# decoder_nto2n_seq

==> decoder_nto2n_seq/placed.png <==
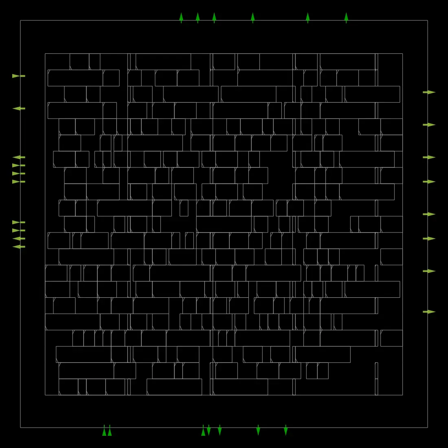
==> decoder_nto2n_seq/ff_map.png <==
(4 px per um) Other sequential cells in the stronger gray, the rest of the logic in the fainter gray.
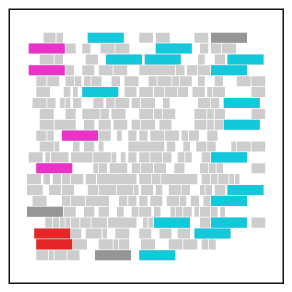
==> decoder_nto2n_seq/class_map.png <==
(4 px per um)
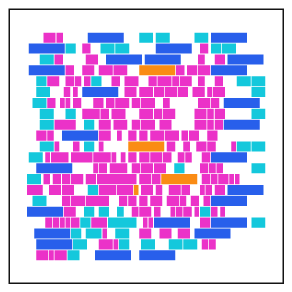
## config.mk

```make
export PLATFORM = sky130hd
export DESIGN_NAME = decoder_nto2n_seq
export DESIGN_NICKNAME = d
export VERILOG_FILES = /design/src/rtl/decoder_nto2n_seq.sv
export SDC_FILE = /design/constraint.sdc
export NUM_CORES = 1
export LEC_CHECK = 0
export CORE_MARGIN = 4
export CORE_UTILIZATION = 54
export CTS_BUF_LIST = sky130_fd_sc_hd__clkbuf_16
export CTS_CLUSTER_SIZE = 16
export DETAILED_ROUTE_END_ITERATION = 10
export GPL_ROUTABILITY_DRIVEN = 1
export PLACE_DENSITY = 0.8
export REMOVE_ABC_BUFFERS = 1
export SLEW_MARGIN = 30
export SYNTH_ARGS = -nofsm -noshare
export SYNTH_HDL_FRONTEND = slang
export SYNTH_SLANG_ARGS = --single-unit
```

## constraint.sdc

```tcl
create_clock -name clk -period 2.2 [get_ports clk]
set_clock_uncertainty 0.05 [all_clocks]
set_input_delay 0.66 -clock clk [delete_from_list [all_inputs] [get_ports clk]]
set_output_delay 0.66 -clock clk [all_outputs]
set_load 0.005 [all_outputs]
```

## src/rtl/decoder_nto2n_seq.sv

```systemverilog
// Registered N-to-2^N one-hot decoder with a valid/ready input, an enable,
// and a self-running scan mode that walks the one-hot output over all indices.
// Optional build macro: DECODER_SKIP_MASK_EN adds skip_mask; scan skips masked
// indices and masked direct selects produce an all-zero output.
module decoder_nto2n_seq #(
    parameter int unsigned N        = 4,
    parameter int unsigned SCAN_DIV = 4
) (
    input  logic                  clk,
    input  logic                  rst,
    input  logic                  en,
    input  logic                  mode,
    input  logic                  in_valid,
    output logic                  in_ready,
    input  logic [N-1:0]          i,
`ifdef DECODER_SKIP_MASK_EN
    input  logic [(2**N)-1:0]     skip_mask,
`endif
    output logic [(2**N)-1:0]     d,
    output logic                  d_valid,
    output logic [N-1:0]          cur_idx
);

    localparam int unsigned OUT_W = 2**N;
    localparam int unsigned PRE_W = (SCAN_DIV > 1) ? $clog2(SCAN_DIV) : 1;
    localparam logic [PRE_W-1:0] PRE_TERM = PRE_W'(SCAN_DIV - 1);

    logic [PRE_W-1:0] pre;
    logic [PRE_W-1:0] pre_n;
    logic [PRE_W-1:0] pre_eff;
    logic [OUT_W-1:0] d_n;
    logic             d_valid_n;
    logic [N-1:0]     idx_n;
    logic             blanked;
    logic             blanked_n;
    logic             mode_q;
    logic             mode_q_n;
    logic [OUT_W-1:0] mask_v;
    logic [N-1:0]     scan_nxt;
    logic             scan_found;
    logic [N-1:0]     cand;

    function automatic logic [OUT_W-1:0] onehot(input logic [N-1:0] x);
        logic [OUT_W-1:0] v;
        v    = '0;
        v[x] = 1'b1;
        return v;
    endfunction

    // Indices excluded from selection (none unless the skip feature is built in)
`ifdef DECODER_SKIP_MASK_EN
    assign mask_v = skip_mask;
`else
    assign mask_v = '0;
`endif

    // Handshake is only offered in enabled direct mode and never during reset
    assign in_ready = en & ~mode & ~rst;

    // Next scan index: first unmasked position after cur_idx, with wrap
    always_comb begin
        scan_found = 1'b0;
        scan_nxt   = cur_idx;
        cand       = cur_idx;
        for (int unsigned k = 1; k <= OUT_W; k++) begin
            cand = N'(32'(cur_idx) + k);
            if (!scan_found && !mask_v[cand]) begin
                scan_found = 1'b1;
                scan_nxt   = cand;
            end
        end
    end

    // Next-state and registered-output logic
    always_comb begin
        d_n       = d;
        d_valid_n = 1'b0;
        idx_n     = cur_idx;
        pre_n     = pre;
        blanked_n = blanked;
        mode_q_n  = mode_q;
        pre_eff   = mode_q ? pre : '0;
        if (!en) begin
            // Blank the output; index, prescaler and mode history freeze
            d_n       = '0;
            blanked_n = 1'b1;
        end else begin
            blanked_n = 1'b0;
            mode_q_n  = mode;
            if (!mode) begin
                pre_n = '0;
                if (in_valid) begin
                    idx_n     = i;
                    d_n       = onehot(i) & ~mask_v;
                    d_valid_n = 1'b1;
                end else if (blanked) begin
                    d_n       = onehot(cur_idx) & ~mask_v;
                    d_valid_n = 1'b1;
                end
            end else if (blanked) begin
                // Restore edge in scan mode: prescaler does not advance
                d_n       = onehot(cur_idx) & ~mask_v;
                d_valid_n = 1'b1;
                pre_n     = pre_eff;
            end else if (pre_eff == PRE_TERM) begin
                pre_n = '0;
                if (scan_found) begin
                    idx_n     = scan_nxt;
                    d_n       = onehot(scan_nxt);
                    d_valid_n = 1'b1;
                end else begin
                    d_n = '0;
                end
            end else begin
                pre_n = pre_eff + PRE_W'(1);
            end
        end
    end

    // State and output registers
    always_ff @(posedge clk or posedge rst) begin
        if (rst) begin
            d       <= '0;
            d_valid <= 1'b0;
            cur_idx <= '0;
            pre     <= '0;
            blanked <= 1'b0;
            mode_q  <= 1'b0;
        end else begin
            d       <= d_n;
            d_valid <= d_valid_n;
            cur_idx <= idx_n;
            pre     <= pre_n;
            blanked <= blanked_n;
            mode_q  <= mode_q_n;
        end
    end

endmodule

```

==> results.txt <==
The synthesis and place-and-route flow finished, so here is a summary.

Of the total power, registers draw 33.3%. The fraction of synthesized area in multiplexers is about 1.9%. The violation tally from detailed-route iteration zero is around 250. The global-route total usage across every layer is 26.1%. The startpoint type of the worst setup path is an input pin. The critical path maximum fanout is 5.

The met3 layer wire length in the routed design came out at 332 um. The skew report gives the latency at the later pin of the worst-skew pair as around 0.26 ns. The most frequent cell after synthesis is sky130_fd_sc_hd__dfrtp_1. For reference, XOR and XNOR gates occupy less than 1% of the area reported after synthesis. The floorplan step records an initial core utilization of a little under three fifths. The standby leakage power came out at slightly below 1 nW. The global placer's final weighted congestion came out at about 0.95. The post-place setup slack came out at -0.445 ns.

The number of OpenROAD warnings came out at 29. The part of the power in combinational logic came out at around 43%. Setup repair after global routing left no endpoint under its margin. The critical path ends at d[11]. The depth of the worst register-to-register path is 5.

The wire length of the first global-routing pass came out at between 9 and 10 mm. The final max-slew violation count came out at 0. The number of buffers added to fix hold violations after cts came out at 0. Checking hold timing, the worst path is listed with class reg2reg. Among cell families on the critical path, the largest total delay comes from buffers and inverters. The placed cell area came out at between 0.002 and 0.0025 mm2.

Measured against its own limit, the worst slew margin works out to 45.8%. The path length in cells of the critical path is 7. For this design the ratio of total power to cell area is between 700 and 800 mW/mm2. The dominant power group in this design is combinational cells. In this run the horizontal extent of the chip is 68.1 um.

For reference, the most critical setup path is categorized as in2reg. The largest registers in the layout are d: 16 flops, cur_idx: 4 flops, pre: 2 flops. The clock sink total came out at 25.

The category of the worst setup path capture point is a flop. In this run the full chip footprint comes out at 0.00464 mm2. Summing the areas of all and, or, nand and nor instances in the mapped netlist gives between 20% and 30% of the synthesized area. In this build the clock could be raised as far as about 0.47 GHz. The number of global-route vias before repair is 1935.

Per the TritonCTS log, the buffer count is 3. According to the I/O placement log, the pin count is 31. The main area contributors are sky130_fd_sc_hd__dfrtp_1 (32%), sky130_fd_sc_hd__a221o_1 (4.6%), sky130_fd_sc_hd__nor2b_1 (4.5%), sky130_fd_sc_hd__o21ai_0 (4.4%), sky130_fd_sc_hd__a32oi_1 (3.6%). The combined area of all synthesized cells came out at 0.00195 mm2. The area fraction in full adders, half adders and majority gates came out at 3.21%. The number of routed nets with antenna violations is 0. The CTS clock-pin slew for the worst setup and hold paths is around 0.070 ns.

The area growth from synthesis to layout is 25.2%. The number of cells in the design after placement came out at between 200 and 300. The final-report setup violation count came out at 0.

The fraction of layout cells with a size suffix above 1 came out at between 10% and 20%. The highest cell delay on the worst timing path came out at ~0.51 ns. Per report_power, the clock group accounts for roughly a quarter of the total. The largest register by flop count is d.

The total of warnings raised by yosys is 0. In this run the critical path is formed by clkdlybuf4s50_1 > buf_6 > mux2_4 > o21ai_4 > buf_4 > nor2_1 > a22o_1. The net load switching power came out at between 0.6 and 0.7 mW. The number of maximum-capacitance violations is 0. Cell internal power was estimated by the tool at 1.06 mW. Per the CTS log, the root buffer master is sky130_fd_sc_hd__clkbuf_16. The count of cells resized by post-cts repair came out at 7. The flop-to-flop setup slack came out at roughly 0.16 ns. Global routing used about 4.3% of the available met3 tracks. The slew at the pin closest to its max-slew limit came out at 0.813 ns. The pin count of the biggest net entering global routing is 26. The launch point of the worst min-delay path is recorded as d[12].

The flow ran to the end, and the final reports show no timing, DRC or antenna violations. The number of antenna violations at the first check in global routing is 0. Setup total negative slack on the finished layout was measured at 0 ns.

The final critical-path setup slack is between 0.06 and 0.07 ns. By count the netlist is led by sky130_fd_sc_hd__dfrtp_1 (25), sky130_fd_sc_hd__o21ai_0 (17), sky130_fd_sc_hd__nor2b_1 (14), sky130_fd_sc_hd__a31oi_1 (10), sky130_fd_sc_hd__nand2_1 (10).
About decoder_nto2n_seq/placed.png:
core utilization of the finished layout: 71.5%
Site Rows: 21
flip-flops: 25
flop share of the area: 25.6%
final cell count without fillers: 296

About decoder_nto2n_seq/ff_map.png:
[`cur_idx`] magenta | sequential cells: 4
[`pre`] red | sequential cells: 2
[`d`] cyan | sequential cells: 16
power consumed by sequential cells: 0.569 mW
sequential cell area: 626 um2

About decoder_nto2n_seq/class_map.png:
[remaining buffers and delay cells] cyan | cells: 47
[clock drivers and dummy loads] orange | cells: 4
[registers] blue | cells: 25
[remaining logic cells] magenta | cells: 174
Floorplan Core Area: 0.00342 mm2
post-route cell area: 0.00244 mm2

final cells by class:
cell class                 count  share of cell area (%)
clock buffer                   3                    3.07
clock inverter                 1                   0.154
inverter                       8                    1.33
multi-input combinational    166                    49.6
sequential                    25                    25.6
tap                           46                    2.36
timing repair buffer          47                    17.9
cell families (layout without fill, tap and decap cells):
family	after synthesis	after routing
xor gates and xnor gates	1	1
AOI/OAI and AO/OA	87	87
muxes	3	3
buffers and inverters	22	59
and+or+nand+nor	70	70
adders and majority gates	5	5
DFF	25	25

# ga_run_sched

==> src/rtl/ga_run_sched_pkg.sv <==
// ---------------------------------------------------------------------------
// ga_pkg
// Shared types for the GA engine run scheduler.
//   run_sched_fsm_st_type : scheduler phase (IDLE/INIT/GEN/DONE)
//   ga_result_type        : run outcome as reported to SW
// ---------------------------------------------------------------------------
package ga_pkg;

  typedef enum logic [1:0] {
    ST_IDLE = 2'd0,
    ST_INIT = 2'd1,
    ST_GEN  = 2'd2,
    ST_DONE = 2'd3
  } run_sched_fsm_st_type;

  typedef enum logic [1:0] {
    RES_NONE    = 2'b00,
    RES_FOUND   = 2'b01,
    RES_MAX_GEN = 2'b10,
    RES_TIMEOUT = 2'b11
  } ga_result_type;

endpackage

==> src/rtl/ga_wdog_cnt.sv <==
// ---------------------------------------------------------------------------
// ga_wdog_cnt
// Saturating idle-cycle counter for the run scheduler.
// Ports:
//   clk, rstn : clock, async active-low reset
//   en        : count this cycle (scheduler is in INIT or GEN)
//   clr       : progress / phase entry / soft reset, restarts the count
//   expired   : this cycle's increment brings the count to all-ones
// ---------------------------------------------------------------------------
module ga_wdog_cnt #(
  parameter int WDOG_W = 20
) (
  input  logic clk,
  input  logic rstn,
  input  logic en,
  input  logic clr,
  output logic expired
);

  localparam logic [WDOG_W-1:0] C_MAX = '1;
  localparam logic [WDOG_W-1:0] C_PRE = C_MAX - WDOG_W'(1);

  logic [WDOG_W-1:0] r_cnt;

  always_ff @(posedge clk or negedge rstn) begin
    if (!rstn)                      r_cnt <= '0;
    else if (clr)                   r_cnt <= '0;
    else if (en && r_cnt != C_MAX)  r_cnt <= r_cnt + WDOG_W'(1);
  end

  // Flag on the increment that reaches all-ones, so the scheduler leaves in
  // that same cycle. A clear (progress) in that cycle suppresses it.
  assign expired = en & ~clr & (r_cnt == C_PRE);

endmodule

==> src/rtl/ga_run_sched.sv <==
// ---------------------------------------------------------------------------
// ga_run_sched
// Top-level run scheduler for the GA engine: starts the initial-population
// generator, counts its pushes up to P, then issues one start per generation
// until fitness is found, max generations are done, or the watchdog expires.
// Ports:
//   clk, rstn       : clock, async active-low reset
//   sw_rst          : sync soft reset, beats every other event
//   cnfg_p          : population size P (latched at start)
//   cnfg_max_gen    : max generations (latched at start)
//   sw_start_pls    : run request, honoured only when idle
//   init_push       : init-pop queue push (monitored)
//   gen_done_pls    : generation finished
//   fit_found_pls   : target fitness reached
//   init_start_pls  : start to init-pop generator
//   gen_start_pls   : start to generation engine
//   done_pls        : run complete
//   cfg_err_pls     : start rejected, P==0 or max_gen==0
//   busy            : run in progress (state != IDLE)
//   gen_count       : generations completed in current/last run
//   result          : outcome, see ga_result_type
// Interface: every *_pls/push signal is a single-cycle strobe sampled at the
// rising edge; there is no back-pressure. Outputs are all registered, so a
// strobe seen at edge N produces its response pulse during cycle N+1.
// ---------------------------------------------------------------------------
module ga_run_sched
  import ga_pkg::*;
#(
  parameter int P_MAX_W = 8,
  parameter int GEN_W   = 16,
  parameter int WDOG_W  = 20
) (
  input  logic               clk,
  input  logic               rstn,
  input  logic               sw_rst,
  input  logic [P_MAX_W-1:0] cnfg_p,
  input  logic [GEN_W-1:0]   cnfg_max_gen,
  input  logic               sw_start_pls,
  input  logic               init_push,
  input  logic               gen_done_pls,
  input  logic               fit_found_pls,
  output logic               init_start_pls,
  output logic               gen_start_pls,
  output logic               done_pls,
  output logic               cfg_err_pls,
  output logic               busy,
  output logic [GEN_W-1:0]   gen_count,
  output logic [1:0]         result
);

  run_sched_fsm_st_type r_state,     w_state_nx;
  ga_result_type        r_result,    w_result_nx;
  logic [P_MAX_W-1:0]   r_p_lat,     w_p_lat_nx;
  logic [GEN_W-1:0]     r_mg_lat,    w_mg_lat_nx;
  logic [P_MAX_W-1:0]   r_push_cnt,  w_push_cnt_nx;
  logic [GEN_W-1:0]     r_gen_count, w_gen_count_nx;
  logic r_init_start, w_init_start_nx;
  logic r_gen_start,  w_gen_start_nx;
  logic r_done,       w_done_nx;
  logic r_cfg_err,    w_cfg_err_nx;
  logic r_busy,       w_busy_nx;

  logic [P_MAX_W-1:0] w_push_inc;
  logic [GEN_W-1:0]   w_gen_inc;
  logic w_wdog_en, w_wdog_clr, w_wdog_exp;

  assign w_push_inc = r_push_cnt + P_MAX_W'(1);
  // gen_count never wraps
  assign w_gen_inc  = (r_gen_count == '1) ? r_gen_count : r_gen_count + GEN_W'(1);

  // Held clear while idle, so every INIT entry starts from zero; the INIT->GEN
  // entry coincides with the final counted push, which clears it anyway.
  assign w_wdog_en  = (r_state == ST_INIT) || (r_state == ST_GEN);
  assign w_wdog_clr = sw_rst || (r_state == ST_IDLE)
                   || ((r_state == ST_INIT) && init_push)
                   || ((r_state == ST_GEN)  && gen_done_pls);

  ga_wdog_cnt #(.WDOG_W(WDOG_W)) u_wdog (
    .clk     (clk),
    .rstn    (rstn),
    .en      (w_wdog_en),
    .clr     (w_wdog_clr),
    .expired (w_wdog_exp)
  );

  always_comb begin
    w_state_nx      = r_state;
    w_result_nx     = r_result;
    w_p_lat_nx      = r_p_lat;
    w_mg_lat_nx     = r_mg_lat;
    w_push_cnt_nx   = r_push_cnt;
    w_gen_count_nx  = r_gen_count;
    w_init_start_nx = 1'b0;
    w_gen_start_nx  = 1'b0;
    w_done_nx       = 1'b0;
    w_cfg_err_nx    = 1'b0;
    case (r_state)
      ST_IDLE: begin
        if (sw_start_pls) begin
          if (cnfg_p != '0 && cnfg_max_gen != '0) begin
            w_state_nx      = ST_INIT;
            w_p_lat_nx      = cnfg_p;
            w_mg_lat_nx     = cnfg_max_gen;
            w_push_cnt_nx   = '0;
            w_gen_count_nx  = '0;
            w_result_nx     = RES_NONE;
            w_init_start_nx = 1'b1;
          end else begin
            w_cfg_err_nx = 1'b1;
          end
        end
      end
      ST_INIT: begin
        if (init_push) begin
          w_push_cnt_nx = w_push_inc;
          if (w_push_inc == r_p_lat) begin
            w_state_nx     = ST_GEN;
            w_gen_start_nx = 1'b1;
          end
        end else if (w_wdog_exp) begin
          w_state_nx  = ST_DONE;
          w_result_nx = RES_TIMEOUT;
          w_done_nx   = 1'b1;
        end
      end
      ST_GEN: begin
        if (gen_done_pls) w_gen_count_nx = w_gen_inc;
        // FOUND outranks a simultaneous gen_done, which still gets counted
        if (fit_found_pls) begin
          w_state_nx  = ST_DONE;
          w_result_nx = RES_FOUND;
          w_done_nx   = 1'b1;
        end else if (gen_done_pls) begin
          if (w_gen_inc == r_mg_lat) begin
            w_state_nx  = ST_DONE;
            w_result_nx = RES_MAX_GEN;
            w_done_nx   = 1'b1;
          end else begin
            w_gen_start_nx = 1'b1;
          end
        end else if (w_wdog_exp) begin
          w_state_nx  = ST_DONE;
          w_result_nx = RES_TIMEOUT;
          w_done_nx   = 1'b1;
        end
      end
      ST_DONE: w_state_nx = ST_IDLE;
      default: w_state_nx = ST_IDLE;
    endcase
    w_busy_nx = (w_state_nx != ST_IDLE);
  end

  always_ff @(posedge clk or negedge rstn)
    if (!rstn) r_state <= ST_IDLE; else if (sw_rst) r_state <= ST_IDLE; else r_state <= w_state_nx;
  always_ff @(posedge clk or negedge rstn)
    if (!rstn) r_result <= RES_NONE; else if (sw_rst) r_result <= RES_NONE; else r_result <= w_result_nx;
  always_ff @(posedge clk or negedge rstn)
    if (!rstn) r_p_lat <= '0; else if (sw_rst) r_p_lat <= '0; else r_p_lat <= w_p_lat_nx;
  always_ff @(posedge clk or negedge rstn)
    if (!rstn) r_mg_lat <= '0; else if (sw_rst) r_mg_lat <= '0; else r_mg_lat <= w_mg_lat_nx;
  always_ff @(posedge clk or negedge rstn)
    if (!rstn) r_push_cnt <= '0; else if (sw_rst) r_push_cnt <= '0; else r_push_cnt <= w_push_cnt_nx;
  always_ff @(posedge clk or negedge rstn)
    if (!rstn) r_gen_count <= '0; else if (sw_rst) r_gen_count <= '0; else r_gen_count <= w_gen_count_nx;
  always_ff @(posedge clk or negedge rstn)
    if (!rstn) r_init_start <= 1'b0; else if (sw_rst) r_init_start <= 1'b0; else r_init_start <= w_init_start_nx;
  always_ff @(posedge clk or negedge rstn)
    if (!rstn) r_gen_start <= 1'b0; else if (sw_rst) r_gen_start <= 1'b0; else r_gen_start <= w_gen_start_nx;
  always_ff @(posedge clk or negedge rstn)
    if (!rstn) r_done <= 1'b0; else if (sw_rst) r_done <= 1'b0; else r_done <= w_done_nx;
  always_ff @(posedge clk or negedge rstn)
    if (!rstn) r_cfg_err <= 1'b0; else if (sw_rst) r_cfg_err <= 1'b0; else r_cfg_err <= w_cfg_err_nx;
  always_ff @(posedge clk or negedge rstn)
    if (!rstn) r_busy <= 1'b0; else if (sw_rst) r_busy <= 1'b0; else r_busy <= w_busy_nx;

  assign init_start_pls = r_init_start;
  assign gen_start_pls  = r_gen_start;
  assign done_pls       = r_done;
  assign cfg_err_pls    = r_cfg_err;
  assign busy           = r_busy;
  assign gen_count      = r_gen_count;
  assign result         = r_result;

endmodule

==> config.mk <==
export PLATFORM = sky130hd
export DESIGN_NAME = ga_run_sched
export DESIGN_NICKNAME = d
export VERILOG_FILES = /design/src/rtl/ga_run_sched_pkg.sv /design/src/rtl/ga_wdog_cnt.sv /design/src/rtl/ga_run_sched.sv
export SDC_FILE = /design/constraint.sdc
export NUM_CORES = 1
export LEC_CHECK = 0
export CORE_UTILIZATION = 57
export DETAILED_ROUTE_END_ITERATION = 7
export GPL_TIMING_DRIVEN = 0
export PLACE_DENSITY_LB_ADDON = 0.08
export SYNTH_ARGS = -nofsm -noshare
export SYNTH_HDL_FRONTEND = slang
export SYNTH_SLANG_ARGS = --single-unit
==> constraint.sdc <==
create_clock -name clk -period 3.6 [get_ports clk]
set_input_delay 0.36 -clock clk [delete_from_list [all_inputs] [get_ports clk]]
set_output_delay 0.36 -clock clk [all_outputs]
set_load 0.005 [all_outputs]
==> ga_run_sched/placed.png <==
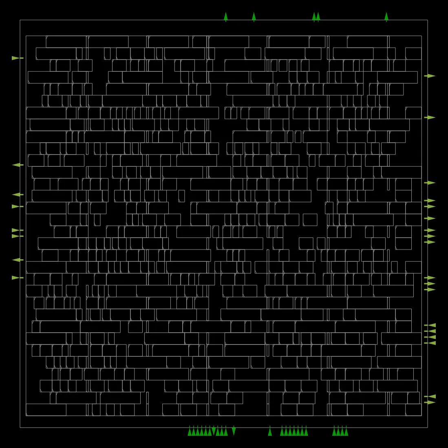
count of filler cells inserted in the layout: 622
Well Taps: 102
final cell count without fillers: 694
Site Rows: 32

==> power by group through the flow <==
stage | registers [mW] | clock network (mW) | logic (mW)
after floorplan | 0.924 | 0 | 0.137
after global placement | 0.932 | 0 | 0.226
after detailed placement | 0.932 | 0 | 0.235
after CTS | 0.916 | 0.592 | 0.238
after global routing | 0.919 | 0.630 | 0.264
final | 0.917 | 0.588 | 0.239
==> final cells by class <==
cell class	count	area (um2)
Buffer	32	139
Clock buffer	11	141
Clock inverter	4	25.0
Fill cell	622	2270
Inverter	15	56.3
Multi-Input combinational cell	398	2640
Sequential cell	77	1930
Tap cell	102	128
Timing Repair Buffer	55	566
==> results.txt <==
The synthesis and place-and-route flow finished, so here is a summary.

Among the non-sequential cells, simple AND/OR/NAND/NOR gates take the most area. The count of cells resized by post-cts repair is 0. The longest incremental delay of any stage on the critical path is reported as ~0.6 ns. The finished cells cover between 0.005 and 0.006 mm2. The detailed route wirelength on metal2 came out at between 5 and 6 mm.

Counting pins that exceed their max-slew limit in the final report gives 0. The number of antenna violations at the first check in global routing came out at 0. The worst reg2reg path startpoint is gen_count[0]. The final timing report gives a worst setup slack of 0.279 ns. The fraction of met3 tracks used by global routing is between 3 and 4%. The count of unique library cells instantiated by Yosys is ~63. The met3 layer wire length in the routed design is 784 um. The flow ran to the end, and the final reports show no timing, DRC or antenna violations. For this design, the sink count on the clock tree is between 70 and 80. The number of routed nets with antenna violations came out at 0.

For reference, the top cells by area after synthesis are sky130_fd_sc_hd__dfrtp_1 (40%), sky130_fd_sc_hd__a22o_1 (4.6%), sky130_fd_sc_hd__nor2_1 (4.2%), sky130_fd_sc_hd__xor2_1 (4.0%), sky130_fd_sc_hd__xnor2_1 (3.9%). The switching portion of total power comes to around 28%. The post-detailed-placement half-perimeter wirelength came out at 8.89 mm. The highest metal layer with signal wires is met4. The vias per cell came out at between 6 and 7. In the synthesized netlist the async set-or-reset flop fraction comes to 100%. The kind of cell with the highest combined delay along the critical path is simple AND/OR/NAND/NOR gates. The routed design has ~12 mm of wire. The post-synthesis xor/xnor area fraction is under 10%. TritonCTS built the clock tree. In this run the horizontal extent of the chip is 93.4 um.

The placed cell area came out at around 0.0054 mm2. The worst register-to-register path depth is 8. The count of TritonRoute iterations in the first routing pass came out at 5. The area fraction in full adders, half adders and majority gates came out at between 1.5 and 2%.

By instance count, the leading cell after synthesis is sky130_fd_sc_hd__dfrtp_1. Per report_power, the clock group accounts for roughly a third of the total. STA classifies the critical path endpoint as a flop. The clock passes through at most 2 buffers. The first global-routing pass estimated 20.8 mm of wire. The number of buffers added to fix hold violations after cts is 1. The total cell area reported by yosys after synthesis is around 0.0048 mm2. The final setup skew came out at approximately 0.013 ns.

The synthesized netlist was found by Yosys to have ~520 cells. By count the netlist is led by sky130_fd_sc_hd__dfrtp_1 (77), sky130_fd_sc_hd__nor2_1 (53), sky130_fd_sc_hd__nand2_1 (33), sky130_fd_sc_hd__nand3_1 (28), sky130_fd_sc_hd__o21ai_0 (27). The most heavily used metal layer in global routing is met2.

# multicycle_control

`src/rtl/multicycle_control.sv`:
```
// Main control FSM for the multi-cycle MIPS datapath: sequences fetch/decode/execute/
// memory/writeback and drives every datapath enable and mux select.
module multicycle_control #(
   parameter int WAIT_MAX = 15,
   parameter int CNT_W    = 4
) (
   input  logic       i_clk,
   input  logic       i_rst_n,
   input  logic [5:0] i_opcode,
   input  logic       i_zero,
   input  logic       i_mem_ready,
   output logic       o_pcWrite,
   output logic [1:0] o_pcSrc,
   output logic       o_iorD,
   output logic       o_memRead,
   output logic       o_memWrite,
   output logic       o_irWrite,
   output logic       o_regDst,
   output logic       o_memToReg,
   output logic       o_regWrite,
   output logic       o_aluSrcA,
   output logic [1:0] o_aluSrcB,
   output logic [5:0] o_aluOp,
   output logic [3:0] o_state,
   output logic       o_illegal,
   output logic       o_memErr
);

   typedef enum logic [3:0] {
      S_IDLE      = 4'd0,
      S_FETCH     = 4'd1,
      S_DECODE    = 4'd2,
      S_EXEC_R    = 4'd3,
      S_R_WB      = 4'd4,
      S_EXEC_I    = 4'd5,
      S_I_WB      = 4'd6,
      S_MEM_ADDR  = 4'd7,
      S_MEM_READ  = 4'd8,
      S_MEM_WB    = 4'd9,
      S_MEM_WRITE = 4'd10,
      S_BRANCH    = 4'd11,
      S_JUMP      = 4'd12
   } state_t;

   localparam logic [5:0] OP_ADD = 6'h08;

   state_t           state_reg, state_next;
   logic [CNT_W-1:0] cnt_reg, cnt_next;
   logic [5:0]       op_reg, op_next;
   logic             timeout;

   always_ff @(posedge i_clk or negedge i_rst_n) begin
      if (!i_rst_n) begin
         state_reg <= S_IDLE;
         cnt_reg   <= '0;
         op_reg    <= '0;
      end else begin
         state_reg <= state_next;
         cnt_reg   <= cnt_next;
         op_reg    <= op_next;
      end
   end

   // A ready in the same cycle the counter hits WAIT_MAX still counts as success.
   assign timeout = !i_mem_ready && (cnt_reg == CNT_W'(WAIT_MAX));
   assign o_state = state_reg;

   always_comb begin
      state_next = state_reg;
      cnt_next   = '0;
      op_next    = op_reg;
      o_pcWrite  = 1'b0;
      o_pcSrc    = 2'd0;
      o_iorD     = 1'b0;
      o_memRead  = 1'b0;
      o_memWrite = 1'b0;
      o_irWrite  = 1'b0;
      o_regDst   = 1'b0;
      o_memToReg = 1'b0;
      o_regWrite = 1'b0;
      o_aluSrcA  = 1'b0;
      o_aluSrcB  = 2'd0;
      o_aluOp    = 6'h00;
      o_illegal  = 1'b0;
      o_memErr   = 1'b0;
      case (state_reg)
         S_IDLE: state_next = S_FETCH;
         S_FETCH: begin
            o_memRead = 1'b1;
            o_aluSrcB = 2'd1;
            o_aluOp   = OP_ADD;
            if (i_mem_ready) begin
               o_irWrite  = 1'b1;
               o_pcWrite  = 1'b1;
               state_next = S_DECODE;
            end else if (timeout) begin
               // PC untouched, so staying here retries the same fetch.
               o_memErr   = 1'b1;
               state_next = S_FETCH;
            end else begin
               cnt_next = cnt_reg + CNT_W'(1);
            end
         end
         S_DECODE: begin
            op_next   = i_opcode;
            o_aluSrcB = 2'd3;
            o_aluOp   = OP_ADD;
            case (i_opcode)
               6'h00:               state_next = S_EXEC_R;
               6'h08, 6'h09, 6'h0F: state_next = S_EXEC_I;
               6'h23, 6'h2B:        state_next = S_MEM_ADDR;
               6'h04, 6'h05:        state_next = S_BRANCH;
               6'h02:               state_next = S_JUMP;
               default: begin
                  o_illegal  = 1'b1;
                  state_next = S_FETCH;
               end
            endcase
         end
         S_EXEC_R: begin
            o_aluSrcA  = 1'b1;
            o_aluSrcB  = 2'd0;
            o_aluOp    = 6'h00;
            state_next = S_R_WB;
         end
         S_R_WB: begin
            o_regDst   = 1'b1;
            o_regWrite = 1'b1;
            state_next = S_FETCH;
         end
         S_EXEC_I: begin
            o_aluSrcA  = 1'b1;
            o_aluSrcB  = 2'd2;
            o_aluOp    = op_reg;
            state_next = S_I_WB;
         end
         S_I_WB: begin
            o_regWrite = 1'b1;
            state_next = S_FETCH;
         end
         S_MEM_ADDR: begin
            o_aluSrcA  = 1'b1;
            o_aluSrcB  = 2'd2;
            o_aluOp    = op_reg;
            state_next = (op_reg == 6'h23) ? S_MEM_READ : S_MEM_WRITE;
         end
         S_MEM_READ: begin
            o_memRead = 1'b1;
            o_iorD    = 1'b1;
            if (i_mem_ready) begin
               state_next = S_MEM_WB;
            end else if (timeout) begin
               o_memErr   = 1'b1;
               state_next = S_FETCH;
            end else begin
               cnt_next = cnt_reg + CNT_W'(1);
            end
         end
         S_MEM_WB: begin
            o_memToReg = 1'b1;
            o_regWrite = 1'b1;
            state_next = S_FETCH;
         end
         S_MEM_WRITE: begin
            o_memWrite = 1'b1;
            o_iorD     = 1'b1;
            if (i_mem_ready) begin
               state_next = S_FETCH;
            end else if (timeout) begin
               o_memErr   = 1'b1;
               state_next = S_FETCH;
            end else begin
               cnt_next = cnt_reg + CNT_W'(1);
            end
         end
         S_BRANCH: begin
            o_aluSrcA  = 1'b1;
            o_aluSrcB  = 2'd0;
            o_aluOp    = op_reg;
            o_pcSrc    = 2'd1;
            o_pcWrite  = ((op_reg == 6'h04) && i_zero) || ((op_reg == 6'h05) && !i_zero);
            state_next = S_FETCH;
         end
         S_JUMP: begin
            o_pcSrc    = 2'd2;
            o_pcWrite  = 1'b1;
            state_next = S_FETCH;
         end
         default: state_next = S_FETCH;
      endcase
   end

endmodule

```
`config.mk`:
```
export PLATFORM = sky130hd
export DESIGN_NAME = multicycle_control
export DESIGN_NICKNAME = d
export VERILOG_FILES = /design/src/rtl/multicycle_control.sv
export SDC_FILE = /design/constraint.sdc
export NUM_CORES = 1
export LEC_CHECK = 0
export ABC_CLOCK_PERIOD_IN_PS = 1500
export CAP_MARGIN = 20
export CORE_MARGIN = 2
export CORE_UTILIZATION = 34
export DETAILED_ROUTE_END_ITERATION = 7
export PLACE_DENSITY = 0.71
export SYNTH_ARGS = -nofsm -noshare
export SYNTH_HDL_FRONTEND = slang
export SYNTH_SLANG_ARGS = --single-unit
```
`constraint.sdc`:
```
create_clock -name i_clk -period 1.5 [get_ports i_clk]
set_input_delay 0.375 -clock i_clk [delete_from_list [all_inputs] [get_ports i_clk]]
set_output_delay 0.375 -clock i_clk [all_outputs]
set_load 0.02 [all_outputs]
```
==> multicycle_control/class_map.png <==
(4 px per um)
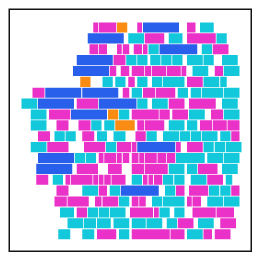
[registers] blue | cells: 14
[clock drivers and dummy loads] orange | cells: 4
[remaining buffers and delay cells] cyan | cells: 98
[remaining logic cells] magenta | cells: 103
Site Rows: 20
flop share of the area: 15.6%
post-route cell area: 0.00227 mm2
core utilization of the finished layout: 75.0%

==> results.txt <==
The synthesis and place-and-route flow finished, so here is a summary.

Per the TritonCTS log, the buffer count is 3. The number of signal-net inverters in the final layout came out at 5. The wire length of the first global-routing pass came out at ~6 mm. The class occupying the most area after layout is reported as buffers. The overall die width came out at ~60 um. The most used flip-flop cell after synthesis is sky130_fd_sc_hd__dfrtp_1. The final max-slew violation count came out at 0. The design draws roughly 4.2 mW. The violation tally from detailed-route iteration zero is 59.

The global-route total usage across every layer came out at roughly 23%. The number of cells in the design after placement came out at approximately 250. The hold violation count in the final report is 0. The part of the power in combinational logic came out at approximately 80%. The flow ran to the end, but the final reports show violations. The final-report setup violation count came out at 23. The worst setup path is launched from a flop. The final wirelength came out at approximately 4.3 mm. On the critical path the largest part of the delay comes from simple AND/OR/NAND/NOR gates. The clock network latency to the later pin of the worst-skew pair came out at approximately 0.29 ns.

The count of cells resized by post-cts repair is approximately 150. The maximum operating frequency came out at 0.489 GHz. The highest cell delay on the worst timing path is 0.45 ns. The data arrival at the endpoint of the critical path came out at between 1.5 and 2 ns. The critical path crosses 4 cells after its start point. The maximum buffer depth of the clock tree came out at 2. The count of TritonRoute iterations in the first routing pass came out at 4. The final period utilization is 136%. The synthesized design contains 14 register bits. The routed layout has roughly 1300 vias. The number of OpenROAD warnings came out at 29. Across the routed clock network, the largest skew measured is around 0.0094 ns. The slowest cell on the critical path is sky130_fd_sc_hd__dfrtp_2. The switching part of the total power came out at about two fifths. The antenna diode instance count is 0. The fraction of final cell area spent on clock buffers and inverters in this run is between 1.5 and 2%.

The library cell used most frequently in the layout, excluding fill and tap cells, is sky130_fd_sc_hd__buf_4. The worst setup path startpoint is o_state[2]. In the final layout, multi-input gates take up roughly two fifths of the cell area. The final critical-path setup slack came out at -0.547 ns. The pin closest to its max-slew limit shows a slew of 0.358 ns. Summed over all failing endpoints, the final setup total negative slack is -8.42 ns. The highest fanout seen on the critical path came out at 6. The worst setup path is captured at an output port. The number of routed nets with antenna violations came out at 0. The largest power group is combinational cells. The normalized max-slew margin came out at between 70% and 80%. The flop count is 14. The fraction of synthesized area in multiplexers is 8.18%. The met3 layer wire length in the routed design is roughly 180 um. The final critical delay including setup and external delays is between 2 and 2.5 ns.

TritonCTS built the clock tree. For flop-to-flop paths, the worst setup slack is 0 ns. For met3 alone, demand over resource in global routing was 2.81%. For this run, combinational gates with multiple inputs come to between 90 and 100. The final reports fail on negative setup slack. The pin count of the biggest net entering global routing is 18. The detailed route wirelength on metal2 is about 2.3 mm. The number of antenna violations at the first check in global routing came to 0. Logged for this run, the post-placement worst setup slack is -1.08 ns. The post-detailed-placement half-perimeter wirelength is approximately 2.9 mm.

The power dissipated in combinational cells came out at 3.29 mW.
==> synthesized netlist by cell type (3+ instances only) <==
cell type,instances,share of area [%]
sky130_fd_sc_hd__inv_1,4,1.4
sky130_fd_sc_hd__dfrtp_1,14,33
sky130_fd_sc_hd__a21oi_1,3,1.4
sky130_fd_sc_hd__o21ai_0,6,2.8
sky130_fd_sc_hd__nand3_1,6,2.8
sky130_fd_sc_hd__nor2_1,19,6.7
sky130_fd_sc_hd__buf_2,5,2.3
sky130_fd_sc_hd__and2_1,6,3.5
sky130_fd_sc_hd__nand2_1,10,3.5
sky130_fd_sc_hd__mux2_2,6,6.3

# bus_demux

==> bus_demux/clock_wires.png <==
(2 px per um)
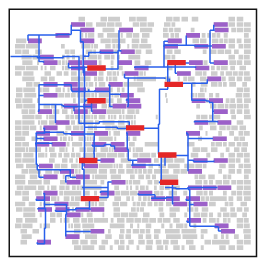
==> bus_demux/port_trees.png <==
(4 px per um)
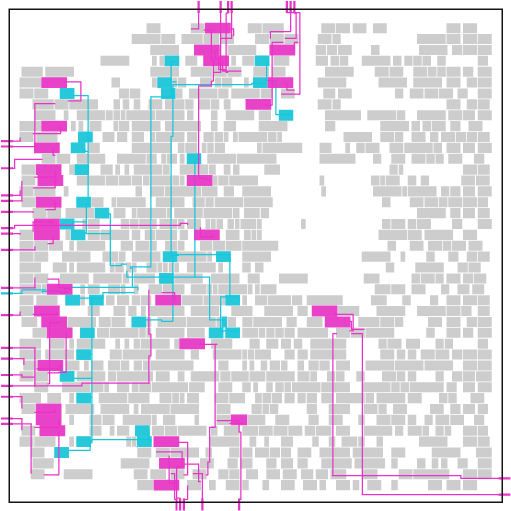
**config.mk**
```make
export PLATFORM = sky130hd
export DESIGN_NAME = bus_demux
export DESIGN_NICKNAME = d
export VERILOG_FILES = /design/src/rtl/bus_demux.sv
export SDC_FILE = /design/constraint.sdc
export NUM_CORES = 1
export LEC_CHECK = 0
export ABC_AREA = 0
export CORE_MARGIN = 2
export CORE_UTILIZATION = 38
export DETAILED_ROUTE_END_ITERATION = 10
export GPL_TIMING_DRIVEN = 0
export HOLD_SLACK_MARGIN = 0.06
export MAX_ROUTING_LAYER = met4
export PLACE_DENSITY = 0.77
export SLEW_MARGIN = 20
export SYNTH_ARGS = -nofsm -noshare
export SYNTH_HDL_FRONTEND = slang
export SYNTH_SLANG_ARGS = --single-unit
```
**constraint.sdc**
```tcl
create_clock -name clk_i -period 2.9 [get_ports clk_i]
set_input_delay 0.87 -clock clk_i [delete_from_list [all_inputs] [get_ports clk_i]]
set_output_delay 0.87 -clock clk_i [all_outputs]
set_load 0.05 [all_outputs]
```
**src/rtl/bus_demux.sv**
```systemverilog
// Data-memory port distributor: routes CPU loads/stores to data memory or to a
// small MMIO bank holding an output mailbox, an input mailbox and a cycle counter.
module bus_demux #(
  parameter logic [31:0] MMIO_BASE = 32'h0000_7F00,
  parameter int          DMEM_AW   = 8
) (
  input  logic               clk_i,
  input  logic               rst_i,
  input  logic [31:0]        cpu_addr_i,
  input  logic               cpu_we_i,
  input  logic               cpu_re_i,
  input  logic [31:0]        cpu_wd_i,
  output logic [31:0]        cpu_rd_o,
  output logic [DMEM_AW-1:0] dmem_addr_o,
  output logic               dmem_we_o,
  output logic [31:0]        dmem_wd_o,
  input  logic [31:0]        dmem_rd_i,
  output logic               io_out_valid_o,
  output logic [31:0]        io_out_data_o,
  input  logic               io_out_ack_i,
  input  logic               io_in_valid_i,
  input  logic [31:0]        io_in_data_i,
  output logic [1:0]         overrun_o
);

  localparam logic [7:0] OFF_OUT_READY = 8'h00;
  localparam logic [7:0] OFF_OUT_DATA  = 8'h04;
  localparam logic [7:0] OFF_IN_VALID  = 8'h08;
  localparam logic [7:0] OFF_IN_DATA   = 8'h0C;
  localparam logic [7:0] OFF_STATUS    = 8'h10;
  localparam logic [7:0] OFF_CYCLE     = 8'h20;

  logic        selIo;
  logic [7:0]  offset;
  logic        wrOutData;
  logic        wrStatus;
  logic        rdInData;
  logic        outOverrun;
  logic        inOverrun;
  logic [1:0]  clearMask;
  logic [31:0] mmioRdata;

  logic        outValid_q, outValid_d;
  logic [31:0] outData_q,  outData_d;
  logic        inValid_q,  inValid_d;
  logic [31:0] inData_q,   inData_d;
  logic [1:0]  overrun_q,  overrun_d;
  logic [31:0] cycleCount_q, cycleCount_d;

  assign selIo  = (cpu_addr_i[31:8] == MMIO_BASE[31:8]);
  assign offset = cpu_addr_i[7:0];

  assign wrOutData = cpu_we_i & selIo & (offset == OFF_OUT_DATA);
  assign wrStatus  = cpu_we_i & selIo & (offset == OFF_STATUS);
  assign rdInData  = cpu_re_i & selIo & (offset == OFF_IN_DATA);

  assign dmem_addr_o = cpu_addr_i[DMEM_AW+1:2];
  assign dmem_we_o   = cpu_we_i & ~selIo;
  assign dmem_wd_o   = cpu_wd_i;

  // A store is accepted if the mailbox is empty or is being drained this same cycle.
  always_comb begin
    outValid_d = outValid_q;
    outData_d  = outData_q;
    outOverrun = 1'b0;
    if (wrOutData) begin
      if (!outValid_q || io_out_ack_i) begin
        outValid_d = 1'b1;
        outData_d  = cpu_wd_i;
      end else begin
        outOverrun = 1'b1;
      end
    end else if (io_out_ack_i) begin
      outValid_d = 1'b0;
    end
  end

  // A strobe coinciding with a consuming load is a clean hand-off, not an overrun.
  always_comb begin
    inValid_d = inValid_q;
    inData_d  = inData_q;
    inOverrun = 1'b0;
    if (io_in_valid_i) begin
      inValid_d = 1'b1;
      inData_d  = io_in_data_i;
      inOverrun = inValid_q & ~rdInData;
    end else if (rdInData) begin
      inValid_d = 1'b0;
    end
  end

  always_comb begin
    clearMask    = wrStatus ? cpu_wd_i[1:0] : 2'b00;
    overrun_d    = (overrun_q & ~clearMask) | {inOverrun, outOverrun};
    cycleCount_d = cycleCount_q + 32'd1;
  end

  always_ff @(posedge clk_i) begin
    if (rst_i) begin
      outValid_q   <= 1'b0;
      outData_q    <= 32'd0;
      inValid_q    <= 1'b0;
      inData_q     <= 32'd0;
      overrun_q    <= 2'b00;
      cycleCount_q <= 32'd0;
    end else begin
      outValid_q   <= outValid_d;
      outData_q    <= outData_d;
      inValid_q    <= inValid_d;
      inData_q     <= inData_d;
      overrun_q    <= overrun_d;
      cycleCount_q <= cycleCount_d;
    end
  end

  always_comb begin
    mmioRdata = 32'd0;
    case (offset)
      OFF_OUT_READY: mmioRdata = {31'd0, ~outValid_q};
      OFF_IN_VALID:  mmioRdata = {31'd0, inValid_q};
      OFF_IN_DATA:   mmioRdata = inData_q;
      OFF_STATUS:    mmioRdata = {30'd0, overrun_q};
      OFF_CYCLE:     mmioRdata = cycleCount_q;
      default:       mmioRdata = 32'd0;
    endcase
  end

  assign cpu_rd_o       = selIo ? mmioRdata : dmem_rd_i;
  assign io_out_valid_o = outValid_q;
  assign io_out_data_o  = outData_q;
  assign overrun_o      = overrun_q;

endmodule

```
==> results.txt <==
The synthesis and place-and-route flow finished, so here is a summary.

The run finished, with violations left. The final reports fail on negative setup slack. Adding up every negative setup slack in the final design gives -12.40 ns.

The depth of the worst register-to-register path is 7. The maximum operating frequency came out at just over 0.3 GHz. The H-tree depth came out at 3. 398 cells are multi-input combinational gates. The clock group total power came out at approximately 1.2 mW. Setup repair after global routing could not meet its margin everywhere.

The script extracted a total leakage power of roughly 3.6 nW. The total of warnings raised by yosys is 0. The final-report setup violation count came out at 33. The layout filler cell count is ~1100. The detailed-route DRC error count is 0. After layout, the buffer instance count without clock buffers stands at about 350.

The dominant kind of cell by area is buffers. Clock-pin slew was measured on the worst setup and hold paths at around 0.07 ns. Of all power groups, the one with the highest power is sequential cells.

The net load switching power is 0.946 mW. The final critical-path setup slack came out at -0.414 ns. The count of TritonRoute iterations in the first routing pass is 4. The total power after layout is approximately 3.4 mW. The commonest non-fill, non-tap cell in the layout is sky130_fd_sc_hd__clkdlybuf4s50_1. The library cell used as clock root buffer is sky130_fd_sc_hd__clkbuf_16. The cell-mix breakdown from Yosys lists the simple-gate area share as a little under a quarter.

On met2, the global router reports a usage of 44.5%. The detailed route wirelength on metal2 came out at approximately 9.5 mm. The global-route total usage across every layer came out at about a quarter. The worst hold path was traced through 2 stages. The buffer-and-inverter tally for the worst setup path is 4. The TritonCTS clock tree is yes.

In the post-synthesis netlist, the cell with the most instances is sky130_fd_sc_hd__dfxtp_1. The utilization after layout is roughly two thirds. In the synthesized netlist, the dominant kind of combinational cell is simple AND/OR/NAND/NOR gates.

The number of OpenROAD warnings came out at 29. The clock sink total came out at 100. On met3, the global router reports a usage of 6.46%.
## Picture notes: bus_demux/clock_wires.png
[clock wires] blue | length: 1220 um
[flip-flops] purple | count: 100
[clock-net drivers] red | count: 9
routed clock nets: 10
clk_skew: 0.00814 ns
clock share of power: 36.3%

## Picture notes: bus_demux/port_trees.png
[`io_in_valid_i`] cyan | direction: input | edge: left | end cells: 33 | buffers: 4 | wire: 485 um
[`dmem_rd_i`] magenta | direction: input | edge: 18 left, 7 top, 5 bottom, 2 right | end cells: 32 | buffers: 32 | wire: 881 um
number of input and output port buffers inserted: 238
I/O pin cnt: 242

sequential cells by signal, indices dropped and copies added, names as in the netlist:
signal,count
io_out_data_o,32
cycleCount_q,32
inValid_q,1
overrun_o,2
inData_q,32
io_out_valid_o,1
repair_timing:
action	4_1_cts	5_1_grt
endpoints found under the setup margin	72	41
pin swaps	21	14
cloned	4	1
buffers inserted	21	1
gates resized	413	48

# alarm_unit

==> alarm_unit/ff_map.png <==
(3 px per um) Other sequential cells in the stronger gray, the rest of the logic in the fainter gray.
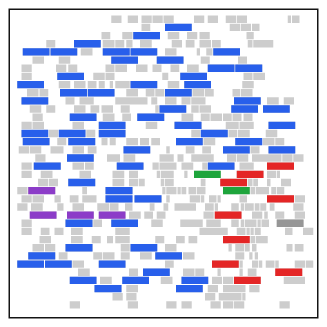
==> alarm_unit/class_map.png <==
(3 px per um)
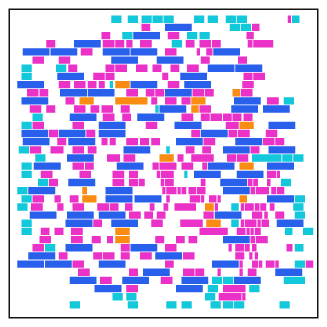
### src/rtl/alarm_unit.sv
// alarm_unit: multi-channel BCD hh:mm alarm controller with ring timeout and
// optional snooze. The macro ALARM_SNOOZE_EN enables the snooze input, the
// SNOOZE state and the MAX_SNOOZE limit; without it the FSM is IDLE/RING only.
module alarm_unit #(
  parameter int unsigned NUM_ALARMS = 4,
  parameter int unsigned RING_SECS  = 60,
  parameter int unsigned SNOOZE_MIN = 5,
  parameter int unsigned MAX_SNOOZE = 3,
  localparam int unsigned IDXW = (NUM_ALARMS > 1) ? $clog2(NUM_ALARMS) : 1
) (
  input  logic                  cp,
  input  logic                  rst,
  input  logic                  sec_tick,
  input  logic [23:0]           hms,
  input  logic                  tone_in,
  input  logic                  wr_en,
  input  logic [IDXW-1:0]       wr_idx,
  input  logic [15:0]           wr_hm,
  input  logic                  wr_on,
  input  logic                  stop,
  input  logic                  snooze,
  output logic                  alarm,
  output logic                  ringing,
  output logic                  snoozing,
  output logic [IDXW-1:0]       active_idx,
  output logic [NUM_ALARMS-1:0] alarm_on
);

  localparam int unsigned SNZ_SECS = SNOOZE_MIN * 60;
  localparam int unsigned SECS_MAX = (RING_SECS > SNZ_SECS) ? RING_SECS : SNZ_SECS;
  localparam int unsigned SW       = $clog2(SECS_MAX + 1);

  typedef enum logic [1:0] {IDLE, RING, SNOOZE} state_t;

  state_t          state;
  logic [SW-1:0]   secs;
  logic [15:0]     hm [NUM_ALARMS];
  logic            hit;
  logic [IDXW-1:0] hit_idx;

`ifdef ALARM_SNOOZE_EN
  localparam int unsigned CW = (MAX_SNOOZE > 0) ? $clog2(MAX_SNOOZE + 1) : 1;
  logic [CW-1:0] snz_cnt;
  logic          snz_q;
  logic          snz_edge;

  assign snz_edge = snooze & ~snz_q;

  // Previous snooze level for rising-edge detection
  always_ff @(posedge cp or posedge rst) begin
    if (rst) snz_q <= 1'b0;
    else     snz_q <= snooze;
  end
`else
  logic unused_snooze;
  assign unused_snooze = snooze ^ (MAX_SNOOZE != 0);
  assign snoozing      = 1'b0;
`endif

  // Alarm setting registers; out-of-range indices match no channel
  always_ff @(posedge cp or posedge rst) begin
    if (rst) begin
      alarm_on <= '0;
      for (int unsigned i = 0; i < NUM_ALARMS; i++) hm[i] <= '0;
    end else if (wr_en) begin
      for (int unsigned i = 0; i < NUM_ALARMS; i++) begin
        if (wr_idx == IDXW'(i)) begin
          hm[i]       <= wr_hm;
          alarm_on[i] <= wr_on;
        end
      end
    end
  end

  // Per-channel match on the second tick at ss=00, lowest index wins
  always_comb begin
    hit     = 1'b0;
    hit_idx = '0;
    for (int unsigned i = 0; i < NUM_ALARMS; i++) begin
      if (!hit && alarm_on[i] && sec_tick && (hms == {hm[i], 8'h00})) begin
        hit     = 1'b1;
        hit_idx = IDXW'(i);
      end
    end
  end

  // Ring / snooze state machine with registered status outputs
  always_ff @(posedge cp or posedge rst) begin
    if (rst) begin
      state      <= IDLE;
      ringing    <= 1'b0;
      active_idx <= '0;
      secs       <= '0;
`ifdef ALARM_SNOOZE_EN
      snoozing   <= 1'b0;
      snz_cnt    <= '0;
`endif
    end else begin
      case (state)
        IDLE: begin
          if (!stop && hit) begin
            state      <= RING;
            ringing    <= 1'b1;
            active_idx <= hit_idx;
            secs       <= '0;
`ifdef ALARM_SNOOZE_EN
            snz_cnt    <= '0;
`endif
          end
        end
        RING: begin
          if (stop) begin
            state   <= IDLE;
            ringing <= 1'b0;
          end
`ifdef ALARM_SNOOZE_EN
          else if (snz_edge) begin
            ringing <= 1'b0;
            if (snz_cnt < CW'(MAX_SNOOZE)) begin
              state    <= SNOOZE;
              snoozing <= 1'b1;
              secs     <= '0;
              snz_cnt  <= snz_cnt + 1'b1;
            end else begin
              state <= IDLE;
            end
          end
`endif
          else if (sec_tick) begin
            if (secs == SW'(RING_SECS - 1)) begin
              state   <= IDLE;
              ringing <= 1'b0;
            end else begin
              secs <= secs + 1'b1;
            end
          end
        end
`ifdef ALARM_SNOOZE_EN
        SNOOZE: begin
          if (stop) begin
            state    <= IDLE;
            snoozing <= 1'b0;
          end else if (sec_tick && (secs == SW'(SNZ_SECS - 1))) begin
            state    <= RING;
            ringing  <= 1'b1;
            snoozing <= 1'b0;
            secs     <= '0;
          end else if (hit) begin
            // a fresh alarm preempts the snooze and restarts the snooze budget
            state      <= RING;
            ringing    <= 1'b1;
            snoozing   <= 1'b0;
            active_idx <= hit_idx;
            secs       <= '0;
            snz_cnt    <= '0;
          end else if (sec_tick) begin
            secs <= secs + 1'b1;
          end
        end
`endif
        default: begin
          state   <= IDLE;
          ringing <= 1'b0;
`ifdef ALARM_SNOOZE_EN
          snoozing <= 1'b0;
`endif
        end
      endcase
    end
  end

  assign alarm = ringing & tone_in;

endmodule

### config.mk
export PLATFORM = sky130hd
export DESIGN_NAME = alarm_unit
export DESIGN_NICKNAME = d
export VERILOG_FILES = /design/src/rtl/alarm_unit.sv
export SDC_FILE = /design/constraint.sdc
export NUM_CORES = 1
export LEC_CHECK = 0
export CAP_MARGIN = 40
export CORE_UTILIZATION = 40
export CTS_BUF_LIST = sky130_fd_sc_hd__clkbuf_8
export CTS_CLUSTER_DIAMETER = 200
export DETAILED_ROUTE_END_ITERATION = 8
export GPL_TIMING_DRIVEN = 0
export SETUP_SLACK_MARGIN = 0.2
export SYNTH_ARGS = -nofsm -noshare
export SYNTH_HDL_FRONTEND = slang
export SYNTH_SLANG_ARGS = --single-unit
### constraint.sdc
create_clock -name cp -period 2.88 [get_ports cp]
set_input_delay 0.72 -clock cp [delete_from_list [all_inputs] [get_ports cp]]
set_output_delay 0.72 -clock cp [all_outputs]
set_load 0.03 [all_outputs]
==> results.txt <==
The synthesis and place-and-route flow finished, so here is a summary.

The flow ran to the end, and the final reports show no timing, DRC or antenna violations. The number of cells in the design after placement is just over 500. The longest clock path from root to sink contains 2 buffers. The part of the power in combinational logic came out at a little over a fifth. The share of synthesized cell area in and, or, nand and nor gates came out at between 10% and 20%. The worst setup path is captured at a flop. Before antenna repair, the detailed router went through 4 iterations. After layout, the clock buffer instance count stands at 10. The cell count after synthesis is ~310. The remaining global-route overflow is 0.

Of the total power, the clock network draws between 20 and 30%. The minimum hold slack came out at roughly 0.53 ns. The total of flip-flops plus latches after synthesis is 80. Note, the detailed placer reported a final HPWL of 6.78 mm. The fraction of power consumed by sequential logic came out at roughly half. The net load switching power came out at about 0.8 mW. The die covers between 0.01 and 0.015 mm2. The final layout contains routed wiring with a total length of between 9 and 10 mm. For the worst-skew pair, the clock arrives at the later sink with an insertion delay of ~0.36 ns. The internal portion of the total power is between 2 and 2.5 mW. The number of global-route vias before repair came out at approximately 2800.

The largest single stage delay on the critical path is 0.52 ns. The overall die width came out at 102 um. The critical path is of the in2reg type. The count of multi-input gates came out at between 200 and 250. On the reported timing paths, the clock transition at the registers reads 0.09 ns. At the worst endpoint, the required time is about 3.1 ns. The post-layout instance count excluding filler cells came out at about 520.

The number of cells in Yosys stat came out at approximately 310. The global-route total usage across every layer is between 10% and 20%. The met3 layer wire length in the routed design came out at around 270 um. The well tap count is around 130. The total of warnings raised by yosys is 0. The total cell area reported by yosys after synthesis is 0.00403 mm2.

The power density normalized to cell area is about 570 mW/mm2. The maximum operating frequency is approximately 0.38 GHz. The final period utilization came out at 90.2%. Max-slew check failures listed in the final report amount to 0. The violation tally from detailed-route iteration zero is around 64. The final critical-path setup slack came out at roughly 0.28 ns. The dominant power group in this design is sequential cells. The post-place setup slack is -0.355 ns. After synthesis, the most frequently instantiated cells are sky130_fd_sc_hd__dfrtp_1 (80), sky130_fd_sc_hd__mux2_2 (68), sky130_fd_sc_hd__xor2_1 (41), sky130_fd_sc_hd__xnor2_1 (30), sky130_fd_sc_hd__nor2_1 (17). The vias per cell is approximately 5.1. Max-cap violations in this run came to 0. The worst setup path is launched from an input pin.

The area growth from synthesis to layout came out at 25.9%. The number of buffers added for setup after CTS is 2. The highest fanout seen on the critical path is 5. The area fraction in full adders, half adders and majority gates is 0.310%.

The library cell used as clock root buffer is sky130_fd_sc_hd__clkbuf_8. The antenna diode instance count came out at 0. The number of clock sinks came to 80. Buffers placed on the I/O ports in this run total 56. The area occupied by multi-input gates is around 0.0020 mm2. The fraction of layout cells with a size suffix above 1 came out at 27.4%.

The library cell used most frequently in the layout, excluding fill and tap cells, is sky130_fd_sc_hd__dfrtp_1. The normalized max-slew margin came out at ~47%. The detailed-route via count is between 2000 and 3000. The commonest register cell is sky130_fd_sc_hd__dfrtp_1. The type recorded for the worst min-delay path is reg2reg. The average size of a mapped cell is 12.8 um2. The slew at the pin closest to its max-slew limit came out at 0.799 ns.
Notes on alarm_unit/ff_map.png above:
[`alarm_on`] purple | sequential cells: 4
[`secs`] red | sequential cells: 9
[`hm`] blue | sequential cells: 64 | where: widely spread
[`active_idx`] green | sequential cells: 2
not colored: 1
power consumed by sequential cells: 1.42 mW
flop share of the area: 39.5%
sequential cell area: 0.00200 mm2

Notes on alarm_unit/class_map.png above:
[remaining logic cells] magenta | cells: 228
[registers] blue | cells: 80
[remaining buffers and delay cells] cyan | cells: 66
[clock drivers and dummy loads] orange | cells: 16
Site Rows: 36
core utilization of the finished layout: 51.9%
Floorplan Core Area: 0.00977 mm2
post-route cell area: 0.00507 mm2

registers in the layout, summed over array words and instances, names as in the netlist:
signal      count
active_idx      2
secs            9
ringing         1
hm             64
alarm_on        4
worst paths after layout:
path                            slack (ns)  cells after the start       to
worst max-delay path                  0.28                      8  secs[7]
worst min-delay path                  0.53                      1    hm[3]
worst max register to register        0.84                      7  secs[7]
worst min register to register        0.53                      1    hm[3]
max in group asynchronous             1.52                      3   hm[32]
min in group asynchronous             0.80                      2  ringing

# video_mode_sequencer

==> src/rtl/video_mode_sequencer_pkg.sv <==
// rtl/video_mode_sequencer_pkg.sv - shared types, state codes and mode helpers for the video mode sequencer
package video_mode_sequencer_pkg;

  typedef enum logic [1:0] {
    MODE_480P = 2'd0,
    MODE_720P = 2'd1
  } mode_code_t;

  typedef logic [2:0] seq_state_t;

  localparam seq_state_t ST_IDLE       = 3'd0;
  localparam seq_state_t ST_WAIT_FRAME = 3'd1;
  localparam seq_state_t ST_BLANK      = 3'd2;
  localparam seq_state_t ST_SWITCH     = 3'd3;
  localparam seq_state_t ST_SETTLE     = 3'd4;

  typedef struct packed {
    logic [11:0] h_active;
    logic [11:0] h_total;
    logic [11:0] v_active;
    logic [11:0] v_total;
    logic        hsync_pos;
    logic        vsync_pos;
  } video_mode_t;

  localparam video_mode_t VIDEO_MODE_480P = '{
    h_active: 12'd640, h_total: 12'd800, v_active: 12'd480, v_total: 12'd525,
    hsync_pos: 1'b0, vsync_pos: 1'b0
  };

  localparam video_mode_t VIDEO_MODE_720P = '{
    h_active: 12'd1280, h_total: 12'd1650, v_active: 12'd720, v_total: 12'd750,
    hsync_pos: 1'b1, vsync_pos: 1'b1
  };

  // Codes 2 and 3 are reserved and never reach mode_sel.
  function automatic logic code_is_valid(input logic [1:0] code);
    return (code == MODE_480P) || (code == MODE_720P);
  endfunction

  // Timing table lookup used by the video top level.
  function automatic video_mode_t mode_code_to_videomode(input logic [1:0] code);
    if (code == MODE_480P) begin
      return VIDEO_MODE_480P;
    end
    return VIDEO_MODE_720P;
  endfunction

endpackage

==> src/rtl/video_mode_sequencer_config_qualifier.sv <==
// rtl/video_mode_sequencer_config_qualifier.sv - debounces config_data and emits one event per stable value
module video_mode_sequencer_config_qualifier
  import video_mode_sequencer_pkg::*;
#(
  parameter int unsigned STABLE_CYCLES = 1024
) (
  input  logic       clock_i,
  input  logic       reset_i,
  input  logic [7:0] config_data_i,
  output logic       qual_valid_o,
  output logic [7:0] qual_data_o
);

  localparam int unsigned CW = $clog2(STABLE_CYCLES + 1);
  localparam logic [CW-1:0] CNT_LAST = CW'(STABLE_CYCLES - 1);
  localparam logic [CW-1:0] CNT_TERM = CW'(STABLE_CYCLES);

  logic [7:0]    cfg_q;
  logic [CW-1:0] cnt_q, cnt_d;
  logic          qual_valid_q, qual_valid_d;
  logic [7:0]    qual_data_q;
  logic          changed;

  // Only the force bit and the mode code matter; bits [6:2] never restart the count.
  always_comb begin
    changed = (config_data_i[7] != cfg_q[7]) || (config_data_i[1:0] != cfg_q[1:0]);
  end

  // Saturating stability counter; the event fires once, on the step into terminal.
  always_comb begin
    cnt_d        = cnt_q;
    qual_valid_d = 1'b0;
    if (changed) begin
      cnt_d = '0;
    end else if (cnt_q != CNT_TERM) begin
      cnt_d        = cnt_q + CW'(1);
      qual_valid_d = (cnt_q == CNT_LAST);
    end
  end

  // Sample register, counter and registered event outputs.
  always_ff @(posedge clock_i or posedge reset_i) begin
    if (reset_i) begin
      cfg_q        <= 8'h00;
      cnt_q        <= '0;
      qual_valid_q <= 1'b0;
      qual_data_q  <= 8'h00;
    end else begin
      cfg_q        <= config_data_i;
      cnt_q        <= cnt_d;
      qual_valid_q <= qual_valid_d;
      if (qual_valid_d) begin
        qual_data_q <= cfg_q;
      end
    end
  end

  assign qual_valid_o = qual_valid_q;
  assign qual_data_o  = qual_data_q;

endmodule

==> src/rtl/video_mode_sequencer.sv <==
// rtl/video_mode_sequencer.sv - frame-aligned runtime video mode switch with blanking and lag re-arm
module video_mode_sequencer
  import video_mode_sequencer_pkg::*;
#(
  parameter int unsigned STABLE_CYCLES = 1024,
  parameter int unsigned BLANK_FRAMES  = 2,
  parameter int unsigned SETTLE_FRAMES = 4,
  parameter logic [1:0]  DEFAULT_MODE  = 2'd1
) (
  input  logic       clock,
  input  logic       reset,
  input  logic [7:0] config_data,
  input  logic       frame_start,
  output logic [1:0] mode_sel,
  output logic       mode_update,
  output logic       blank,
  output logic       lag_restart,
  output logic       busy,
  output logic       cfg_error
);

  localparam logic [7:0] BLANK_TERM  = (BLANK_FRAMES  > 255) ? 8'hFF : 8'(BLANK_FRAMES);
  localparam logic [7:0] SETTLE_TERM = (SETTLE_FRAMES > 255) ? 8'hFF : 8'(SETTLE_FRAMES);

  logic       qual_valid;
  logic [7:0] qual_data;
  logic       qual_unused;

  seq_state_t state_q, state_d;
  logic [1:0] mode_q, mode_d;
  logic [1:0] pending_q, pending_d;
  logic [7:0] frame_cnt_q, frame_cnt_d, frame_cnt_inc;
  logic       req_valid_q, req_valid_d;
  logic [2:0] req_data_q, req_data_d;
  logic       mode_update_q, mode_update_d;
  logic       blank_q, blank_d;
  logic       lag_restart_q, lag_restart_d;
  logic       busy_q, busy_d;
  logic       cfg_error_q, cfg_error_d;

  logic       ev_valid;
  logic       ev_force;
  logic [1:0] ev_code;

  video_mode_sequencer_config_qualifier #(
    .STABLE_CYCLES(STABLE_CYCLES)
  ) u_qualifier (
    .clock_i      (clock),
    .reset_i      (reset),
    .config_data_i(config_data),
    .qual_valid_o (qual_valid),
    .qual_data_o  (qual_data)
  );

  assign qual_unused = ^qual_data[6:2];

  // Event seen by IDLE: a fresh qualification wins over a request held during blanking.
  always_comb begin
    ev_valid = qual_valid | req_valid_q;
    ev_force = qual_valid ? qual_data[7]   : req_data_q[2];
    ev_code  = qual_valid ? qual_data[1:0] : req_data_q[1:0];
  end

  // Sequencer next state, frame counting and request holding.
  always_comb begin
    state_d       = state_q;
    mode_d        = mode_q;
    pending_d     = pending_q;
    frame_cnt_d   = frame_cnt_q;
    req_valid_d   = req_valid_q;
    req_data_d    = req_data_q;
    mode_update_d = 1'b0;
    lag_restart_d = 1'b0;
    cfg_error_d   = 1'b0;
    frame_cnt_inc = (frame_cnt_q == 8'hFF) ? frame_cnt_q : frame_cnt_q + 8'd1;

    case (state_q)
      ST_IDLE: begin
        req_valid_d = 1'b0;
        if (ev_valid) begin
          if (!code_is_valid(ev_code)) begin
            cfg_error_d = 1'b1;
          end else if ((ev_code != mode_q) || ev_force) begin
            pending_d = ev_code;
            state_d   = ST_WAIT_FRAME;
          end
        end
      end
      ST_WAIT_FRAME: begin
        if (qual_valid && code_is_valid(qual_data[1:0])) begin
          pending_d = qual_data[1:0];
        end
        if (frame_start) begin
          frame_cnt_d = 8'd0;
          state_d     = ST_BLANK;
        end
      end
      ST_BLANK: begin
        if (frame_start) begin
          frame_cnt_d = frame_cnt_inc;
          if (frame_cnt_inc == BLANK_TERM) begin
            mode_d        = pending_q;
            mode_update_d = 1'b1;
            state_d       = ST_SWITCH;
          end
        end
      end
      ST_SWITCH: begin
        frame_cnt_d = 8'd0;
        state_d     = ST_SETTLE;
      end
      ST_SETTLE: begin
        if (frame_start) begin
          frame_cnt_d = frame_cnt_inc;
          if (frame_cnt_inc == SETTLE_TERM) begin
            lag_restart_d = 1'b1;
            state_d       = ST_IDLE;
          end
        end
      end
      default: begin
        state_d = ST_IDLE;
      end
    endcase

    if ((state_q == ST_BLANK || state_q == ST_SWITCH || state_q == ST_SETTLE) && qual_valid) begin
      req_valid_d = 1'b1;
      req_data_d  = {qual_data[7], qual_data[1:0]};
    end

    blank_d = (state_d == ST_BLANK) || (state_d == ST_SWITCH) || (state_d == ST_SETTLE);
    busy_d  = (state_d != ST_IDLE);
  end

  // State and registered outputs; reset drops everything at once without a lag_restart.
  always_ff @(posedge clock or posedge reset) begin
    if (reset) begin
      state_q       <= ST_IDLE;
      mode_q        <= DEFAULT_MODE;
      pending_q     <= DEFAULT_MODE;
      frame_cnt_q   <= 8'd0;
      req_valid_q   <= 1'b0;
      req_data_q    <= 3'd0;
      mode_update_q <= 1'b0;
      blank_q       <= 1'b0;
      lag_restart_q <= 1'b0;
      busy_q        <= 1'b0;
      cfg_error_q   <= 1'b0;
    end else begin
      state_q       <= state_d;
      mode_q        <= mode_d;
      pending_q     <= pending_d;
      frame_cnt_q   <= frame_cnt_d;
      req_valid_q   <= req_valid_d;
      req_data_q    <= req_data_d;
      mode_update_q <= mode_update_d;
      blank_q       <= blank_d;
      lag_restart_q <= lag_restart_d;
      busy_q        <= busy_d;
      cfg_error_q   <= cfg_error_d;
    end
  end

  assign mode_sel    = mode_q;
  assign mode_update = mode_update_q;
  assign blank       = blank_q;
  assign lag_restart = lag_restart_q;
  assign busy        = busy_q;
  assign cfg_error   = cfg_error_q;

endmodule

==> config.mk <==
export PLATFORM = sky130hd
export DESIGN_NAME = video_mode_sequencer
export DESIGN_NICKNAME = d
export VERILOG_FILES = /design/src/rtl/video_mode_sequencer_pkg.sv /design/src/rtl/video_mode_sequencer_config_qualifier.sv /design/src/rtl/video_mode_sequencer.sv
export SDC_FILE = /design/constraint.sdc
export NUM_CORES = 1
export LEC_CHECK = 0
export ABC_AREA = 1
export CAP_MARGIN = 20
export CORE_ASPECT_RATIO = 1.1
export CORE_MARGIN = 2
export CORE_UTILIZATION = 61
export CTS_CLUSTER_SIZE = 28
export DETAILED_ROUTE_END_ITERATION = 16
export PLACE_DENSITY_LB_ADDON = 0.15
export SETUP_SLACK_MARGIN = 0.5
export SLEW_MARGIN = 20
export SYNTH_ARGS = -nofsm -noshare
export SYNTH_HDL_FRONTEND = slang
export SYNTH_SLANG_ARGS = --single-unit
==> constraint.sdc <==
create_clock -name clock -period 3.5 [get_ports clock]
set_clock_uncertainty 0.15 [all_clocks]
set_input_delay 0.35 -clock clock [delete_from_list [all_inputs] [get_ports clock]]
set_output_delay 0.35 -clock clock [all_outputs]
set_load 0.02 [all_outputs]
==> video_mode_sequencer/clock_wires.png <==
(4 px per um)
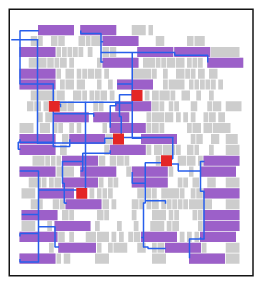
[flip-flops] purple | count: 42
[clock-net drivers] red | count: 5
[clock wires] blue | length: 464 um
flops lie: widely spread
clock latency on the worst-skew pair: 0.34 ns
power drawn by the clock network: 0.247 mW
clock share of power: 23.4%

==> video_mode_sequencer/class_map.png <==
(4 px per um)
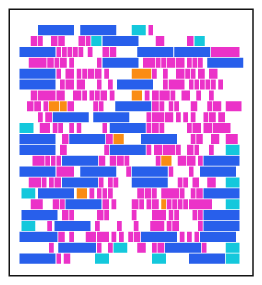
[remaining logic cells] magenta | cells: 218
[clock drivers and dummy loads] orange | cells: 8
[remaining buffers and delay cells] cyan | cells: 14
[registers] blue | cells: 42
flop share of the area: 44.1%
post-route cell area: 0.00239 mm2
core utilization of the finished layout: 71.2%

[cell usage in the layout (no fill, tap or decap), drive strengths merged]
cell,instances
ha,3
nand4,6
nand2,62
dfstp,2
a21oi,10
nor3,3
clkdlybuf4s50,12
clkinv,1
buf,2
o211ai,2
a211oi,1
a31o,1
nor2,30
inv,46
nor4,3
nand3,13
o21ai,26
xnor2,4
o21bai,1
xor2,2
o22ai,5
dfrtp,40
clkbuf,7
[cells by family after synthesis]
logic type	count (synthesis)
buffers and inverters	48
XOR/XNOR	6
AND-OR/OR-AND	46
adder cells (fa/ha/maj)	3
flip-flops	42
AND/OR/NAND/NOR	117
==> results.txt <==
The synthesis and place-and-route flow finished, so here is a summary.

The run finished with clean final reports. The number of core rows is 22. The worst reg2reg path startpoint is frame_cnt_q[0]. In this run, the synthesized area fraction spent on adder and majority cells is recorded as roughly 1.7%. For the worst setup path, the data required time is 3.00 ns. In this run the standard cell core region covers ~0.0034 mm2.

Gates resized during post-CTS repair numbered 0. For this run, the number of standard cells in the final layout without fillers is between 300 and 400. The detailed-route DRC error count is 0. Sequential cells consume a total of around 0.58 mW.

The register area share after synthesis is between 40% and 50%. The fraction of synthesized area in multiplexers is 0%. The path length in cells of the critical path is 1.

The number of maximum-capacitance violations came out at 0. Counting flops per register, the top entry is u_qualifier.cnt_q. Per the STA report, the cell with the highest stage delay on the worst path is sky130_fd_sc_hd__clkdlybuf4s50_1. The detailed router reports a met2 wire length of ~2 mm. The fraction of met3 tracks used by global routing came out at 5.28%. For the worst flop-to-flop path, the logic depth is 12. The flop-to-flop setup slack came out at 1.49 ns. The internal power contribution is between 0.7 and 0.8 mW. Data arrives at the worst endpoint at 1.51 ns. Looking at the gate-level netlist, the highest instance count belongs to sky130_fd_sc_hd__nand2_1.

The flow reports that combinational logic draws between 20 and 25% of the design power. The total power after layout is 1.05 mW. The combined area of all synthesized cells came out at between 0.002 and 0.0025 mm2.

# exec_sequencer

==> exec_sequencer/port_trees.png <==
(6 px per um)
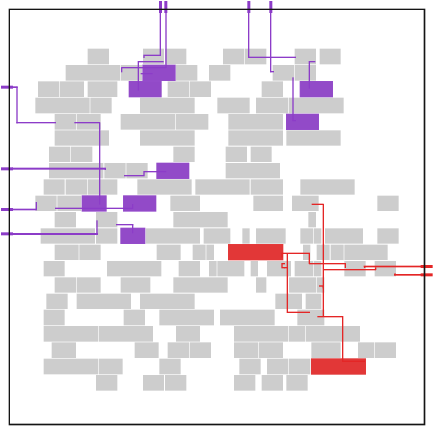
==> exec_sequencer/class_map.png <==
(4 px per um)
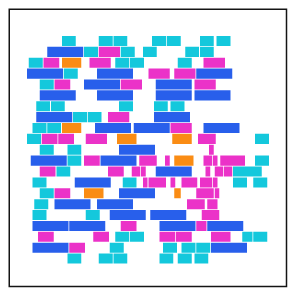
--- src/rtl/fsm_pkg.sv ---
// Shared types and sizes for the exec sequencer and the result-select stage.
package fsm_pkg;

  localparam int unsigned DataWidth         = 8;
  localparam int unsigned ExecCyclesDefault = 4;

  typedef enum logic [1:0] {
    STATE_IDLE = 2'd0,
    STATE_LOAD = 2'd1,
    STATE_EXEC = 2'd2,
    STATE_DONE = 2'd3
  } fsm_state_e;

endpackage

--- src/rtl/exec_cycle_counter.sv ---
// Clear/enable cycle counter; o_tc_c flags the last EXEC cycle (count == Terminal-1).
module exec_cycle_counter #(
  parameter int unsigned Terminal = 4,
  parameter int unsigned CntW     = $clog2(Terminal + 1)
) (
  input  logic i_clk,
  input  logic i_rst_n,
  input  logic i_clr,
  input  logic i_en,
  output logic o_tc_c
);

  logic [CntW-1:0] r_count;

  always_ff @(posedge i_clk or negedge i_rst_n) begin
    if (!i_rst_n) begin
      r_count <= '0;
    end else if (i_clr) begin
      r_count <= '0;
    end else if (i_en) begin
      r_count <= r_count + CntW'(1);
    end
  end

  assign o_tc_c = (r_count == CntW'(Terminal - 1));

endmodule

--- src/rtl/exec_sequencer.sv ---
// Control stage feeding the result-select stage: IDLE -> LOAD -> EXEC(xExecCycles) -> DONE.
// Optional abort of LOAD/EXEC is built only when EXEC_SEQ_ABORT_EN is defined.
module exec_sequencer
  import fsm_pkg::*;
#(
  parameter int unsigned ExecCycles = ExecCyclesDefault
) (
  input  logic                 clk_i,
  input  logic                 rst_ni,
  input  logic                 start_valid_i,
  output logic                 start_ready_o,
  input  logic [DataWidth-1:0] start_d0_i,
  input  logic [DataWidth-1:0] start_d1_i,
  input  logic                 abort_i,
  output fsm_state_e           state_o,
  output logic                 valid_o,
  output logic [DataWidth-1:0] d0_o,
  output logic [DataWidth-1:0] d1_o,
  input  logic [DataWidth-1:0] result_i,
  output logic [DataWidth-1:0] result_o,
  output logic                 result_valid_o,
  input  logic                 result_ready_i
);

  fsm_state_e           r_state;
  logic                 r_valid;
  logic [DataWidth-1:0] r_d0;
  logic [DataWidth-1:0] r_d1;
  logic [DataWidth-1:0] r_result;
  logic                 r_result_valid;

  logic w_start_fire;
  logic w_abort;
  logic w_tc;

`ifdef EXEC_SEQ_ABORT_EN
  assign w_abort = abort_i;
`else
  logic w_unused_abort;
  assign w_unused_abort = abort_i;
  assign w_abort        = 1'b0;
`endif

  // A pending result must be drained (possibly this same cycle) before a new start.
  assign start_ready_o = (r_state == STATE_IDLE) && (!r_result_valid || result_ready_i);
  assign w_start_fire  = start_valid_i && start_ready_o;

  exec_cycle_counter #(
    .Terminal (ExecCycles)
  ) u_counter (
    .i_clk   (clk_i),
    .i_rst_n (rst_ni),
    .i_clr   (r_state != STATE_EXEC),
    .i_en    (r_state == STATE_EXEC),
    .o_tc_c  (w_tc)
  );

  always_ff @(posedge clk_i or negedge rst_ni) begin
    if (!rst_ni) begin
      r_state        <= STATE_IDLE;
      r_valid        <= 1'b0;
      r_d0           <= '0;
      r_d1           <= '0;
      r_result       <= '0;
      r_result_valid <= 1'b0;
    end else begin
      if (r_result_valid && result_ready_i) begin
        r_result_valid <= 1'b0;
      end
      case (r_state)
        STATE_IDLE: begin
          if (w_start_fire) begin
            r_d0    <= start_d0_i;
            r_d1    <= start_d1_i;
            r_state <= STATE_LOAD;
          end
        end
        STATE_LOAD: begin
          if (w_abort) begin
            r_state <= STATE_IDLE;
          end else begin
            r_state <= STATE_EXEC;
            r_valid <= 1'b1;
          end
        end
        STATE_EXEC: begin
          // Abort wins over the terminal-count exit.
          if (w_abort || w_tc) begin
            r_valid <= 1'b0;
            r_state <= w_abort ? STATE_IDLE : STATE_DONE;
          end
        end
        STATE_DONE: begin
          r_result       <= result_i;
          r_result_valid <= 1'b1;
          r_state        <= STATE_IDLE;
        end
        default: r_state <= STATE_IDLE;
      endcase
    end
  end

  assign state_o        = r_state;
  assign valid_o        = r_valid;
  assign d0_o           = r_d0;
  assign d1_o           = r_d1;
  assign result_o       = r_result;
  assign result_valid_o = r_result_valid;

endmodule

--- config.mk ---
export PLATFORM = sky130hd
export DESIGN_NAME = exec_sequencer
export DESIGN_NICKNAME = d
export VERILOG_FILES = /design/src/rtl/fsm_pkg.sv /design/src/rtl/exec_cycle_counter.sv /design/src/rtl/exec_sequencer.sv
export SDC_FILE = /design/constraint.sdc
export NUM_CORES = 1
export LEC_CHECK = 0
export CAP_MARGIN = 20
export CORE_MARGIN = 4
export CORE_UTILIZATION = 35
export DETAILED_ROUTE_END_ITERATION = 12
export PLACE_DENSITY_LB_ADDON = 0.12
export REMOVE_ABC_BUFFERS = 1
export SYNTH_ARGS = -nofsm -noshare
export SYNTH_HDL_FRONTEND = slang
export SYNTH_SLANG_ARGS = --single-unit
--- constraint.sdc ---
create_clock -name clk_i -period 1.9 [get_ports clk_i]
set_input_delay 0.19 -clock clk_i [delete_from_list [all_inputs] [get_ports clk_i]]
set_output_delay 0.19 -clock clk_i [all_outputs]
set_load 0.05 [all_outputs]
==> results.txt <==
The synthesis and place-and-route flow finished, so here is a summary.

The remaining global-route overflow is 0. The slew at the pin closest to its max-slew limit came out at between 0.5 and 0.6 ns. The count of unique library cells instantiated by Yosys is 16.

The maximum buffer depth of the clock tree came out at 2. The number of cells in Yosys stat is about 80.

In the per-layer breakdown of the detailed-route log, met1 shows around 990 um. Looking at the clock tree report, the root buffer type is sky130_fd_sc_hd__clkbuf_8. Of the synthesized area, sequential elements account for 59.7%.

The pin count of the biggest net entering global routing is 32. The class of the worst hold path is in2async. The total of flip-flops plus latches after synthesis came out at 31.

The count of library flops with an enable pin came out at 0. The depth of the worst register-to-register path is 5. TritonCTS built the clock tree.

Of all cell types, the one taking the most synthesized area is sky130_fd_sc_hd__dfrtp_1. The flow ran to the end, and the final reports show no timing, DRC or antenna violations. Sorting the synthesis cell report by count puts at the top sky130_fd_sc_hd__dfrtp_1. The fraction of the core area occupied by cells at floorplan is between 30% and 40%.

The post-place setup slack is 0.310 ns. The highest fanout seen on the critical path came out at 5. The cell count after synthesis is 82. The final total negative setup slack is 0 ns. The share of flip-flops with an asynchronous set or reset after synthesis came out at 100%. The timing report shows that the slowest cell on the worst path is sky130_fd_sc_hd__clkdlybuf4s50_1. The buffer-and-inverter tally for the worst setup path is 1.
Notes on exec_sequencer/port_trees.png above:
[`start_d1_i`] purple | direction: input | edge: 4 left, 4 top | end cells: 8 | buffers: 8 | wire: 171 um
[`state_o`] red | direction: output | edge: right | end cells: 2 | buffers: 2 | wire: 89.3 um
I/O pin cnt: 58
number of input and output port buffers inserted: 56

Notes on exec_sequencer/class_map.png above:
[remaining buffers and delay cells] cyan | cells: 57
[clock drivers and dummy loads] orange | cells: 7
[remaining logic cells] magenta | cells: 49
[registers] blue | cells: 31
flop share of the area: 38.7%
core utilization of the finished layout: 57.9%
Site Rows: 21

[cell families after synthesis]
family	share of synthesized area (%)
buffers and inverters	2.98
flip-flops	59.7
AND/OR/NAND/NOR	5.29
multiplexers	24.5
adder cells (fa/ha/maj)	5.77
AND-OR/OR-AND	1.73
[area by class of cell]
cell class / count / area (um2) / area share [%]
inverter: 6 / 22.5 / 1.12
timing repair buffer: 57 / 578 / 28.8
sequential: 31 / 776 / 38.7
clock buffer: 6 / 82.6 / 4.11
tap: 46 / 57.6 / 2.87
clock inverter: 1 / 5.00 / 0.249
multi-input combinational: 43 / 485 / 24.2

# rca_s

==> rca_s/placed.png <==
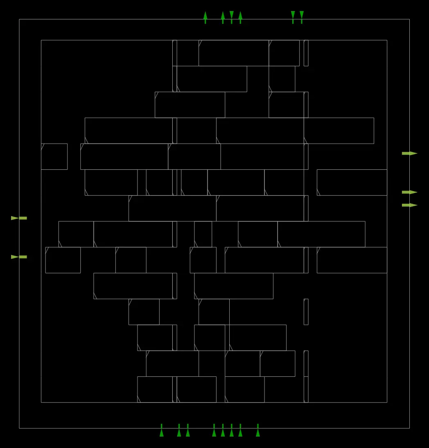
==> rca_s/port_trees.png <==
(12 px per um)
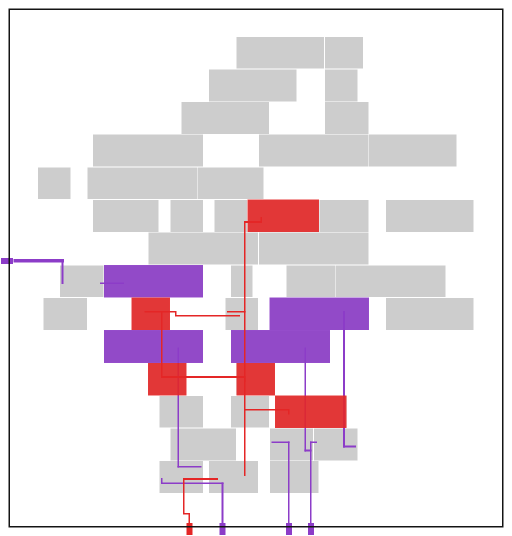
==> rca_s/clock_wires.png <==
(6 px per um)
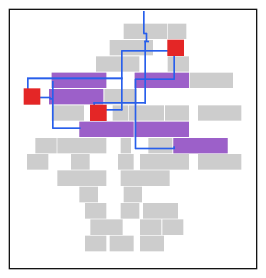
[src/rtl/rca_s_pkg.sv]
// Shared constants for the rca_s ripple-carry adder/subtractor.
// Holds the default operand width and the add/subtract mode encodings.
package rca_s_pkg;

    localparam int RCA_S_WIDTH_DEF = 4;

    localparam logic MODE_ADD = 1'b0;
    localparam logic MODE_SUB = 1'b1;

endpackage

[src/rtl/rca_s_full_adder.sv]
// One-bit full adder built from XOR/AND/OR gates; one ripple stage of rca_s.
// Purely combinational, no flow control.
module full_adder (
    input  logic a,
    input  logic b,
    input  logic cin,
    output logic sum,
    output logic cout
);

    logic p;
    logic g;
    logic pc;

    assign p    = a ^ b;
    assign g    = a & b;
    assign pc   = p & cin;
    assign sum  = p ^ cin;
    assign cout = g | pc;

endmodule

[src/rtl/rca_s.sv]
// Registered ripple-carry add/subtract, one-cycle latency, one op per cycle, no backpressure.
// Optional signed-overflow output OVF is present only when RCA_S_OVF_EN is defined.
module rca_s
    import rca_s_pkg::*;
#(
    parameter int WIDTH = RCA_S_WIDTH_DEF
) (
    input  logic             clk,
    input  logic             rst_n,
    input  logic [WIDTH-1:0] A,
    input  logic [WIDTH-1:0] B,
    input  logic             Cin,
    input  logic             M,
    input  logic             in_valid,
    output logic [WIDTH-1:0] S,
    output logic             Co,
`ifdef RCA_S_OVF_EN
    output logic             OVF,
`endif
    output logic             out_valid
);

    logic [WIDTH:0]   carry;
    logic [WIDTH-1:0] sum;
    logic [WIDTH-1:0] b_eff;

    // Subtraction is A + ~B + ~Cin: invert B and the incoming carry/borrow.
    assign b_eff    = B ^ {WIDTH{M}};
    assign carry[0] = Cin ^ M;

    for (genvar i = 0; i < WIDTH; i++) begin : g_stage
        full_adder u_fa (
            .a    (A[i]),
            .b    (b_eff[i]),
            .cin  (carry[i]),
            .sum  (sum[i]),
            .cout (carry[i+1])
        );
    end

    logic [WIDTH-1:0] s_d, s_q;
    logic             co_d, co_q;
    logic             vld_d, vld_q;

    always_comb begin
        s_d   = s_q;
        co_d  = co_q;
        vld_d = 1'b0;
        if (in_valid) begin
            s_d   = sum;
            co_d  = carry[WIDTH];
            vld_d = 1'b1;
        end
    end

    always_ff @(posedge clk or negedge rst_n) begin
        if (!rst_n) begin
            s_q   <= '0;
            co_q  <= 1'b0;
            vld_q <= 1'b0;
        end else begin
            s_q   <= s_d;
            co_q  <= co_d;
            vld_q <= vld_d;
        end
    end

    assign S         = s_q;
    assign Co        = co_q;
    assign out_valid = vld_q;

`ifdef RCA_S_OVF_EN
    logic ovf_d, ovf_q;

    // Signed overflow: carry into the sign bit differs from carry out of it.
    always_comb begin
        ovf_d = ovf_q;
        if (in_valid) begin
            ovf_d = carry[WIDTH] ^ carry[WIDTH-1];
        end
    end

    always_ff @(posedge clk or negedge rst_n) begin
        if (!rst_n) begin
            ovf_q <= 1'b0;
        end else begin
            ovf_q <= ovf_d;
        end
    end

    assign OVF = ovf_q;
`endif

endmodule

[config.mk]
export PLATFORM = sky130hd
export DESIGN_NAME = rca_s
export DESIGN_NICKNAME = d
export VERILOG_FILES = /design/src/rtl/rca_s_pkg.sv /design/src/rtl/rca_s_full_adder.sv /design/src/rtl/rca_s.sv
export SDC_FILE = /design/constraint.sdc
export NUM_CORES = 1
export LEC_CHECK = 0
export ABC_CLOCK_PERIOD_IN_PS = 1200
export CORE_AREA = 2 2 39 41
export DETAILED_ROUTE_END_ITERATION = 6
export DIE_AREA = 0 0 41 43
export GPL_ROUTABILITY_DRIVEN = 0
export PLACE_DENSITY = 0.61
export RECOVER_POWER = 25
export REMOVE_ABC_BUFFERS = 1
export SLEW_MARGIN = 20
export SYNTH_ARGS = -nofsm -noshare
export SYNTH_HDL_FRONTEND = slang
export SYNTH_HIERARCHICAL = 1
export SYNTH_SLANG_ARGS = --single-unit
[constraint.sdc]
create_clock -name clk -period 1.2 [get_ports clk]
set_input_delay 0.36 -clock clk [delete_from_list [all_inputs] [get_ports clk]]
set_output_delay 0.36 -clock clk [all_outputs]
set_load 0.05 [all_outputs]
==> results.txt <==
The synthesis and place-and-route flow finished, so here is a summary.

The final critical-path setup slack came out at -1.04 ns. The final-report setup violation count came out at 5. The fraction of the core area occupied by cells at floorplan came out at roughly a quarter. The most used cell along the critical path is sky130_fd_sc_hd__fa_2.

The worst-case vdd ir drop came out at roughly 0.90 mV. Recorded from the global router log, the overflow total was 0. The final timing report lists a hold violation count of 0. The fraction of power consumed by sequential logic is between 20% and 30%. The power density normalized to cell area came out at roughly 1700 mW/mm2. On the critical path the data arrives at roughly 2.4 ns. The die span in y came out at 43 um. The detailed route wirelength on metal2 came out at ~430 um.

The final reports fail on negative setup slack. The run finished, with violations left. The standby leakage power is between 0.2 and 0.3 nW.

The capture instance of the worst register-to-register path is S[3]. The number of different library cells used by synthesis comes to 5. In the per-layer breakdown of the detailed-route log, met1 shows 252 um.
About rca_s/placed.png:
flop share of the area: 22.8%
Floorplan Core Area: 0.00138 mm2
count of filler cells inserted in the layout: 118

About rca_s/port_trees.png:
[`A`] purple | direction: input | edge: 3 bottom, 1 left | end cells: 4 | buffers: 4 | wire: 64.2 um
[`M`] red | direction: input | edge: bottom | end cells: 5 | buffers: 2 | wire: 55.8 um
I/O pin cnt: 19
number of input and output port buffers inserted: 18

About rca_s/clock_wires.png:
[clock wires] blue | length: 112 um
[clock-net drivers] red | count: 3
[flip-flops] purple | count: 6
routed clock nets: 4
flops lie: middle
power drawn by the clock network: 0.184 mW
clk_skew: 0 ns

-- cell type report --
type                       instances  area, um2
fill                             118        724
multi-input combinational         14        216
sequential                         6        150
clock buffer                       3       22.5
tap                               16       20.0
timing repair buffer              20        250
-- cells in the mapped netlist --
library cell / number / area (um2)
sky130_fd_sc_hd__buf_2: 1 / 5.00
sky130_fd_sc_hd__dfrtp_1: 6 / 150
sky130_fd_sc_hd__fa_1: 4 / 80.1
sky130_fd_sc_hd__mux2_2: 5 / 56.3
sky130_fd_sc_hd__xor2_1: 5 / 43.8
-- state kept, by name (all words and copies together) (netlist names) --
register,flops
Co,1
S,4
out_valid,1

# fetch_sequencer

==> fetch_sequencer/placed.png <==
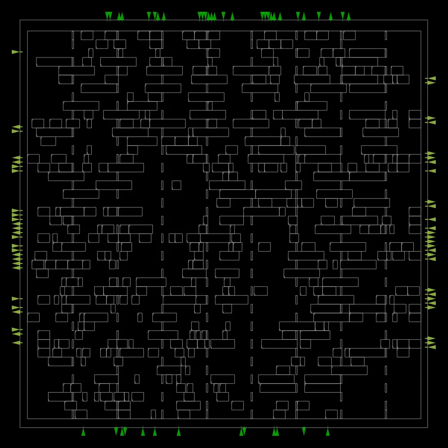
==> fetch_sequencer/clock_wires.png <==
(2 px per um)
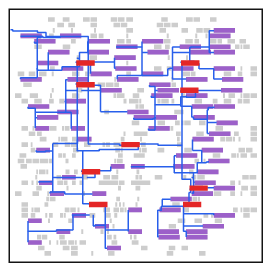
==> fetch_sequencer/port_trees.png <==
(4 px per um)
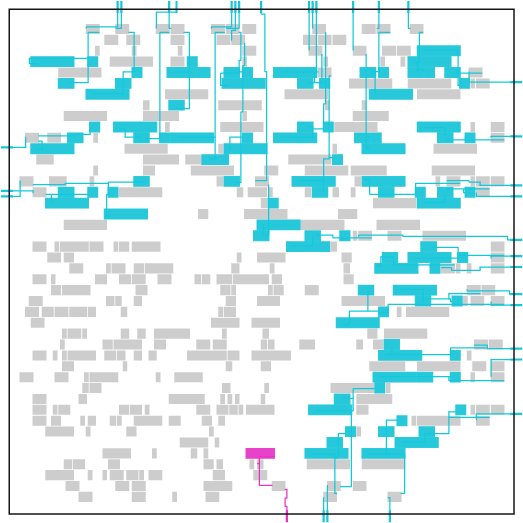
--- src/rtl/fetch_sequencer.sv ---
// fetch_sequencer: issues sequential instruction reads to a 1-cycle-latency
// memory and forwards returned words, in program order, into an instruction
// FIFO. A 2-entry skid buffer absorbs the response already in flight when the
// FIFO fills, and branch redirects discard every word from the old stream.
module fetch_sequencer #(
  parameter int ADDR_WIDTH = 11,
  parameter int DATA_SIZE  = 32
) (
  input  logic                  clk,
  input  logic                  rst,
  input  logic                  branch_valid,
  input  logic [ADDR_WIDTH-1:0] branch_address,
  input  logic                  fifo_full,
  input  logic                  mem_r_valid,
  input  logic [DATA_SIZE-1:0]  mem_r_data,
  output logic                  mem_r_en,
  output logic [ADDR_WIDTH-1:0] mem_r_adrs,
  output logic                  fifo_w_en,
  output logic [DATA_SIZE-1:0]  fifo_w_data,
  output logic                  protocol_err
);

  typedef enum logic [1:0] {IDLE, RUN, HOLD, FLUSH} state_t;

  state_t                 state_q, state_d;
  logic [ADDR_WIDTH-1:0]  pc, pc_d;
  logic                   inflight_q;
  logic                   drop_q, drop_d;
  logic [1:0]             skid_count, skid_count_d;
  logic [DATA_SIZE-1:0]   skid_data_0, skid_data_0_d;
  logic [DATA_SIZE-1:0]   skid_data_1, skid_data_1_d;
  logic                   protocol_err_d;

  logic [2:0]             occupancy;
  logic                   issue_ok;
  logic                   branch_take;
  logic                   resp;
  logic                   resp_keep;
  logic                   spurious;

  // Skid entries plus the read in flight must never exceed the buffer depth,
  // so every response that cannot go straight to the FIFO has a slot waiting.
  assign occupancy   = {1'b0, skid_count} + {2'b00, inflight_q};
  assign issue_ok    = !rst && !fifo_full && (occupancy < 3'd2) && !branch_valid
                       && (state_q != IDLE);
  assign branch_take = branch_valid && (state_q != IDLE);
  assign resp        = mem_r_valid && inflight_q;
  assign resp_keep   = resp && !drop_q;
  assign spurious    = mem_r_valid && !inflight_q;

  // Next-state, response routing and output strobes.
  always_comb begin
    state_d        = state_q;
    pc_d           = pc;
    drop_d         = drop_q;
    skid_count_d   = skid_count;
    skid_data_0_d  = skid_data_0;
    skid_data_1_d  = skid_data_1;
    protocol_err_d = protocol_err | spurious;
    mem_r_en       = issue_ok;
    mem_r_adrs     = pc;
    fifo_w_en      = 1'b0;
    fifo_w_data    = '0;

    if (branch_take) begin
      // Redirect wins over everything. With single-cycle latency the old
      // stream's in-flight word lands in this very cycle and is not pushed;
      // drop_q records that a flush cycle is owed before the new stream.
      pc_d         = branch_address;
      skid_count_d = 2'd0;
      drop_d       = inflight_q;
      state_d      = inflight_q ? FLUSH : RUN;
    end else begin
      if (issue_ok) begin
        pc_d = pc + ADDR_WIDTH'(1);
      end

      if (resp && drop_q) begin
        drop_d = 1'b0;
      end
      // Nothing from the old stream can still be outstanding once FLUSH is
      // reached, so the discard flag retires here and the new stream's first
      // response (issued this cycle) is kept.
      if (state_q == FLUSH) begin
        drop_d = 1'b0;
      end

      if (!fifo_full && skid_count != 2'd0) begin
        // Oldest buffered word goes first; a same-cycle response queues behind.
        fifo_w_en   = 1'b1;
        fifo_w_data = skid_data_0;
        if (skid_count == 2'd2) begin
          skid_data_0_d = skid_data_1;
          if (resp_keep) begin
            skid_data_1_d = mem_r_data;
          end else begin
            skid_count_d = 2'd1;
          end
        end else begin
          if (resp_keep) begin
            skid_data_0_d = mem_r_data;
          end else begin
            skid_count_d = 2'd0;
          end
        end
      end else if (!fifo_full && resp_keep) begin
        fifo_w_en   = 1'b1;
        fifo_w_data = mem_r_data;
      end else if (resp_keep) begin
        if (skid_count == 2'd0) begin
          skid_data_0_d = mem_r_data;
          skid_count_d  = 2'd1;
        end else begin
          skid_data_1_d = mem_r_data;
          skid_count_d  = 2'd2;
        end
      end

      case (state_q)
        IDLE:    state_d = RUN;
        RUN:     state_d = issue_ok ? RUN : HOLD;
        HOLD:    state_d = issue_ok ? RUN : HOLD;
        FLUSH:   state_d = issue_ok ? RUN : HOLD;
        default: state_d = IDLE;
      endcase
    end

    if (rst) begin
      mem_r_en    = 1'b0;
      fifo_w_en   = 1'b0;
      fifo_w_data = '0;
    end
  end

  // Control registers; reset abandons any read in flight.
  always_ff @(posedge clk) begin
    if (rst) begin
      state_q      <= IDLE;
      pc           <= '0;
      inflight_q   <= 1'b0;
      drop_q       <= 1'b0;
      skid_count   <= 2'd0;
      protocol_err <= 1'b0;
    end else begin
      state_q      <= state_d;
      pc           <= pc_d;
      inflight_q   <= mem_r_en;
      drop_q       <= drop_d;
      skid_count   <= skid_count_d;
      protocol_err <= protocol_err_d;
    end
  end

  // Skid data storage; validity is carried by skid_count alone.
  always_ff @(posedge clk) begin
    skid_data_0 <= skid_data_0_d;
    skid_data_1 <= skid_data_1_d;
  end

endmodule

--- config.mk ---
export PLATFORM = sky130hd
export DESIGN_NAME = fetch_sequencer
export DESIGN_NICKNAME = d
export VERILOG_FILES = /design/src/rtl/fetch_sequencer.sv
export SDC_FILE = /design/constraint.sdc
export NUM_CORES = 1
export LEC_CHECK = 0
export CELL_PAD_IN_SITES_DETAIL_PLACEMENT = 0
export CELL_PAD_IN_SITES_GLOBAL_PLACEMENT = 2
export CORE_MARGIN = 2
export CORE_UTILIZATION = 25
export CTS_CLUSTER_SIZE = 30
export DETAILED_ROUTE_END_ITERATION = 12
export GPL_TIMING_DRIVEN = 0
export PLACE_DENSITY_LB_ADDON = 0.1
export SETUP_SLACK_MARGIN = 0.3
export SLEW_MARGIN = 20
export SYNTH_ARGS = -nofsm -noshare
export SYNTH_HDL_FRONTEND = slang
export SYNTH_SLANG_ARGS = --single-unit
--- constraint.sdc ---
create_clock -name clk -period 4.4 [get_ports clk]
set_input_delay 0.88 -clock clk [delete_from_list [all_inputs] [get_ports clk]]
set_output_delay 0.88 -clock clk [all_outputs]
set_load 0.01 [all_outputs]
==> results.txt <==
The synthesis and place-and-route flow finished, so here is a summary.

The flow ran to the end, and the final reports show no timing, DRC or antenna violations. The most used flip-flop cell after synthesis is sky130_fd_sc_hd__edfxtp_1. TritonCTS built the clock tree. The global routing met1 resource utilization is approximately 18%. Looking at the VDD voltage map, the peak drop is between 0.1 and 0.15 mV. On met2, the global router reports a usage of between 10% and 20%. The final total negative setup slack is 0 ns.

Synthesis produced a little under 300 cells. For this run, the script counts the antenna cells in the layout as 0. At the worst endpoint, the required time is around 3.5 ns. The total cell area reported by yosys after synthesis came out at approximately 0.0037 mm2. The final hold violation count recorded for this run is 0. The power density normalized to cell area is ~330 mW/mm2. Leaving out fill and tap cells, the most frequent cell in the layout is sky130_fd_sc_hd__clkdlybuf4s50_1. The number of stages on the worst hold path came out at 2. The proportion of final cell area spent on non-clock buffers came out at 21.0%. The most heavily used metal layer in global routing is met2. Counting I/O delays and the setup requirement, the final critical path takes 3.92 ns. STA on the placed design reports a worst setup slack of -0.227 ns. Setup repair after global routing left no endpoint under its margin. Looking at the critical path, the single cell with the biggest stage delay is sky130_fd_sc_hd__clkdlybuf4s50_1. In the post-route analysis, the smallest setup slack over all paths is 0.477 ns. The area growth from synthesis to layout is 42.4%. The part of the power in combinational logic came out at 8.6%. The number of antenna violations at the first check in global routing came out at 0.

The max-slew check reports its worst relative slack as about three fifths. The first global-routing pass estimated 15.9 mm of wire. sky130_fd_sc_hd__edfxtp_1 is the most common cell in the netlist.

The class of the worst hold path is reg2reg. For this run, asynchronously set or reset flops after synthesis account for 0%. Hold repair after CTS inserted 0 buffers. The highest fanout seen on the critical path came out at 10. The final report lists the setup-violating endpoint count as 0. STA classifies the critical path endpoint as an output port. The path with the worst hold slack has its endpoint at protocol_err. The startpoint type of the worst setup path is an input pin.

Yosys reported a register bit count of 82. The largest total area in the synthesized netlist belongs to sky130_fd_sc_hd__edfxtp_1. The register area share after synthesis came out at between 60% and 70%. The power dissipated in combinational cells came out at roughly 0.15 mW. Detailed routing placed a total of 527 um of wire on met3.

Sequential cells burn about half of the power. The CTS clock-pin slew for the worst setup and hold paths is about 0.060 ns.
About fetch_sequencer/placed.png:
Well Taps: 184
Floorplan Core Area: 0.0145 mm2
count of filler cells inserted in the layout: 1476
core utilization of the finished layout: 36.3%
final cell count without fillers: 595

About fetch_sequencer/clock_wires.png:
[clock-net drivers] red | count: 9
[flip-flops] purple | count: 82
[clock wires] blue | length: 1230 um
flops lie: widely spread
clock share of power: 41.5%
clock latency on the worst-skew pair: 0.34 ns

About fetch_sequencer/port_trees.png:
[`protocol_err`] magenta | direction: output | edge: bottom | end cells: 1 | buffers: 1 | wire: 21.5 um
[`mem_r_data`] cyan | direction: input | edge: 14 top, 12 right, 3 left, 3 bottom | end cells: 96 | buffers: 32 | wire: 1290 um
number of input and output port buffers inserted: 92
I/O pin cnt: 94

[cells by family after synthesis]
| group | after synthesis | share of synthesized area [%] |
|---|---|---|
| AND-OR/OR-AND | 65 | 13.9 |
| adder cells (fa/ha/maj) | 1 | 0.337 |
| AND/OR/NAND/NOR | 85 | 10.3 |
| XOR/XNOR | 6 | 1.42 |
| multiplexers | 33 | 9.99 |
| buffers and inverters | 24 | 2.56 |
| flip-flops | 82 | 61.5 |
[flip-flops by register name, summed over array words and instances (netlist names)]
name / cells
state_q: 2
protocol_err: 1
skid_data_1: 32
skid_data_0: 32
skid_count: 2
inflight_q: 1
drop_q: 1
mem_r_adrs: 11

# cmp_arbiter

[src/rtl/cmp_arbiter.sv]
`default_nettype none
// ============================================================================
// Module   : cmp_arbiter
// Purpose  : Round-robin sharing of one WIDTH-bit equality comparator between
//            two requesters. The granted operands are latched onto the
//            comparator inputs. The result R is sampled CMP_LAT edges later
//            and returned with a one-cycle done pulse.
// Ports    : CLK, Reset (async, active-high)
//            req0/op0/a0/b0, req1/op1/a1/b1  - requester inputs (op: 0=eq, 1=ne)
//            grant0/1, done0/1, res0/1, busy - requester-side status (registered)
//            cmp_A, cmp_B, cmp_eq, cmp_ne    - comparator drive (registered)
//            cmp_R                           - comparator result
// Revision : 1.0 - initial release
// ============================================================================
module cmp_arbiter #(
  parameter int WIDTH   = 16,
  parameter int CMP_LAT = 1     // legal range 1..15
) (
  input  logic             CLK,
  input  logic             Reset,
  input  logic             req0,
  input  logic             op0,
  input  logic [WIDTH-1:0] a0,
  input  logic [WIDTH-1:0] b0,
  input  logic             req1,
  input  logic             op1,
  input  logic [WIDTH-1:0] a1,
  input  logic [WIDTH-1:0] b1,
  output logic             grant0,
  output logic             grant1,
  output logic             done0,
  output logic             done1,
  output logic             res0,
  output logic             res1,
  output logic             busy,
  output logic [WIDTH-1:0] cmp_A,
  output logic [WIDTH-1:0] cmp_B,
  output logic             cmp_eq,
  output logic             cmp_ne,
  input  logic             cmp_R
);

  typedef enum logic [1:0] {
    IDLE = 2'd0,
    CMP  = 2'd1,
    DONE = 2'd2
  } state_t;

  // Count value at which R has settled for CMP_LAT edges.
  localparam logic [3:0] C_CNT_LAST = 4'(CMP_LAT - 1);

  state_t     r_state;
  logic [3:0] r_cnt;
  logic       r_rr_ptr;   // requester favoured when both request
  logic       r_sel;      // requester currently being served

  // Arbitration decision: requester 1 wins if it is the only one asking, or
  // if both ask and the pointer favours it. Feeds registers only.
  logic             w_pick1;
  logic             w_any;
  logic             w_op;
  logic [WIDTH-1:0] w_a;
  logic [WIDTH-1:0] w_b;

  always_comb begin
    w_any   = req0 | req1;
    w_pick1 = req1 & (~req0 | r_rr_ptr);
    w_op    = w_pick1 ? op1 : op0;
    w_a     = w_pick1 ? a1  : a0;
    w_b     = w_pick1 ? b1  : b0;
  end

  always_ff @(posedge CLK or posedge Reset) begin
    if (Reset) begin
      r_state  <= IDLE;
      r_cnt    <= 4'd0;
      r_rr_ptr <= 1'b0;
      r_sel    <= 1'b0;
      grant0   <= 1'b0;
      grant1   <= 1'b0;
      done0    <= 1'b0;
      done1    <= 1'b0;
      res0     <= 1'b0;
      res1     <= 1'b0;
      busy     <= 1'b0;
      cmp_A    <= '0;
      cmp_B    <= '0;
      cmp_eq   <= 1'b0;
      cmp_ne   <= 1'b0;
    end else begin
      case (r_state)
        IDLE: begin
          if (w_any) begin
            // Operands are captured here; later input changes cannot
            // disturb the comparison in flight.
            r_sel   <= w_pick1;
            cmp_A   <= w_a;
            cmp_B   <= w_b;
            cmp_eq  <= ~w_op;
            cmp_ne  <= w_op;
            grant0  <= ~w_pick1;
            grant1  <= w_pick1;
            busy    <= 1'b1;
            r_cnt   <= 4'd0;
            r_state <= CMP;
          end else begin
            // cmp_A/cmp_B keep their last values while idle.
            cmp_eq <= 1'b0;
            cmp_ne <= 1'b0;
          end
        end

        CMP: begin
          r_cnt <= r_cnt + 4'd1;
          if (r_cnt == C_CNT_LAST) begin
            if (r_sel) begin
              res1  <= cmp_R;
              done1 <= 1'b1;
            end else begin
              res0  <= cmp_R;
              done0 <= 1'b1;
            end
            cmp_eq   <= 1'b0;
            cmp_ne   <= 1'b0;
            r_rr_ptr <= ~r_sel;
            r_state  <= DONE;
          end
        end

        DONE: begin
          done0   <= 1'b0;
          done1   <= 1'b0;
          grant0  <= 1'b0;
          grant1  <= 1'b0;
          busy    <= 1'b0;
          r_state <= IDLE;
        end

        default: begin
          r_state <= IDLE;
        end
      endcase
    end
  end

endmodule
`default_nettype wire

[config.mk]
export PLATFORM = sky130hd
export DESIGN_NAME = cmp_arbiter
export DESIGN_NICKNAME = d
export VERILOG_FILES = /design/src/rtl/cmp_arbiter.sv
export SDC_FILE = /design/constraint.sdc
export NUM_CORES = 1
export LEC_CHECK = 0
export CORE_ASPECT_RATIO = 1.25
export CORE_UTILIZATION = 40
export DETAILED_ROUTE_END_ITERATION = 8
export HOLD_SLACK_MARGIN = 0.15
export MAX_ROUTING_LAYER = met4
export PLACE_DENSITY_LB_ADDON = 0.08
export SLEW_MARGIN = 25
export SYNTH_ARGS = -nofsm -noshare
export SYNTH_HDL_FRONTEND = slang
export SYNTH_SLANG_ARGS = --single-unit
export TNS_END_PERCENT = 1
[constraint.sdc]
create_clock -name CLK -period 2.6 [get_ports CLK]
set_clock_uncertainty 0.15 [all_clocks]
set_input_delay 0.26 -clock CLK [delete_from_list [all_inputs] [get_ports CLK]]
set_output_delay 0.26 -clock CLK [all_outputs]
set_load 0.1 [all_outputs]
==> results.txt <==
The synthesis and place-and-route flow finished, so here is a summary.

The flow ran to the end, and the final reports show no timing, DRC or antenna violations. Summed over its instances, the top area cell type makes up 54.5% of the synthesized netlist area. The detailed-route DRC error count came out at 0.

The number of buffers inserted during clock tree synthesis is 5. The routed metal-1 wire length is ~2.5 mm.

The detailed route wirelength on metal2 came out at 2.87 mm. The register area share after synthesis is approximately 54%. In the post-synthesis netlist, the biggest area contributors are sky130_fd_sc_hd__dfrtp_1 (54%), sky130_fd_sc_hd__a221o_1 (14%), sky130_fd_sc_hd__a21boi_0 (11%), sky130_fd_sc_hd__buf_6 (1.5%), sky130_fd_sc_hd__buf_2 (1.3%).

The worst setup path is captured at a flop. The synthesis run shows multiplexers occupying ~1.6% of the cell area. The path length in cells of the critical path is 5. After detailed routing, the number of vias per cell comes to roughly 5.4. The number of routed nets with antenna violations is 0. The normalized max-slew margin came out at between 70 and 80%.

The final-report setup violation count came out at 0. According to the floorplan log, the row count is 30. The fraction of layout cells with a size suffix above 1 is between 20% and 30%. The share of final layout cell area taken by clock buffers and inverters came out at 3.38%. The slew at the pin closest to its max-slew limit is ~0.31 ns.

The most used flip-flop cell after synthesis is sky130_fd_sc_hd__dfrtp_1.
[how the worst min path moves through the flow]
stage,startpoint,to,slack [ns],cells after the start
6_report,done1,done1,0.34,1
3_3_place_gp,done1,done1,0.32,1
4_1_cts,done1,done1,0.34,1
3_5_place_dp,done1,done1,0.32,1
5_1_grt,done1,done1,0.38,1
2_1_floorplan,cmp_R,res1,0.24,1
[state kept, by name (all words and copies together) (netlist names)]
signal	count
busy	1
cmp_A	16
cmp_B	16
cmp_eq	1
cmp_ne	1
done0	1
done1	1
grant0	1
grant1	1
r_cnt	4
r_rr_ptr	1
r_sel	1
r_state	2
res0	1
res1	1
==> cmp_arbiter/port_trees.png <==
(6 px per um)
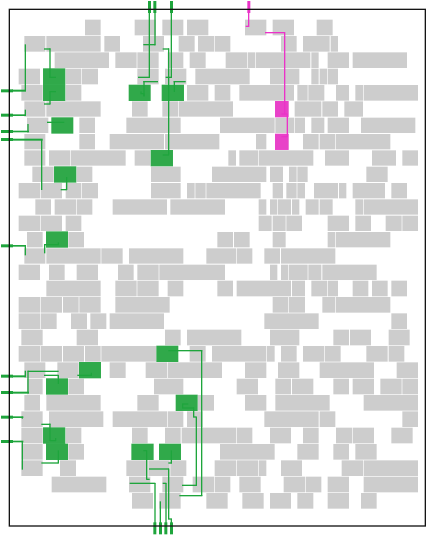
[`op1`] magenta | direction: input | edge: top | end cells: 2 | buffers: 1 | wire: 25.4 um
[`a0`] green | direction: input | edge: 9 left, 4 bottom, 3 top | end cells: 16 | buffers: 16 | wire: 248 um
number of input and output port buffers inserted: 111
I/O pin cnt: 112

==> cmp_arbiter/placed.png <==
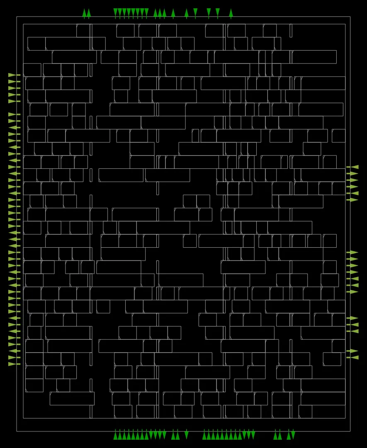
core utilization of the finished layout: 63.3%
count of filler cells inserted in the layout: 439
Well Taps: 64
flip-flops: 49


# audio_sequencer

==> audio_sequencer/clock_wires.png <==
(3 px per um)
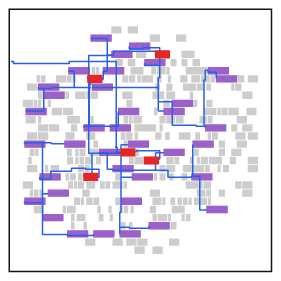
==> audio_sequencer/placed.png <==
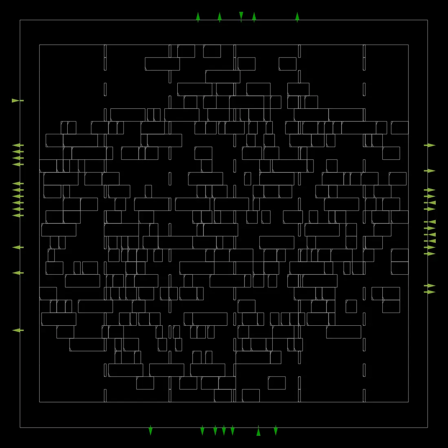
--- src/rtl/audio_sequencer.sv ---
// Beat scheduler for the melody/bass synth: counts frame ticks, fetches one song ROM row per beat,
// advances the song position and drives the per-voice decaying envelopes.
module audio_sequencer #(
    parameter int unsigned SONG_LEN       = 288,
    parameter int unsigned TICKS_PER_BEAT = 6,
    parameter int unsigned POS_W          = 9,
    parameter int unsigned VOL_W          = 6,
    parameter int unsigned MEL_DECAY_SH   = 3,
    parameter int unsigned BASS_DECAY_SH  = 2
) (
    input  logic             clk,
    input  logic             rst_n,
    input  logic             frame_tick,
    input  logic             run,
    input  logic             restart,
    output logic             rom_en,
    output logic [POS_W-1:0] rom_addr,
    input  logic             rom_mel_trig,
    input  logic             rom_bass_trig,
    output logic [POS_W-1:0] songpos,
    output logic             beat_strobe,
    output logic [VOL_W-1:0] mel_vol,
    output logic [VOL_W-1:0] bass_vol,
    output logic             busy
);

    localparam int unsigned TICK_W = $clog2(TICKS_PER_BEAT + 1);
    localparam logic [TICK_W-1:0] LAST_TICK = TICK_W'(TICKS_PER_BEAT - 1);
    localparam logic [POS_W-1:0]  LAST_POS  = POS_W'(SONG_LEN - 1);
    localparam logic [VOL_W-1:0]  VOL_MAX   = {VOL_W{1'b1}};

    typedef enum logic [1:0] {
        StIdle,
        StFetch,
        StApply
    } state_t;

    state_t            state;
    logic [TICK_W-1:0] tick_ctr;
    logic [VOL_W-1:0]  mel_q;
    logic [VOL_W-1:0]  bass_q;

    // Shift-based decay never underflows; it stalls once vol >> sh reaches zero.
    logic [VOL_W-1:0] mel_decayed;
    logic [VOL_W-1:0] bass_decayed;

    always_comb begin
        mel_decayed  = mel_q - (mel_q >> MEL_DECAY_SH);
        bass_decayed = bass_q - (bass_q >> BASS_DECAY_SH);
    end

    always_ff @(posedge clk) begin
        if (!rst_n || restart) begin
            state       <= StIdle;
            tick_ctr    <= '0;
            songpos     <= LAST_POS;
            rom_addr    <= LAST_POS;
            rom_en      <= 1'b0;
            beat_strobe <= 1'b0;
            mel_q       <= '0;
            bass_q      <= '0;
        end else begin
            rom_en      <= 1'b0;
            beat_strobe <= 1'b0;
            unique case (state)
                StIdle: begin
                    if (frame_tick && run) begin
                        if (tick_ctr == LAST_TICK) begin
                            tick_ctr <= '0;
                            rom_en   <= 1'b1;
                            rom_addr <= songpos;
                            state    <= StFetch;
                        end else begin
                            tick_ctr <= tick_ctr + TICK_W'(1);
                            mel_q    <= mel_decayed;
                            bass_q   <= bass_decayed;
                        end
                    end
                end
                StFetch: begin
                    // Strobe coincides with the cycle the ROM data is valid.
                    beat_strobe <= 1'b1;
                    state       <= StApply;
                end
                StApply: begin
                    if (rom_mel_trig) begin
                        mel_q <= VOL_MAX;
                    end
                    if (rom_bass_trig) begin
                        bass_q <= VOL_MAX;
                    end
                    songpos <= (songpos == LAST_POS) ? '0 : songpos + POS_W'(1);
                    state   <= StIdle;
                end
                default: state <= StIdle;
            endcase
        end
    end

    always_comb begin
        busy     = (state != StIdle);
        mel_vol  = run ? mel_q : '0;
        bass_vol = run ? bass_q : '0;
    end

endmodule
--- config.mk ---
export PLATFORM = sky130hd
export DESIGN_NAME = audio_sequencer
export DESIGN_NICKNAME = d
export VERILOG_FILES = /design/src/rtl/audio_sequencer.sv
export SDC_FILE = /design/constraint.sdc
export NUM_CORES = 1
export LEC_CHECK = 0
export ABC_AREA = 0
export CAP_MARGIN = 20
export CORE_MARGIN = 4
export CORE_UTILIZATION = 30
export DETAILED_ROUTE_END_ITERATION = 10
export GPL_TIMING_DRIVEN = 0
export PLACE_DENSITY = 0.53
export SETUP_SLACK_MARGIN = 0.05
export SLEW_MARGIN = 20
export SYNTH_ARGS = -nofsm -noshare
export SYNTH_HDL_FRONTEND = slang
export SYNTH_SLANG_ARGS = --single-unit
--- constraint.sdc ---
create_clock -name clk -period 4.7 [get_ports clk]
set_clock_uncertainty 0.05 [all_clocks]
set_input_delay 0.94 -clock clk [delete_from_list [all_inputs] [get_ports clk]]
set_output_delay 0.94 -clock clk [all_outputs]
set_load 0.02 [all_outputs]
==> results.txt <==
The synthesis and place-and-route flow finished, so here is a summary.

By area, the combinational part of the netlist is dominated by simple AND/OR/NAND/NOR gates. The number of routed nets with antenna violations came out at 0. The fraction of the core area occupied by cells at floorplan is a little under a third. The share of synthesized cell area in and-or and or-and compound cells came out at 12.6%. The power density normalized to cell area is between 200 and 250 mW/mm2.

The final total negative setup slack came out at 0 ns. The clock sink total came out at 37. The dominant kind of cell by area is combinational gates.

The flow ran to the end, and the final reports show no timing, DRC or antenna violations. The standby leakage power came out at between 0.9 and 1 nW. The share of synthesized cell area in and, or, nand and nor gates is 29.0%. The pin count of the biggest net entering global routing is 12. The final timing report gives a worst setup slack of about 1.1 ns. The final max-slew violation count is 0. The layout summary lists the proportion of cells stronger than drive strength 1 as ~6.8%. The family with the most delay on the worst path is buffers and inverters. Ranking logic cells in the layout by count gives the top entries sky130_fd_sc_hd__clkdlybuf4s50_1 (39), sky130_fd_sc_hd__dfxtp_1 (37), sky130_fd_sc_hd__nand2_1 (28), sky130_fd_sc_hd__and2_1 (16). The min-delay analysis places its worst path in the category reg2reg.

The highest cell delay on the worst timing path is ~0.6 ns. Per report_power, the Sequential row totals 0.319 mW. The number of global-route vias before repair came out at 1595. The count of TritonRoute iterations in the first routing pass came out at 5.

The highest fanout seen on the critical path is 10. The number of signal-net inverters in the final layout came out at 10. The internal power contribution is around 0.44 mW. The design area is approximately 0.0024 mm2. Between the synthesized netlist and the finished layout, the area growth was recorded as 30.4%.

The biggest slice of the total power is consumed by sequential cells. The number of maximum-capacitance violations is 0. For this run the detailed placement stage logged an HPWL of roughly 3.4 mm. The sequential portion of the cell area came out at 30.4%. The endpoint identified for the worst register-to-register timing path is mel_q[4].

The CTS clock-pin slew for the worst setup and hold paths came out at around 0.080 ns. The global-route total usage across every layer is 13.6%. The count of clock-net buffers in the final layout is 6. In the final report, the number of hold violations comes to 0. Looking at the gate-level netlist, the highest instance count belongs to sky130_fd_sc_hd__dfxtp_1.

The layout filler cell count came out at around 630. The final-report setup violation count is 0. The required time of the critical path is approximately 3.7 ns.
About audio_sequencer/clock_wires.png:
[flip-flops] purple | count: 37
[clock wires] blue | length: 601 um
[clock-net drivers] red | count: 5
routed clock nets: 6
clock share of power: 37.4%
clock latency on the worst-skew pair: 0.29 ns
power drawn by the clock network: 0.222 mW

About audio_sequencer/placed.png:
final cell count without fillers: 340
core utilization of the finished layout: 40.6%
Floorplan Core Area: 0.00599 mm2

routing by layer:
layer	wire, um	part of all wire, %
met5	0	0
met4	61	1.3
met3	240	5.1
met2	2210	47
met1	2150	46
worst min-delay path: cells and delay by family (launching register included):
kind               cells  cell delay [ns]
DFF                    1             0.32
and+or+nand+nor        1             0.05
AOI/OAI and AO/OA      1             0.05
flip-flops by register name (all words and copies together) (netlist names):
| signal | count |
|---|---|
| rom_en | 1 |
| bass_q | 6 |
| beat_strobe | 1 |
| songpos | 9 |
| state | 2 |
| tick_ctr | 3 |
| mel_q | 6 |
| rom_addr | 9 |

# hms_time_counter

--- config.mk ---
export PLATFORM = sky130hd
export DESIGN_NAME = hms_time_counter
export DESIGN_NICKNAME = d
export VERILOG_FILES = /design/src/rtl/watch_pkg.sv /design/src/rtl/mod_n_counter.sv /design/src/rtl/hms_time_counter.sv
export SDC_FILE = /design/constraint.sdc
export NUM_CORES = 1
export LEC_CHECK = 0
export CAP_MARGIN = 20
export CORE_MARGIN = 2
export CORE_UTILIZATION = 46
export DETAILED_ROUTE_END_ITERATION = 10
export HOLD_SLACK_MARGIN = 0.1
export PLACE_DENSITY_LB_ADDON = 0.25
export SYNTH_ARGS = -nofsm -noshare
export SYNTH_HDL_FRONTEND = slang
export SYNTH_SLANG_ARGS = --single-unit
export TNS_END_PERCENT = 10
--- constraint.sdc ---
create_clock -name clk -period 2 [get_ports clk]
set_clock_uncertainty 0.05 [all_clocks]
set_input_delay 0.4 -clock clk [delete_from_list [all_inputs] [get_ports clk]]
set_output_delay 0.4 -clock clk [all_outputs]
set_load 0.01 [all_outputs]
--- src/rtl/watch_pkg.sv ---
// Shared field widths, default moduli and set-mode field encoding for the
// hours/minutes/seconds time counter.
package watch_pkg;

    // Output field widths
    localparam int SEC_W  = 6;
    localparam int MIN_W  = 6;
    localparam int HOUR_W = 5;

    // Default moduli for a 24-hour clock
    localparam int SEC_MAX_DEF  = 60;
    localparam int MIN_MAX_DEF  = 60;
    localparam int HOUR_MAX_DEF = 24;

    // Field selected for editing while in set mode
    typedef enum logic [1:0] {
        SEL_SEC  = 2'd0,
        SEL_MIN  = 2'd1,
        SEL_HOUR = 2'd2,
        SEL_NONE = 2'd3
    } set_sel_e;

    // True when the raw select code picks the given field and an increment is requested
    function automatic logic field_inc(input logic [1:0] sel, input set_sel_e field, input logic inc);
        return inc && (set_sel_e'(sel) == field);
    endfunction

endpackage

--- src/rtl/mod_n_counter.sv ---
// Wrap-around counter 0..P_MAX-1.
// Two ways to advance: a carry from the lower stage (only while enabled), which
// also produces a registered one-cycle tick when the count wraps, and a direct
// increment (used by set mode), which wraps silently without a tick.
module mod_n_counter
    import watch_pkg::*;
#(
    parameter int P_WIDTH = 6,
    parameter int P_MAX   = 60
) (
    input  logic               clk,
    input  logic               reset,
    input  logic               en,
    input  logic               carry_in,
    input  logic               inc,
    output logic [P_WIDTH-1:0] count,
    output logic               tick
);

    localparam logic [P_WIDTH-1:0] LAST = P_WIDTH'(P_MAX - 1);

    logic [P_WIDTH-1:0] count_reg, count_next;
    logic               tick_reg, tick_next;
    logic               at_last;
    logic               carry_adv;
    logic               advance;

    // Next-count and tick decode; anything at or past the last value wraps to 0
    always_comb begin
        at_last    = (count_reg >= LAST);
        carry_adv  = en & carry_in;
        advance    = carry_adv | inc;
        count_next = count_reg;
        if (advance) begin
            count_next = at_last ? '0 : count_reg + 1'b1;
        end
        tick_next  = carry_adv & at_last;
    end

    // State and tick registers, synchronous reset has priority
    always_ff @(posedge clk) begin
        if (reset) begin
            count_reg <= '0;
            tick_reg  <= 1'b0;
        end else begin
            count_reg <= count_next;
            tick_reg  <= tick_next;
        end
    end

    assign count = count_reg;
    assign tick  = tick_reg;

endmodule

--- src/rtl/hms_time_counter.sv ---
// Hours/minutes/seconds time-of-day counter.
// Three cascaded wrap counters; set mode pauses the cascade and lets the user
// bump one field at a time without carrying into the others.
module hms_time_counter
    import watch_pkg::*;
#(
    parameter int P_SEC_MAX  = SEC_MAX_DEF,
    parameter int P_MIN_MAX  = MIN_MAX_DEF,
    parameter int P_HOUR_MAX = HOUR_MAX_DEF
) (
    input  logic              clk,
    input  logic              reset,
    input  logic              i_one_sec_tick,
    input  logic              i_set_en,
    input  logic [1:0]        i_set_sel,
    input  logic              i_inc,
    output logic [SEC_W-1:0]  o_sec,
    output logic [MIN_W-1:0]  o_min,
    output logic [HOUR_W-1:0] o_hour,
    output logic              o_min_tick,
    output logic              o_hour_tick,
    output logic              o_day_tick
);

    localparam logic [SEC_W-1:0] SEC_LAST = SEC_W'(P_SEC_MAX - 1);
    localparam logic [MIN_W-1:0] MIN_LAST = MIN_W'(P_MIN_MAX - 1);

    logic count_en;
    logic sec_carry_in, min_carry_in, hour_carry_in;
    logic sec_inc, min_inc, hour_inc;

    // Set-mode gating and carry cascade: a stage advances only when every lower
    // stage is about to wrap on this same tick
    always_comb begin
        count_en      = ~i_set_en;
        sec_carry_in  = i_one_sec_tick;
        min_carry_in  = i_one_sec_tick & (o_sec >= SEC_LAST);
        hour_carry_in = min_carry_in & (o_min >= MIN_LAST);
        sec_inc       = i_set_en & field_inc(i_set_sel, SEL_SEC,  i_inc);
        min_inc       = i_set_en & field_inc(i_set_sel, SEL_MIN,  i_inc);
        hour_inc      = i_set_en & field_inc(i_set_sel, SEL_HOUR, i_inc);
    end

    mod_n_counter #(.P_WIDTH(SEC_W), .P_MAX(P_SEC_MAX)) u_sec (
        .clk      (clk),
        .reset    (reset),
        .en       (count_en),
        .carry_in (sec_carry_in),
        .inc      (sec_inc),
        .count    (o_sec),
        .tick     (o_min_tick)
    );

    mod_n_counter #(.P_WIDTH(MIN_W), .P_MAX(P_MIN_MAX)) u_min (
        .clk      (clk),
        .reset    (reset),
        .en       (count_en),
        .carry_in (min_carry_in),
        .inc      (min_inc),
        .count    (o_min),
        .tick     (o_hour_tick)
    );

    mod_n_counter #(.P_WIDTH(HOUR_W), .P_MAX(P_HOUR_MAX)) u_hour (
        .clk      (clk),
        .reset    (reset),
        .en       (count_en),
        .carry_in (hour_carry_in),
        .inc      (hour_inc),
        .count    (o_hour),
        .tick     (o_day_tick)
    );

endmodule

==> results.txt <==
The synthesis and place-and-route flow finished, so here is a summary.

The power dissipated in combinational cells is a little under 0.07 mW. In the synthesized netlist the dominant register cell turns out to be sky130_fd_sc_hd__dfxtp_1. Looking at the post-CTS report, the setup buffer insertion count equals 0. The wire length of the first global-routing pass came out at between 3 and 4 mm. The share of flip-flops with an asynchronous set or reset after synthesis is 0%. The post-synthesis xor/xnor area fraction is 3.65%.

The detailed router put a total of around 1000 um of wire on met1. The final layout report lists a non-clock buffer count of 33. The design draws slightly above 0.7 mW.

The sequential portion of the cell area is between 20% and 30%. The number of antenna violations at the first check in global routing is 0. For this run, the chip area from Yosys synthesis comes to ~960 um2. The met3 layer wire length in the routed design is 68 um. Yosys attributes the largest share of cell area to sky130_fd_sc_hd__dfxtp_1 (42%), sky130_fd_sc_hd__a21oi_1 (4.7%), sky130_fd_sc_hd__nor2_1 (4.3%), sky130_fd_sc_hd__ha_1 (3.9%), sky130_fd_sc_hd__o21ai_0 (3.7%). The run finished with clean final reports. The part of the power in combinational logic came out at 9.8%. The class of the worst hold path is reg2reg. The area occupied by multi-input gates is roughly 550 um2.

The count of library flops with an enable pin is 0. The slowest cell on the critical path is sky130_fd_sc_hd__clkdlybuf4s50_1. The cell taking the most area after synthesis is sky130_fd_sc_hd__dfxtp_1. After synthesis the cells add up to ~960 um2. The count of unique library cells instantiated by Yosys is 39. Counting the inverters off the clock network in the layout gives 1. The class occupying the most area after layout is reported as combinational gates. The fraction of synthesized area in multiplexers came out at about 2.1%.

The internal power contribution is between 0.5 and 0.6 mW. The maximum operating frequency is approximately 0.55 GHz. Summing all non-filler instances in the final layout gives an area of roughly 0.0013 mm2. The final layout contains 151 nets. Walking the worst path, the cells encountered are clkdlybuf4s50_1.

Setup slack on the worst reg-to-reg path comes out at approximately 0.18 ns. The clock sink total is 20. The largest power group is sequential cells. The violation tally from detailed-route iteration zero is 12. The script extracted a total leakage power of 0.491 nW.

The CTS clock-pin slew for the worst setup and hold paths came out at approximately 0.11 ns. The detailed-route via count came out at between 900 and 1000. The number of nets produced by synthesis came out at between 100 and 150. The dominant kind of combinational cell is AND-OR/OR-AND gates. After filler insertion, the fill cell instance count of the layout stands at roughly 180. The fraction of layout cells with a size suffix above 1 is around 13%. The number of OpenROAD warnings is 26. The net load switching power came out at ~0.16 mW. The remaining global-route overflow came out at 0.

The number of core rows came out at 16. The final report gives the core utilization as 68.2%. The share of final layout cell area taken by clock buffers and inverters is ~2.7%. The global routing stage identified its most utilized layer as met2. The total of flip-flops plus latches after synthesis came out at 20. The well tap count is 27.

The placed cell area came out at about 0.0013 mm2. In the final layout, multi-input gates take up 41.2% of the cell area. The core region area came out at just under 0.002 mm2.

STA classifies the critical path startpoint as a flop. According to the cell report, the number of logic gates is about 80. The count of cells resized by post-cts repair came out at 0. The number of maximum-capacitance violations came out at 0. Averaged over all synthesized cells, the footprint is roughly 9.2 um2. The number of buffers added to fix hold violations after cts came out at 0. The startpoint of the lowest-slack hold path is u_hour.count[0]. The final wirelength came out at between 2 and 2.5 mm.

Overall routing resource usage recorded by global route was a little under a fifth. The highest cell delay on the worst timing path came out at about 0.6 ns.
[worst max-delay path by stage]
stage / from / to / slack, ns / depth (start not counted)
after floorplan: u_sec.count[0] / u_min.count[4] / 0.25 / 5
after global placement: i_set_en / u_min.count[4] / -0.03 / 5
after detailed placement: i_set_en / u_hour.count[4] / -0.07 / 7
after CTS: u_sec.count[2] / o_sec[2] / 0.17 / 1
after global routing: u_sec.count[1] / u_min.count[4] / 0.04 / 5
final: u_sec.count[2] / o_sec[2] / 0.18 / 1
==> hms_time_counter/clock_wires.png <==
(6 px per um)
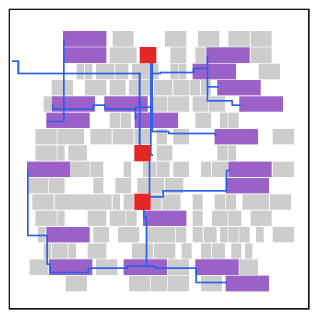
[clock-net drivers] red | count: 3
[clock wires] blue | length: 234 um
[flip-flops] purple | count: 20
flops lie: widely spread
routed clock nets: 4
clock share of power: 32.7%
clock latency on the worst-skew pair: 0.30 ns
power drawn by the clock network: 0.233 mW

==> hms_time_counter/port_trees.png <==
(10 px per um)
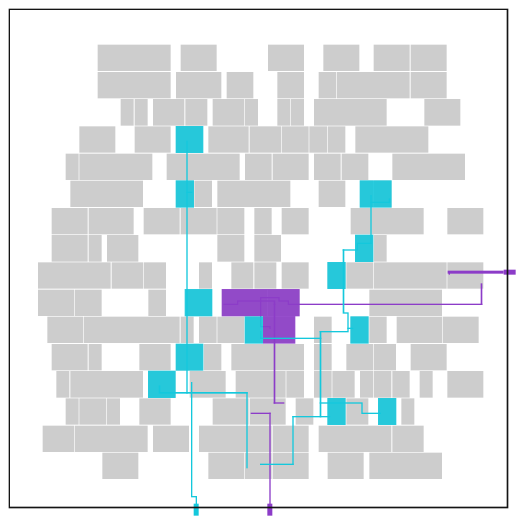
[`reset`] cyan | direction: input | edge: bottom | end cells: 13 | buffers: 2 | wire: 111 um
[`i_set_sel`] purple | direction: input | edge: 1 bottom, 1 right | end cells: 3 | buffers: 2 | wire: 61.6 um
I/O pin cnt: 27
number of input and output port buffers inserted: 26



==> notes/layouts.md <==
Pictures saved along the way, in no particular order.

Cell classes on the final placement.
image #1
(3 px per um)
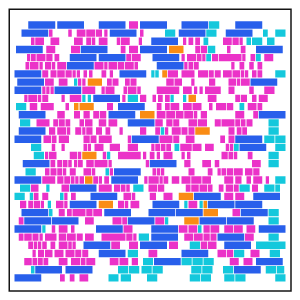
image #2
(6 px per um)
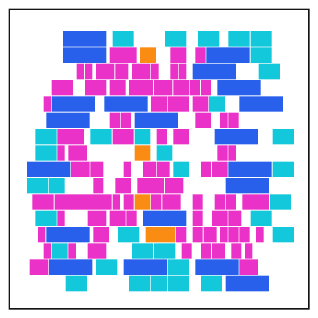
image #3
(6 px per um)
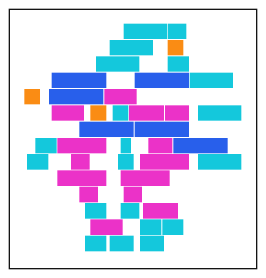
image #4
(3 px per um)
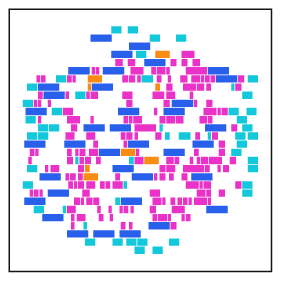
image #5
(2 px per um)
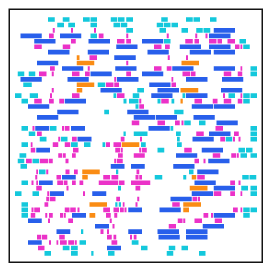
image #6
(3 px per um)
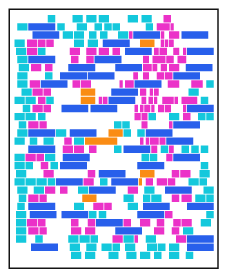
ga_run_sched: image #1
audio_sequencer: image #4
rca_s: image #3
cmp_arbiter: image #6
hms_time_counter: image #2
fetch_sequencer: image #5


==> layout pictures side by side <==
Clock distribution.
(a)
(3 px per um)
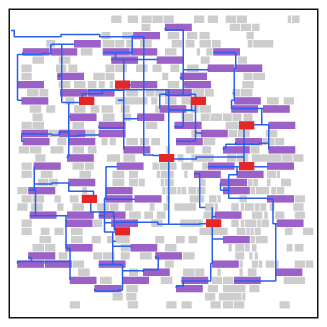
(b)
(3 px per um)
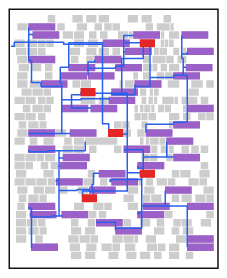
(c)
(4 px per um)
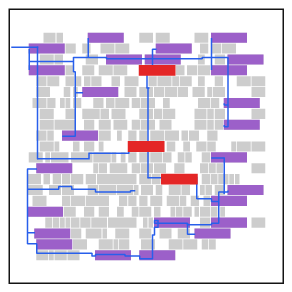
(d)
(4 px per um)
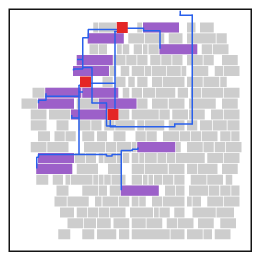
(e)
(3 px per um)
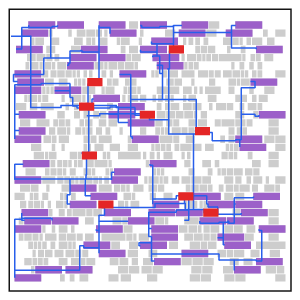
(f)
(4 px per um)
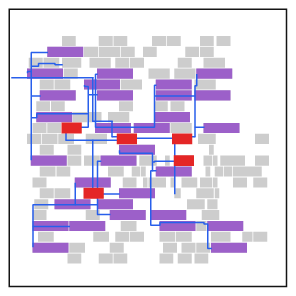
The one with the smallest die is (d).
The one with the largest die is (a).
(b) -> cmp_arbiter
(a) -> alarm_unit
(d) -> multicycle_control
(c) -> decoder_nto2n_seq
(f) -> exec_sequencer
(e) -> ga_run_sched

Power is estimated from default activity; no workload was simulated.
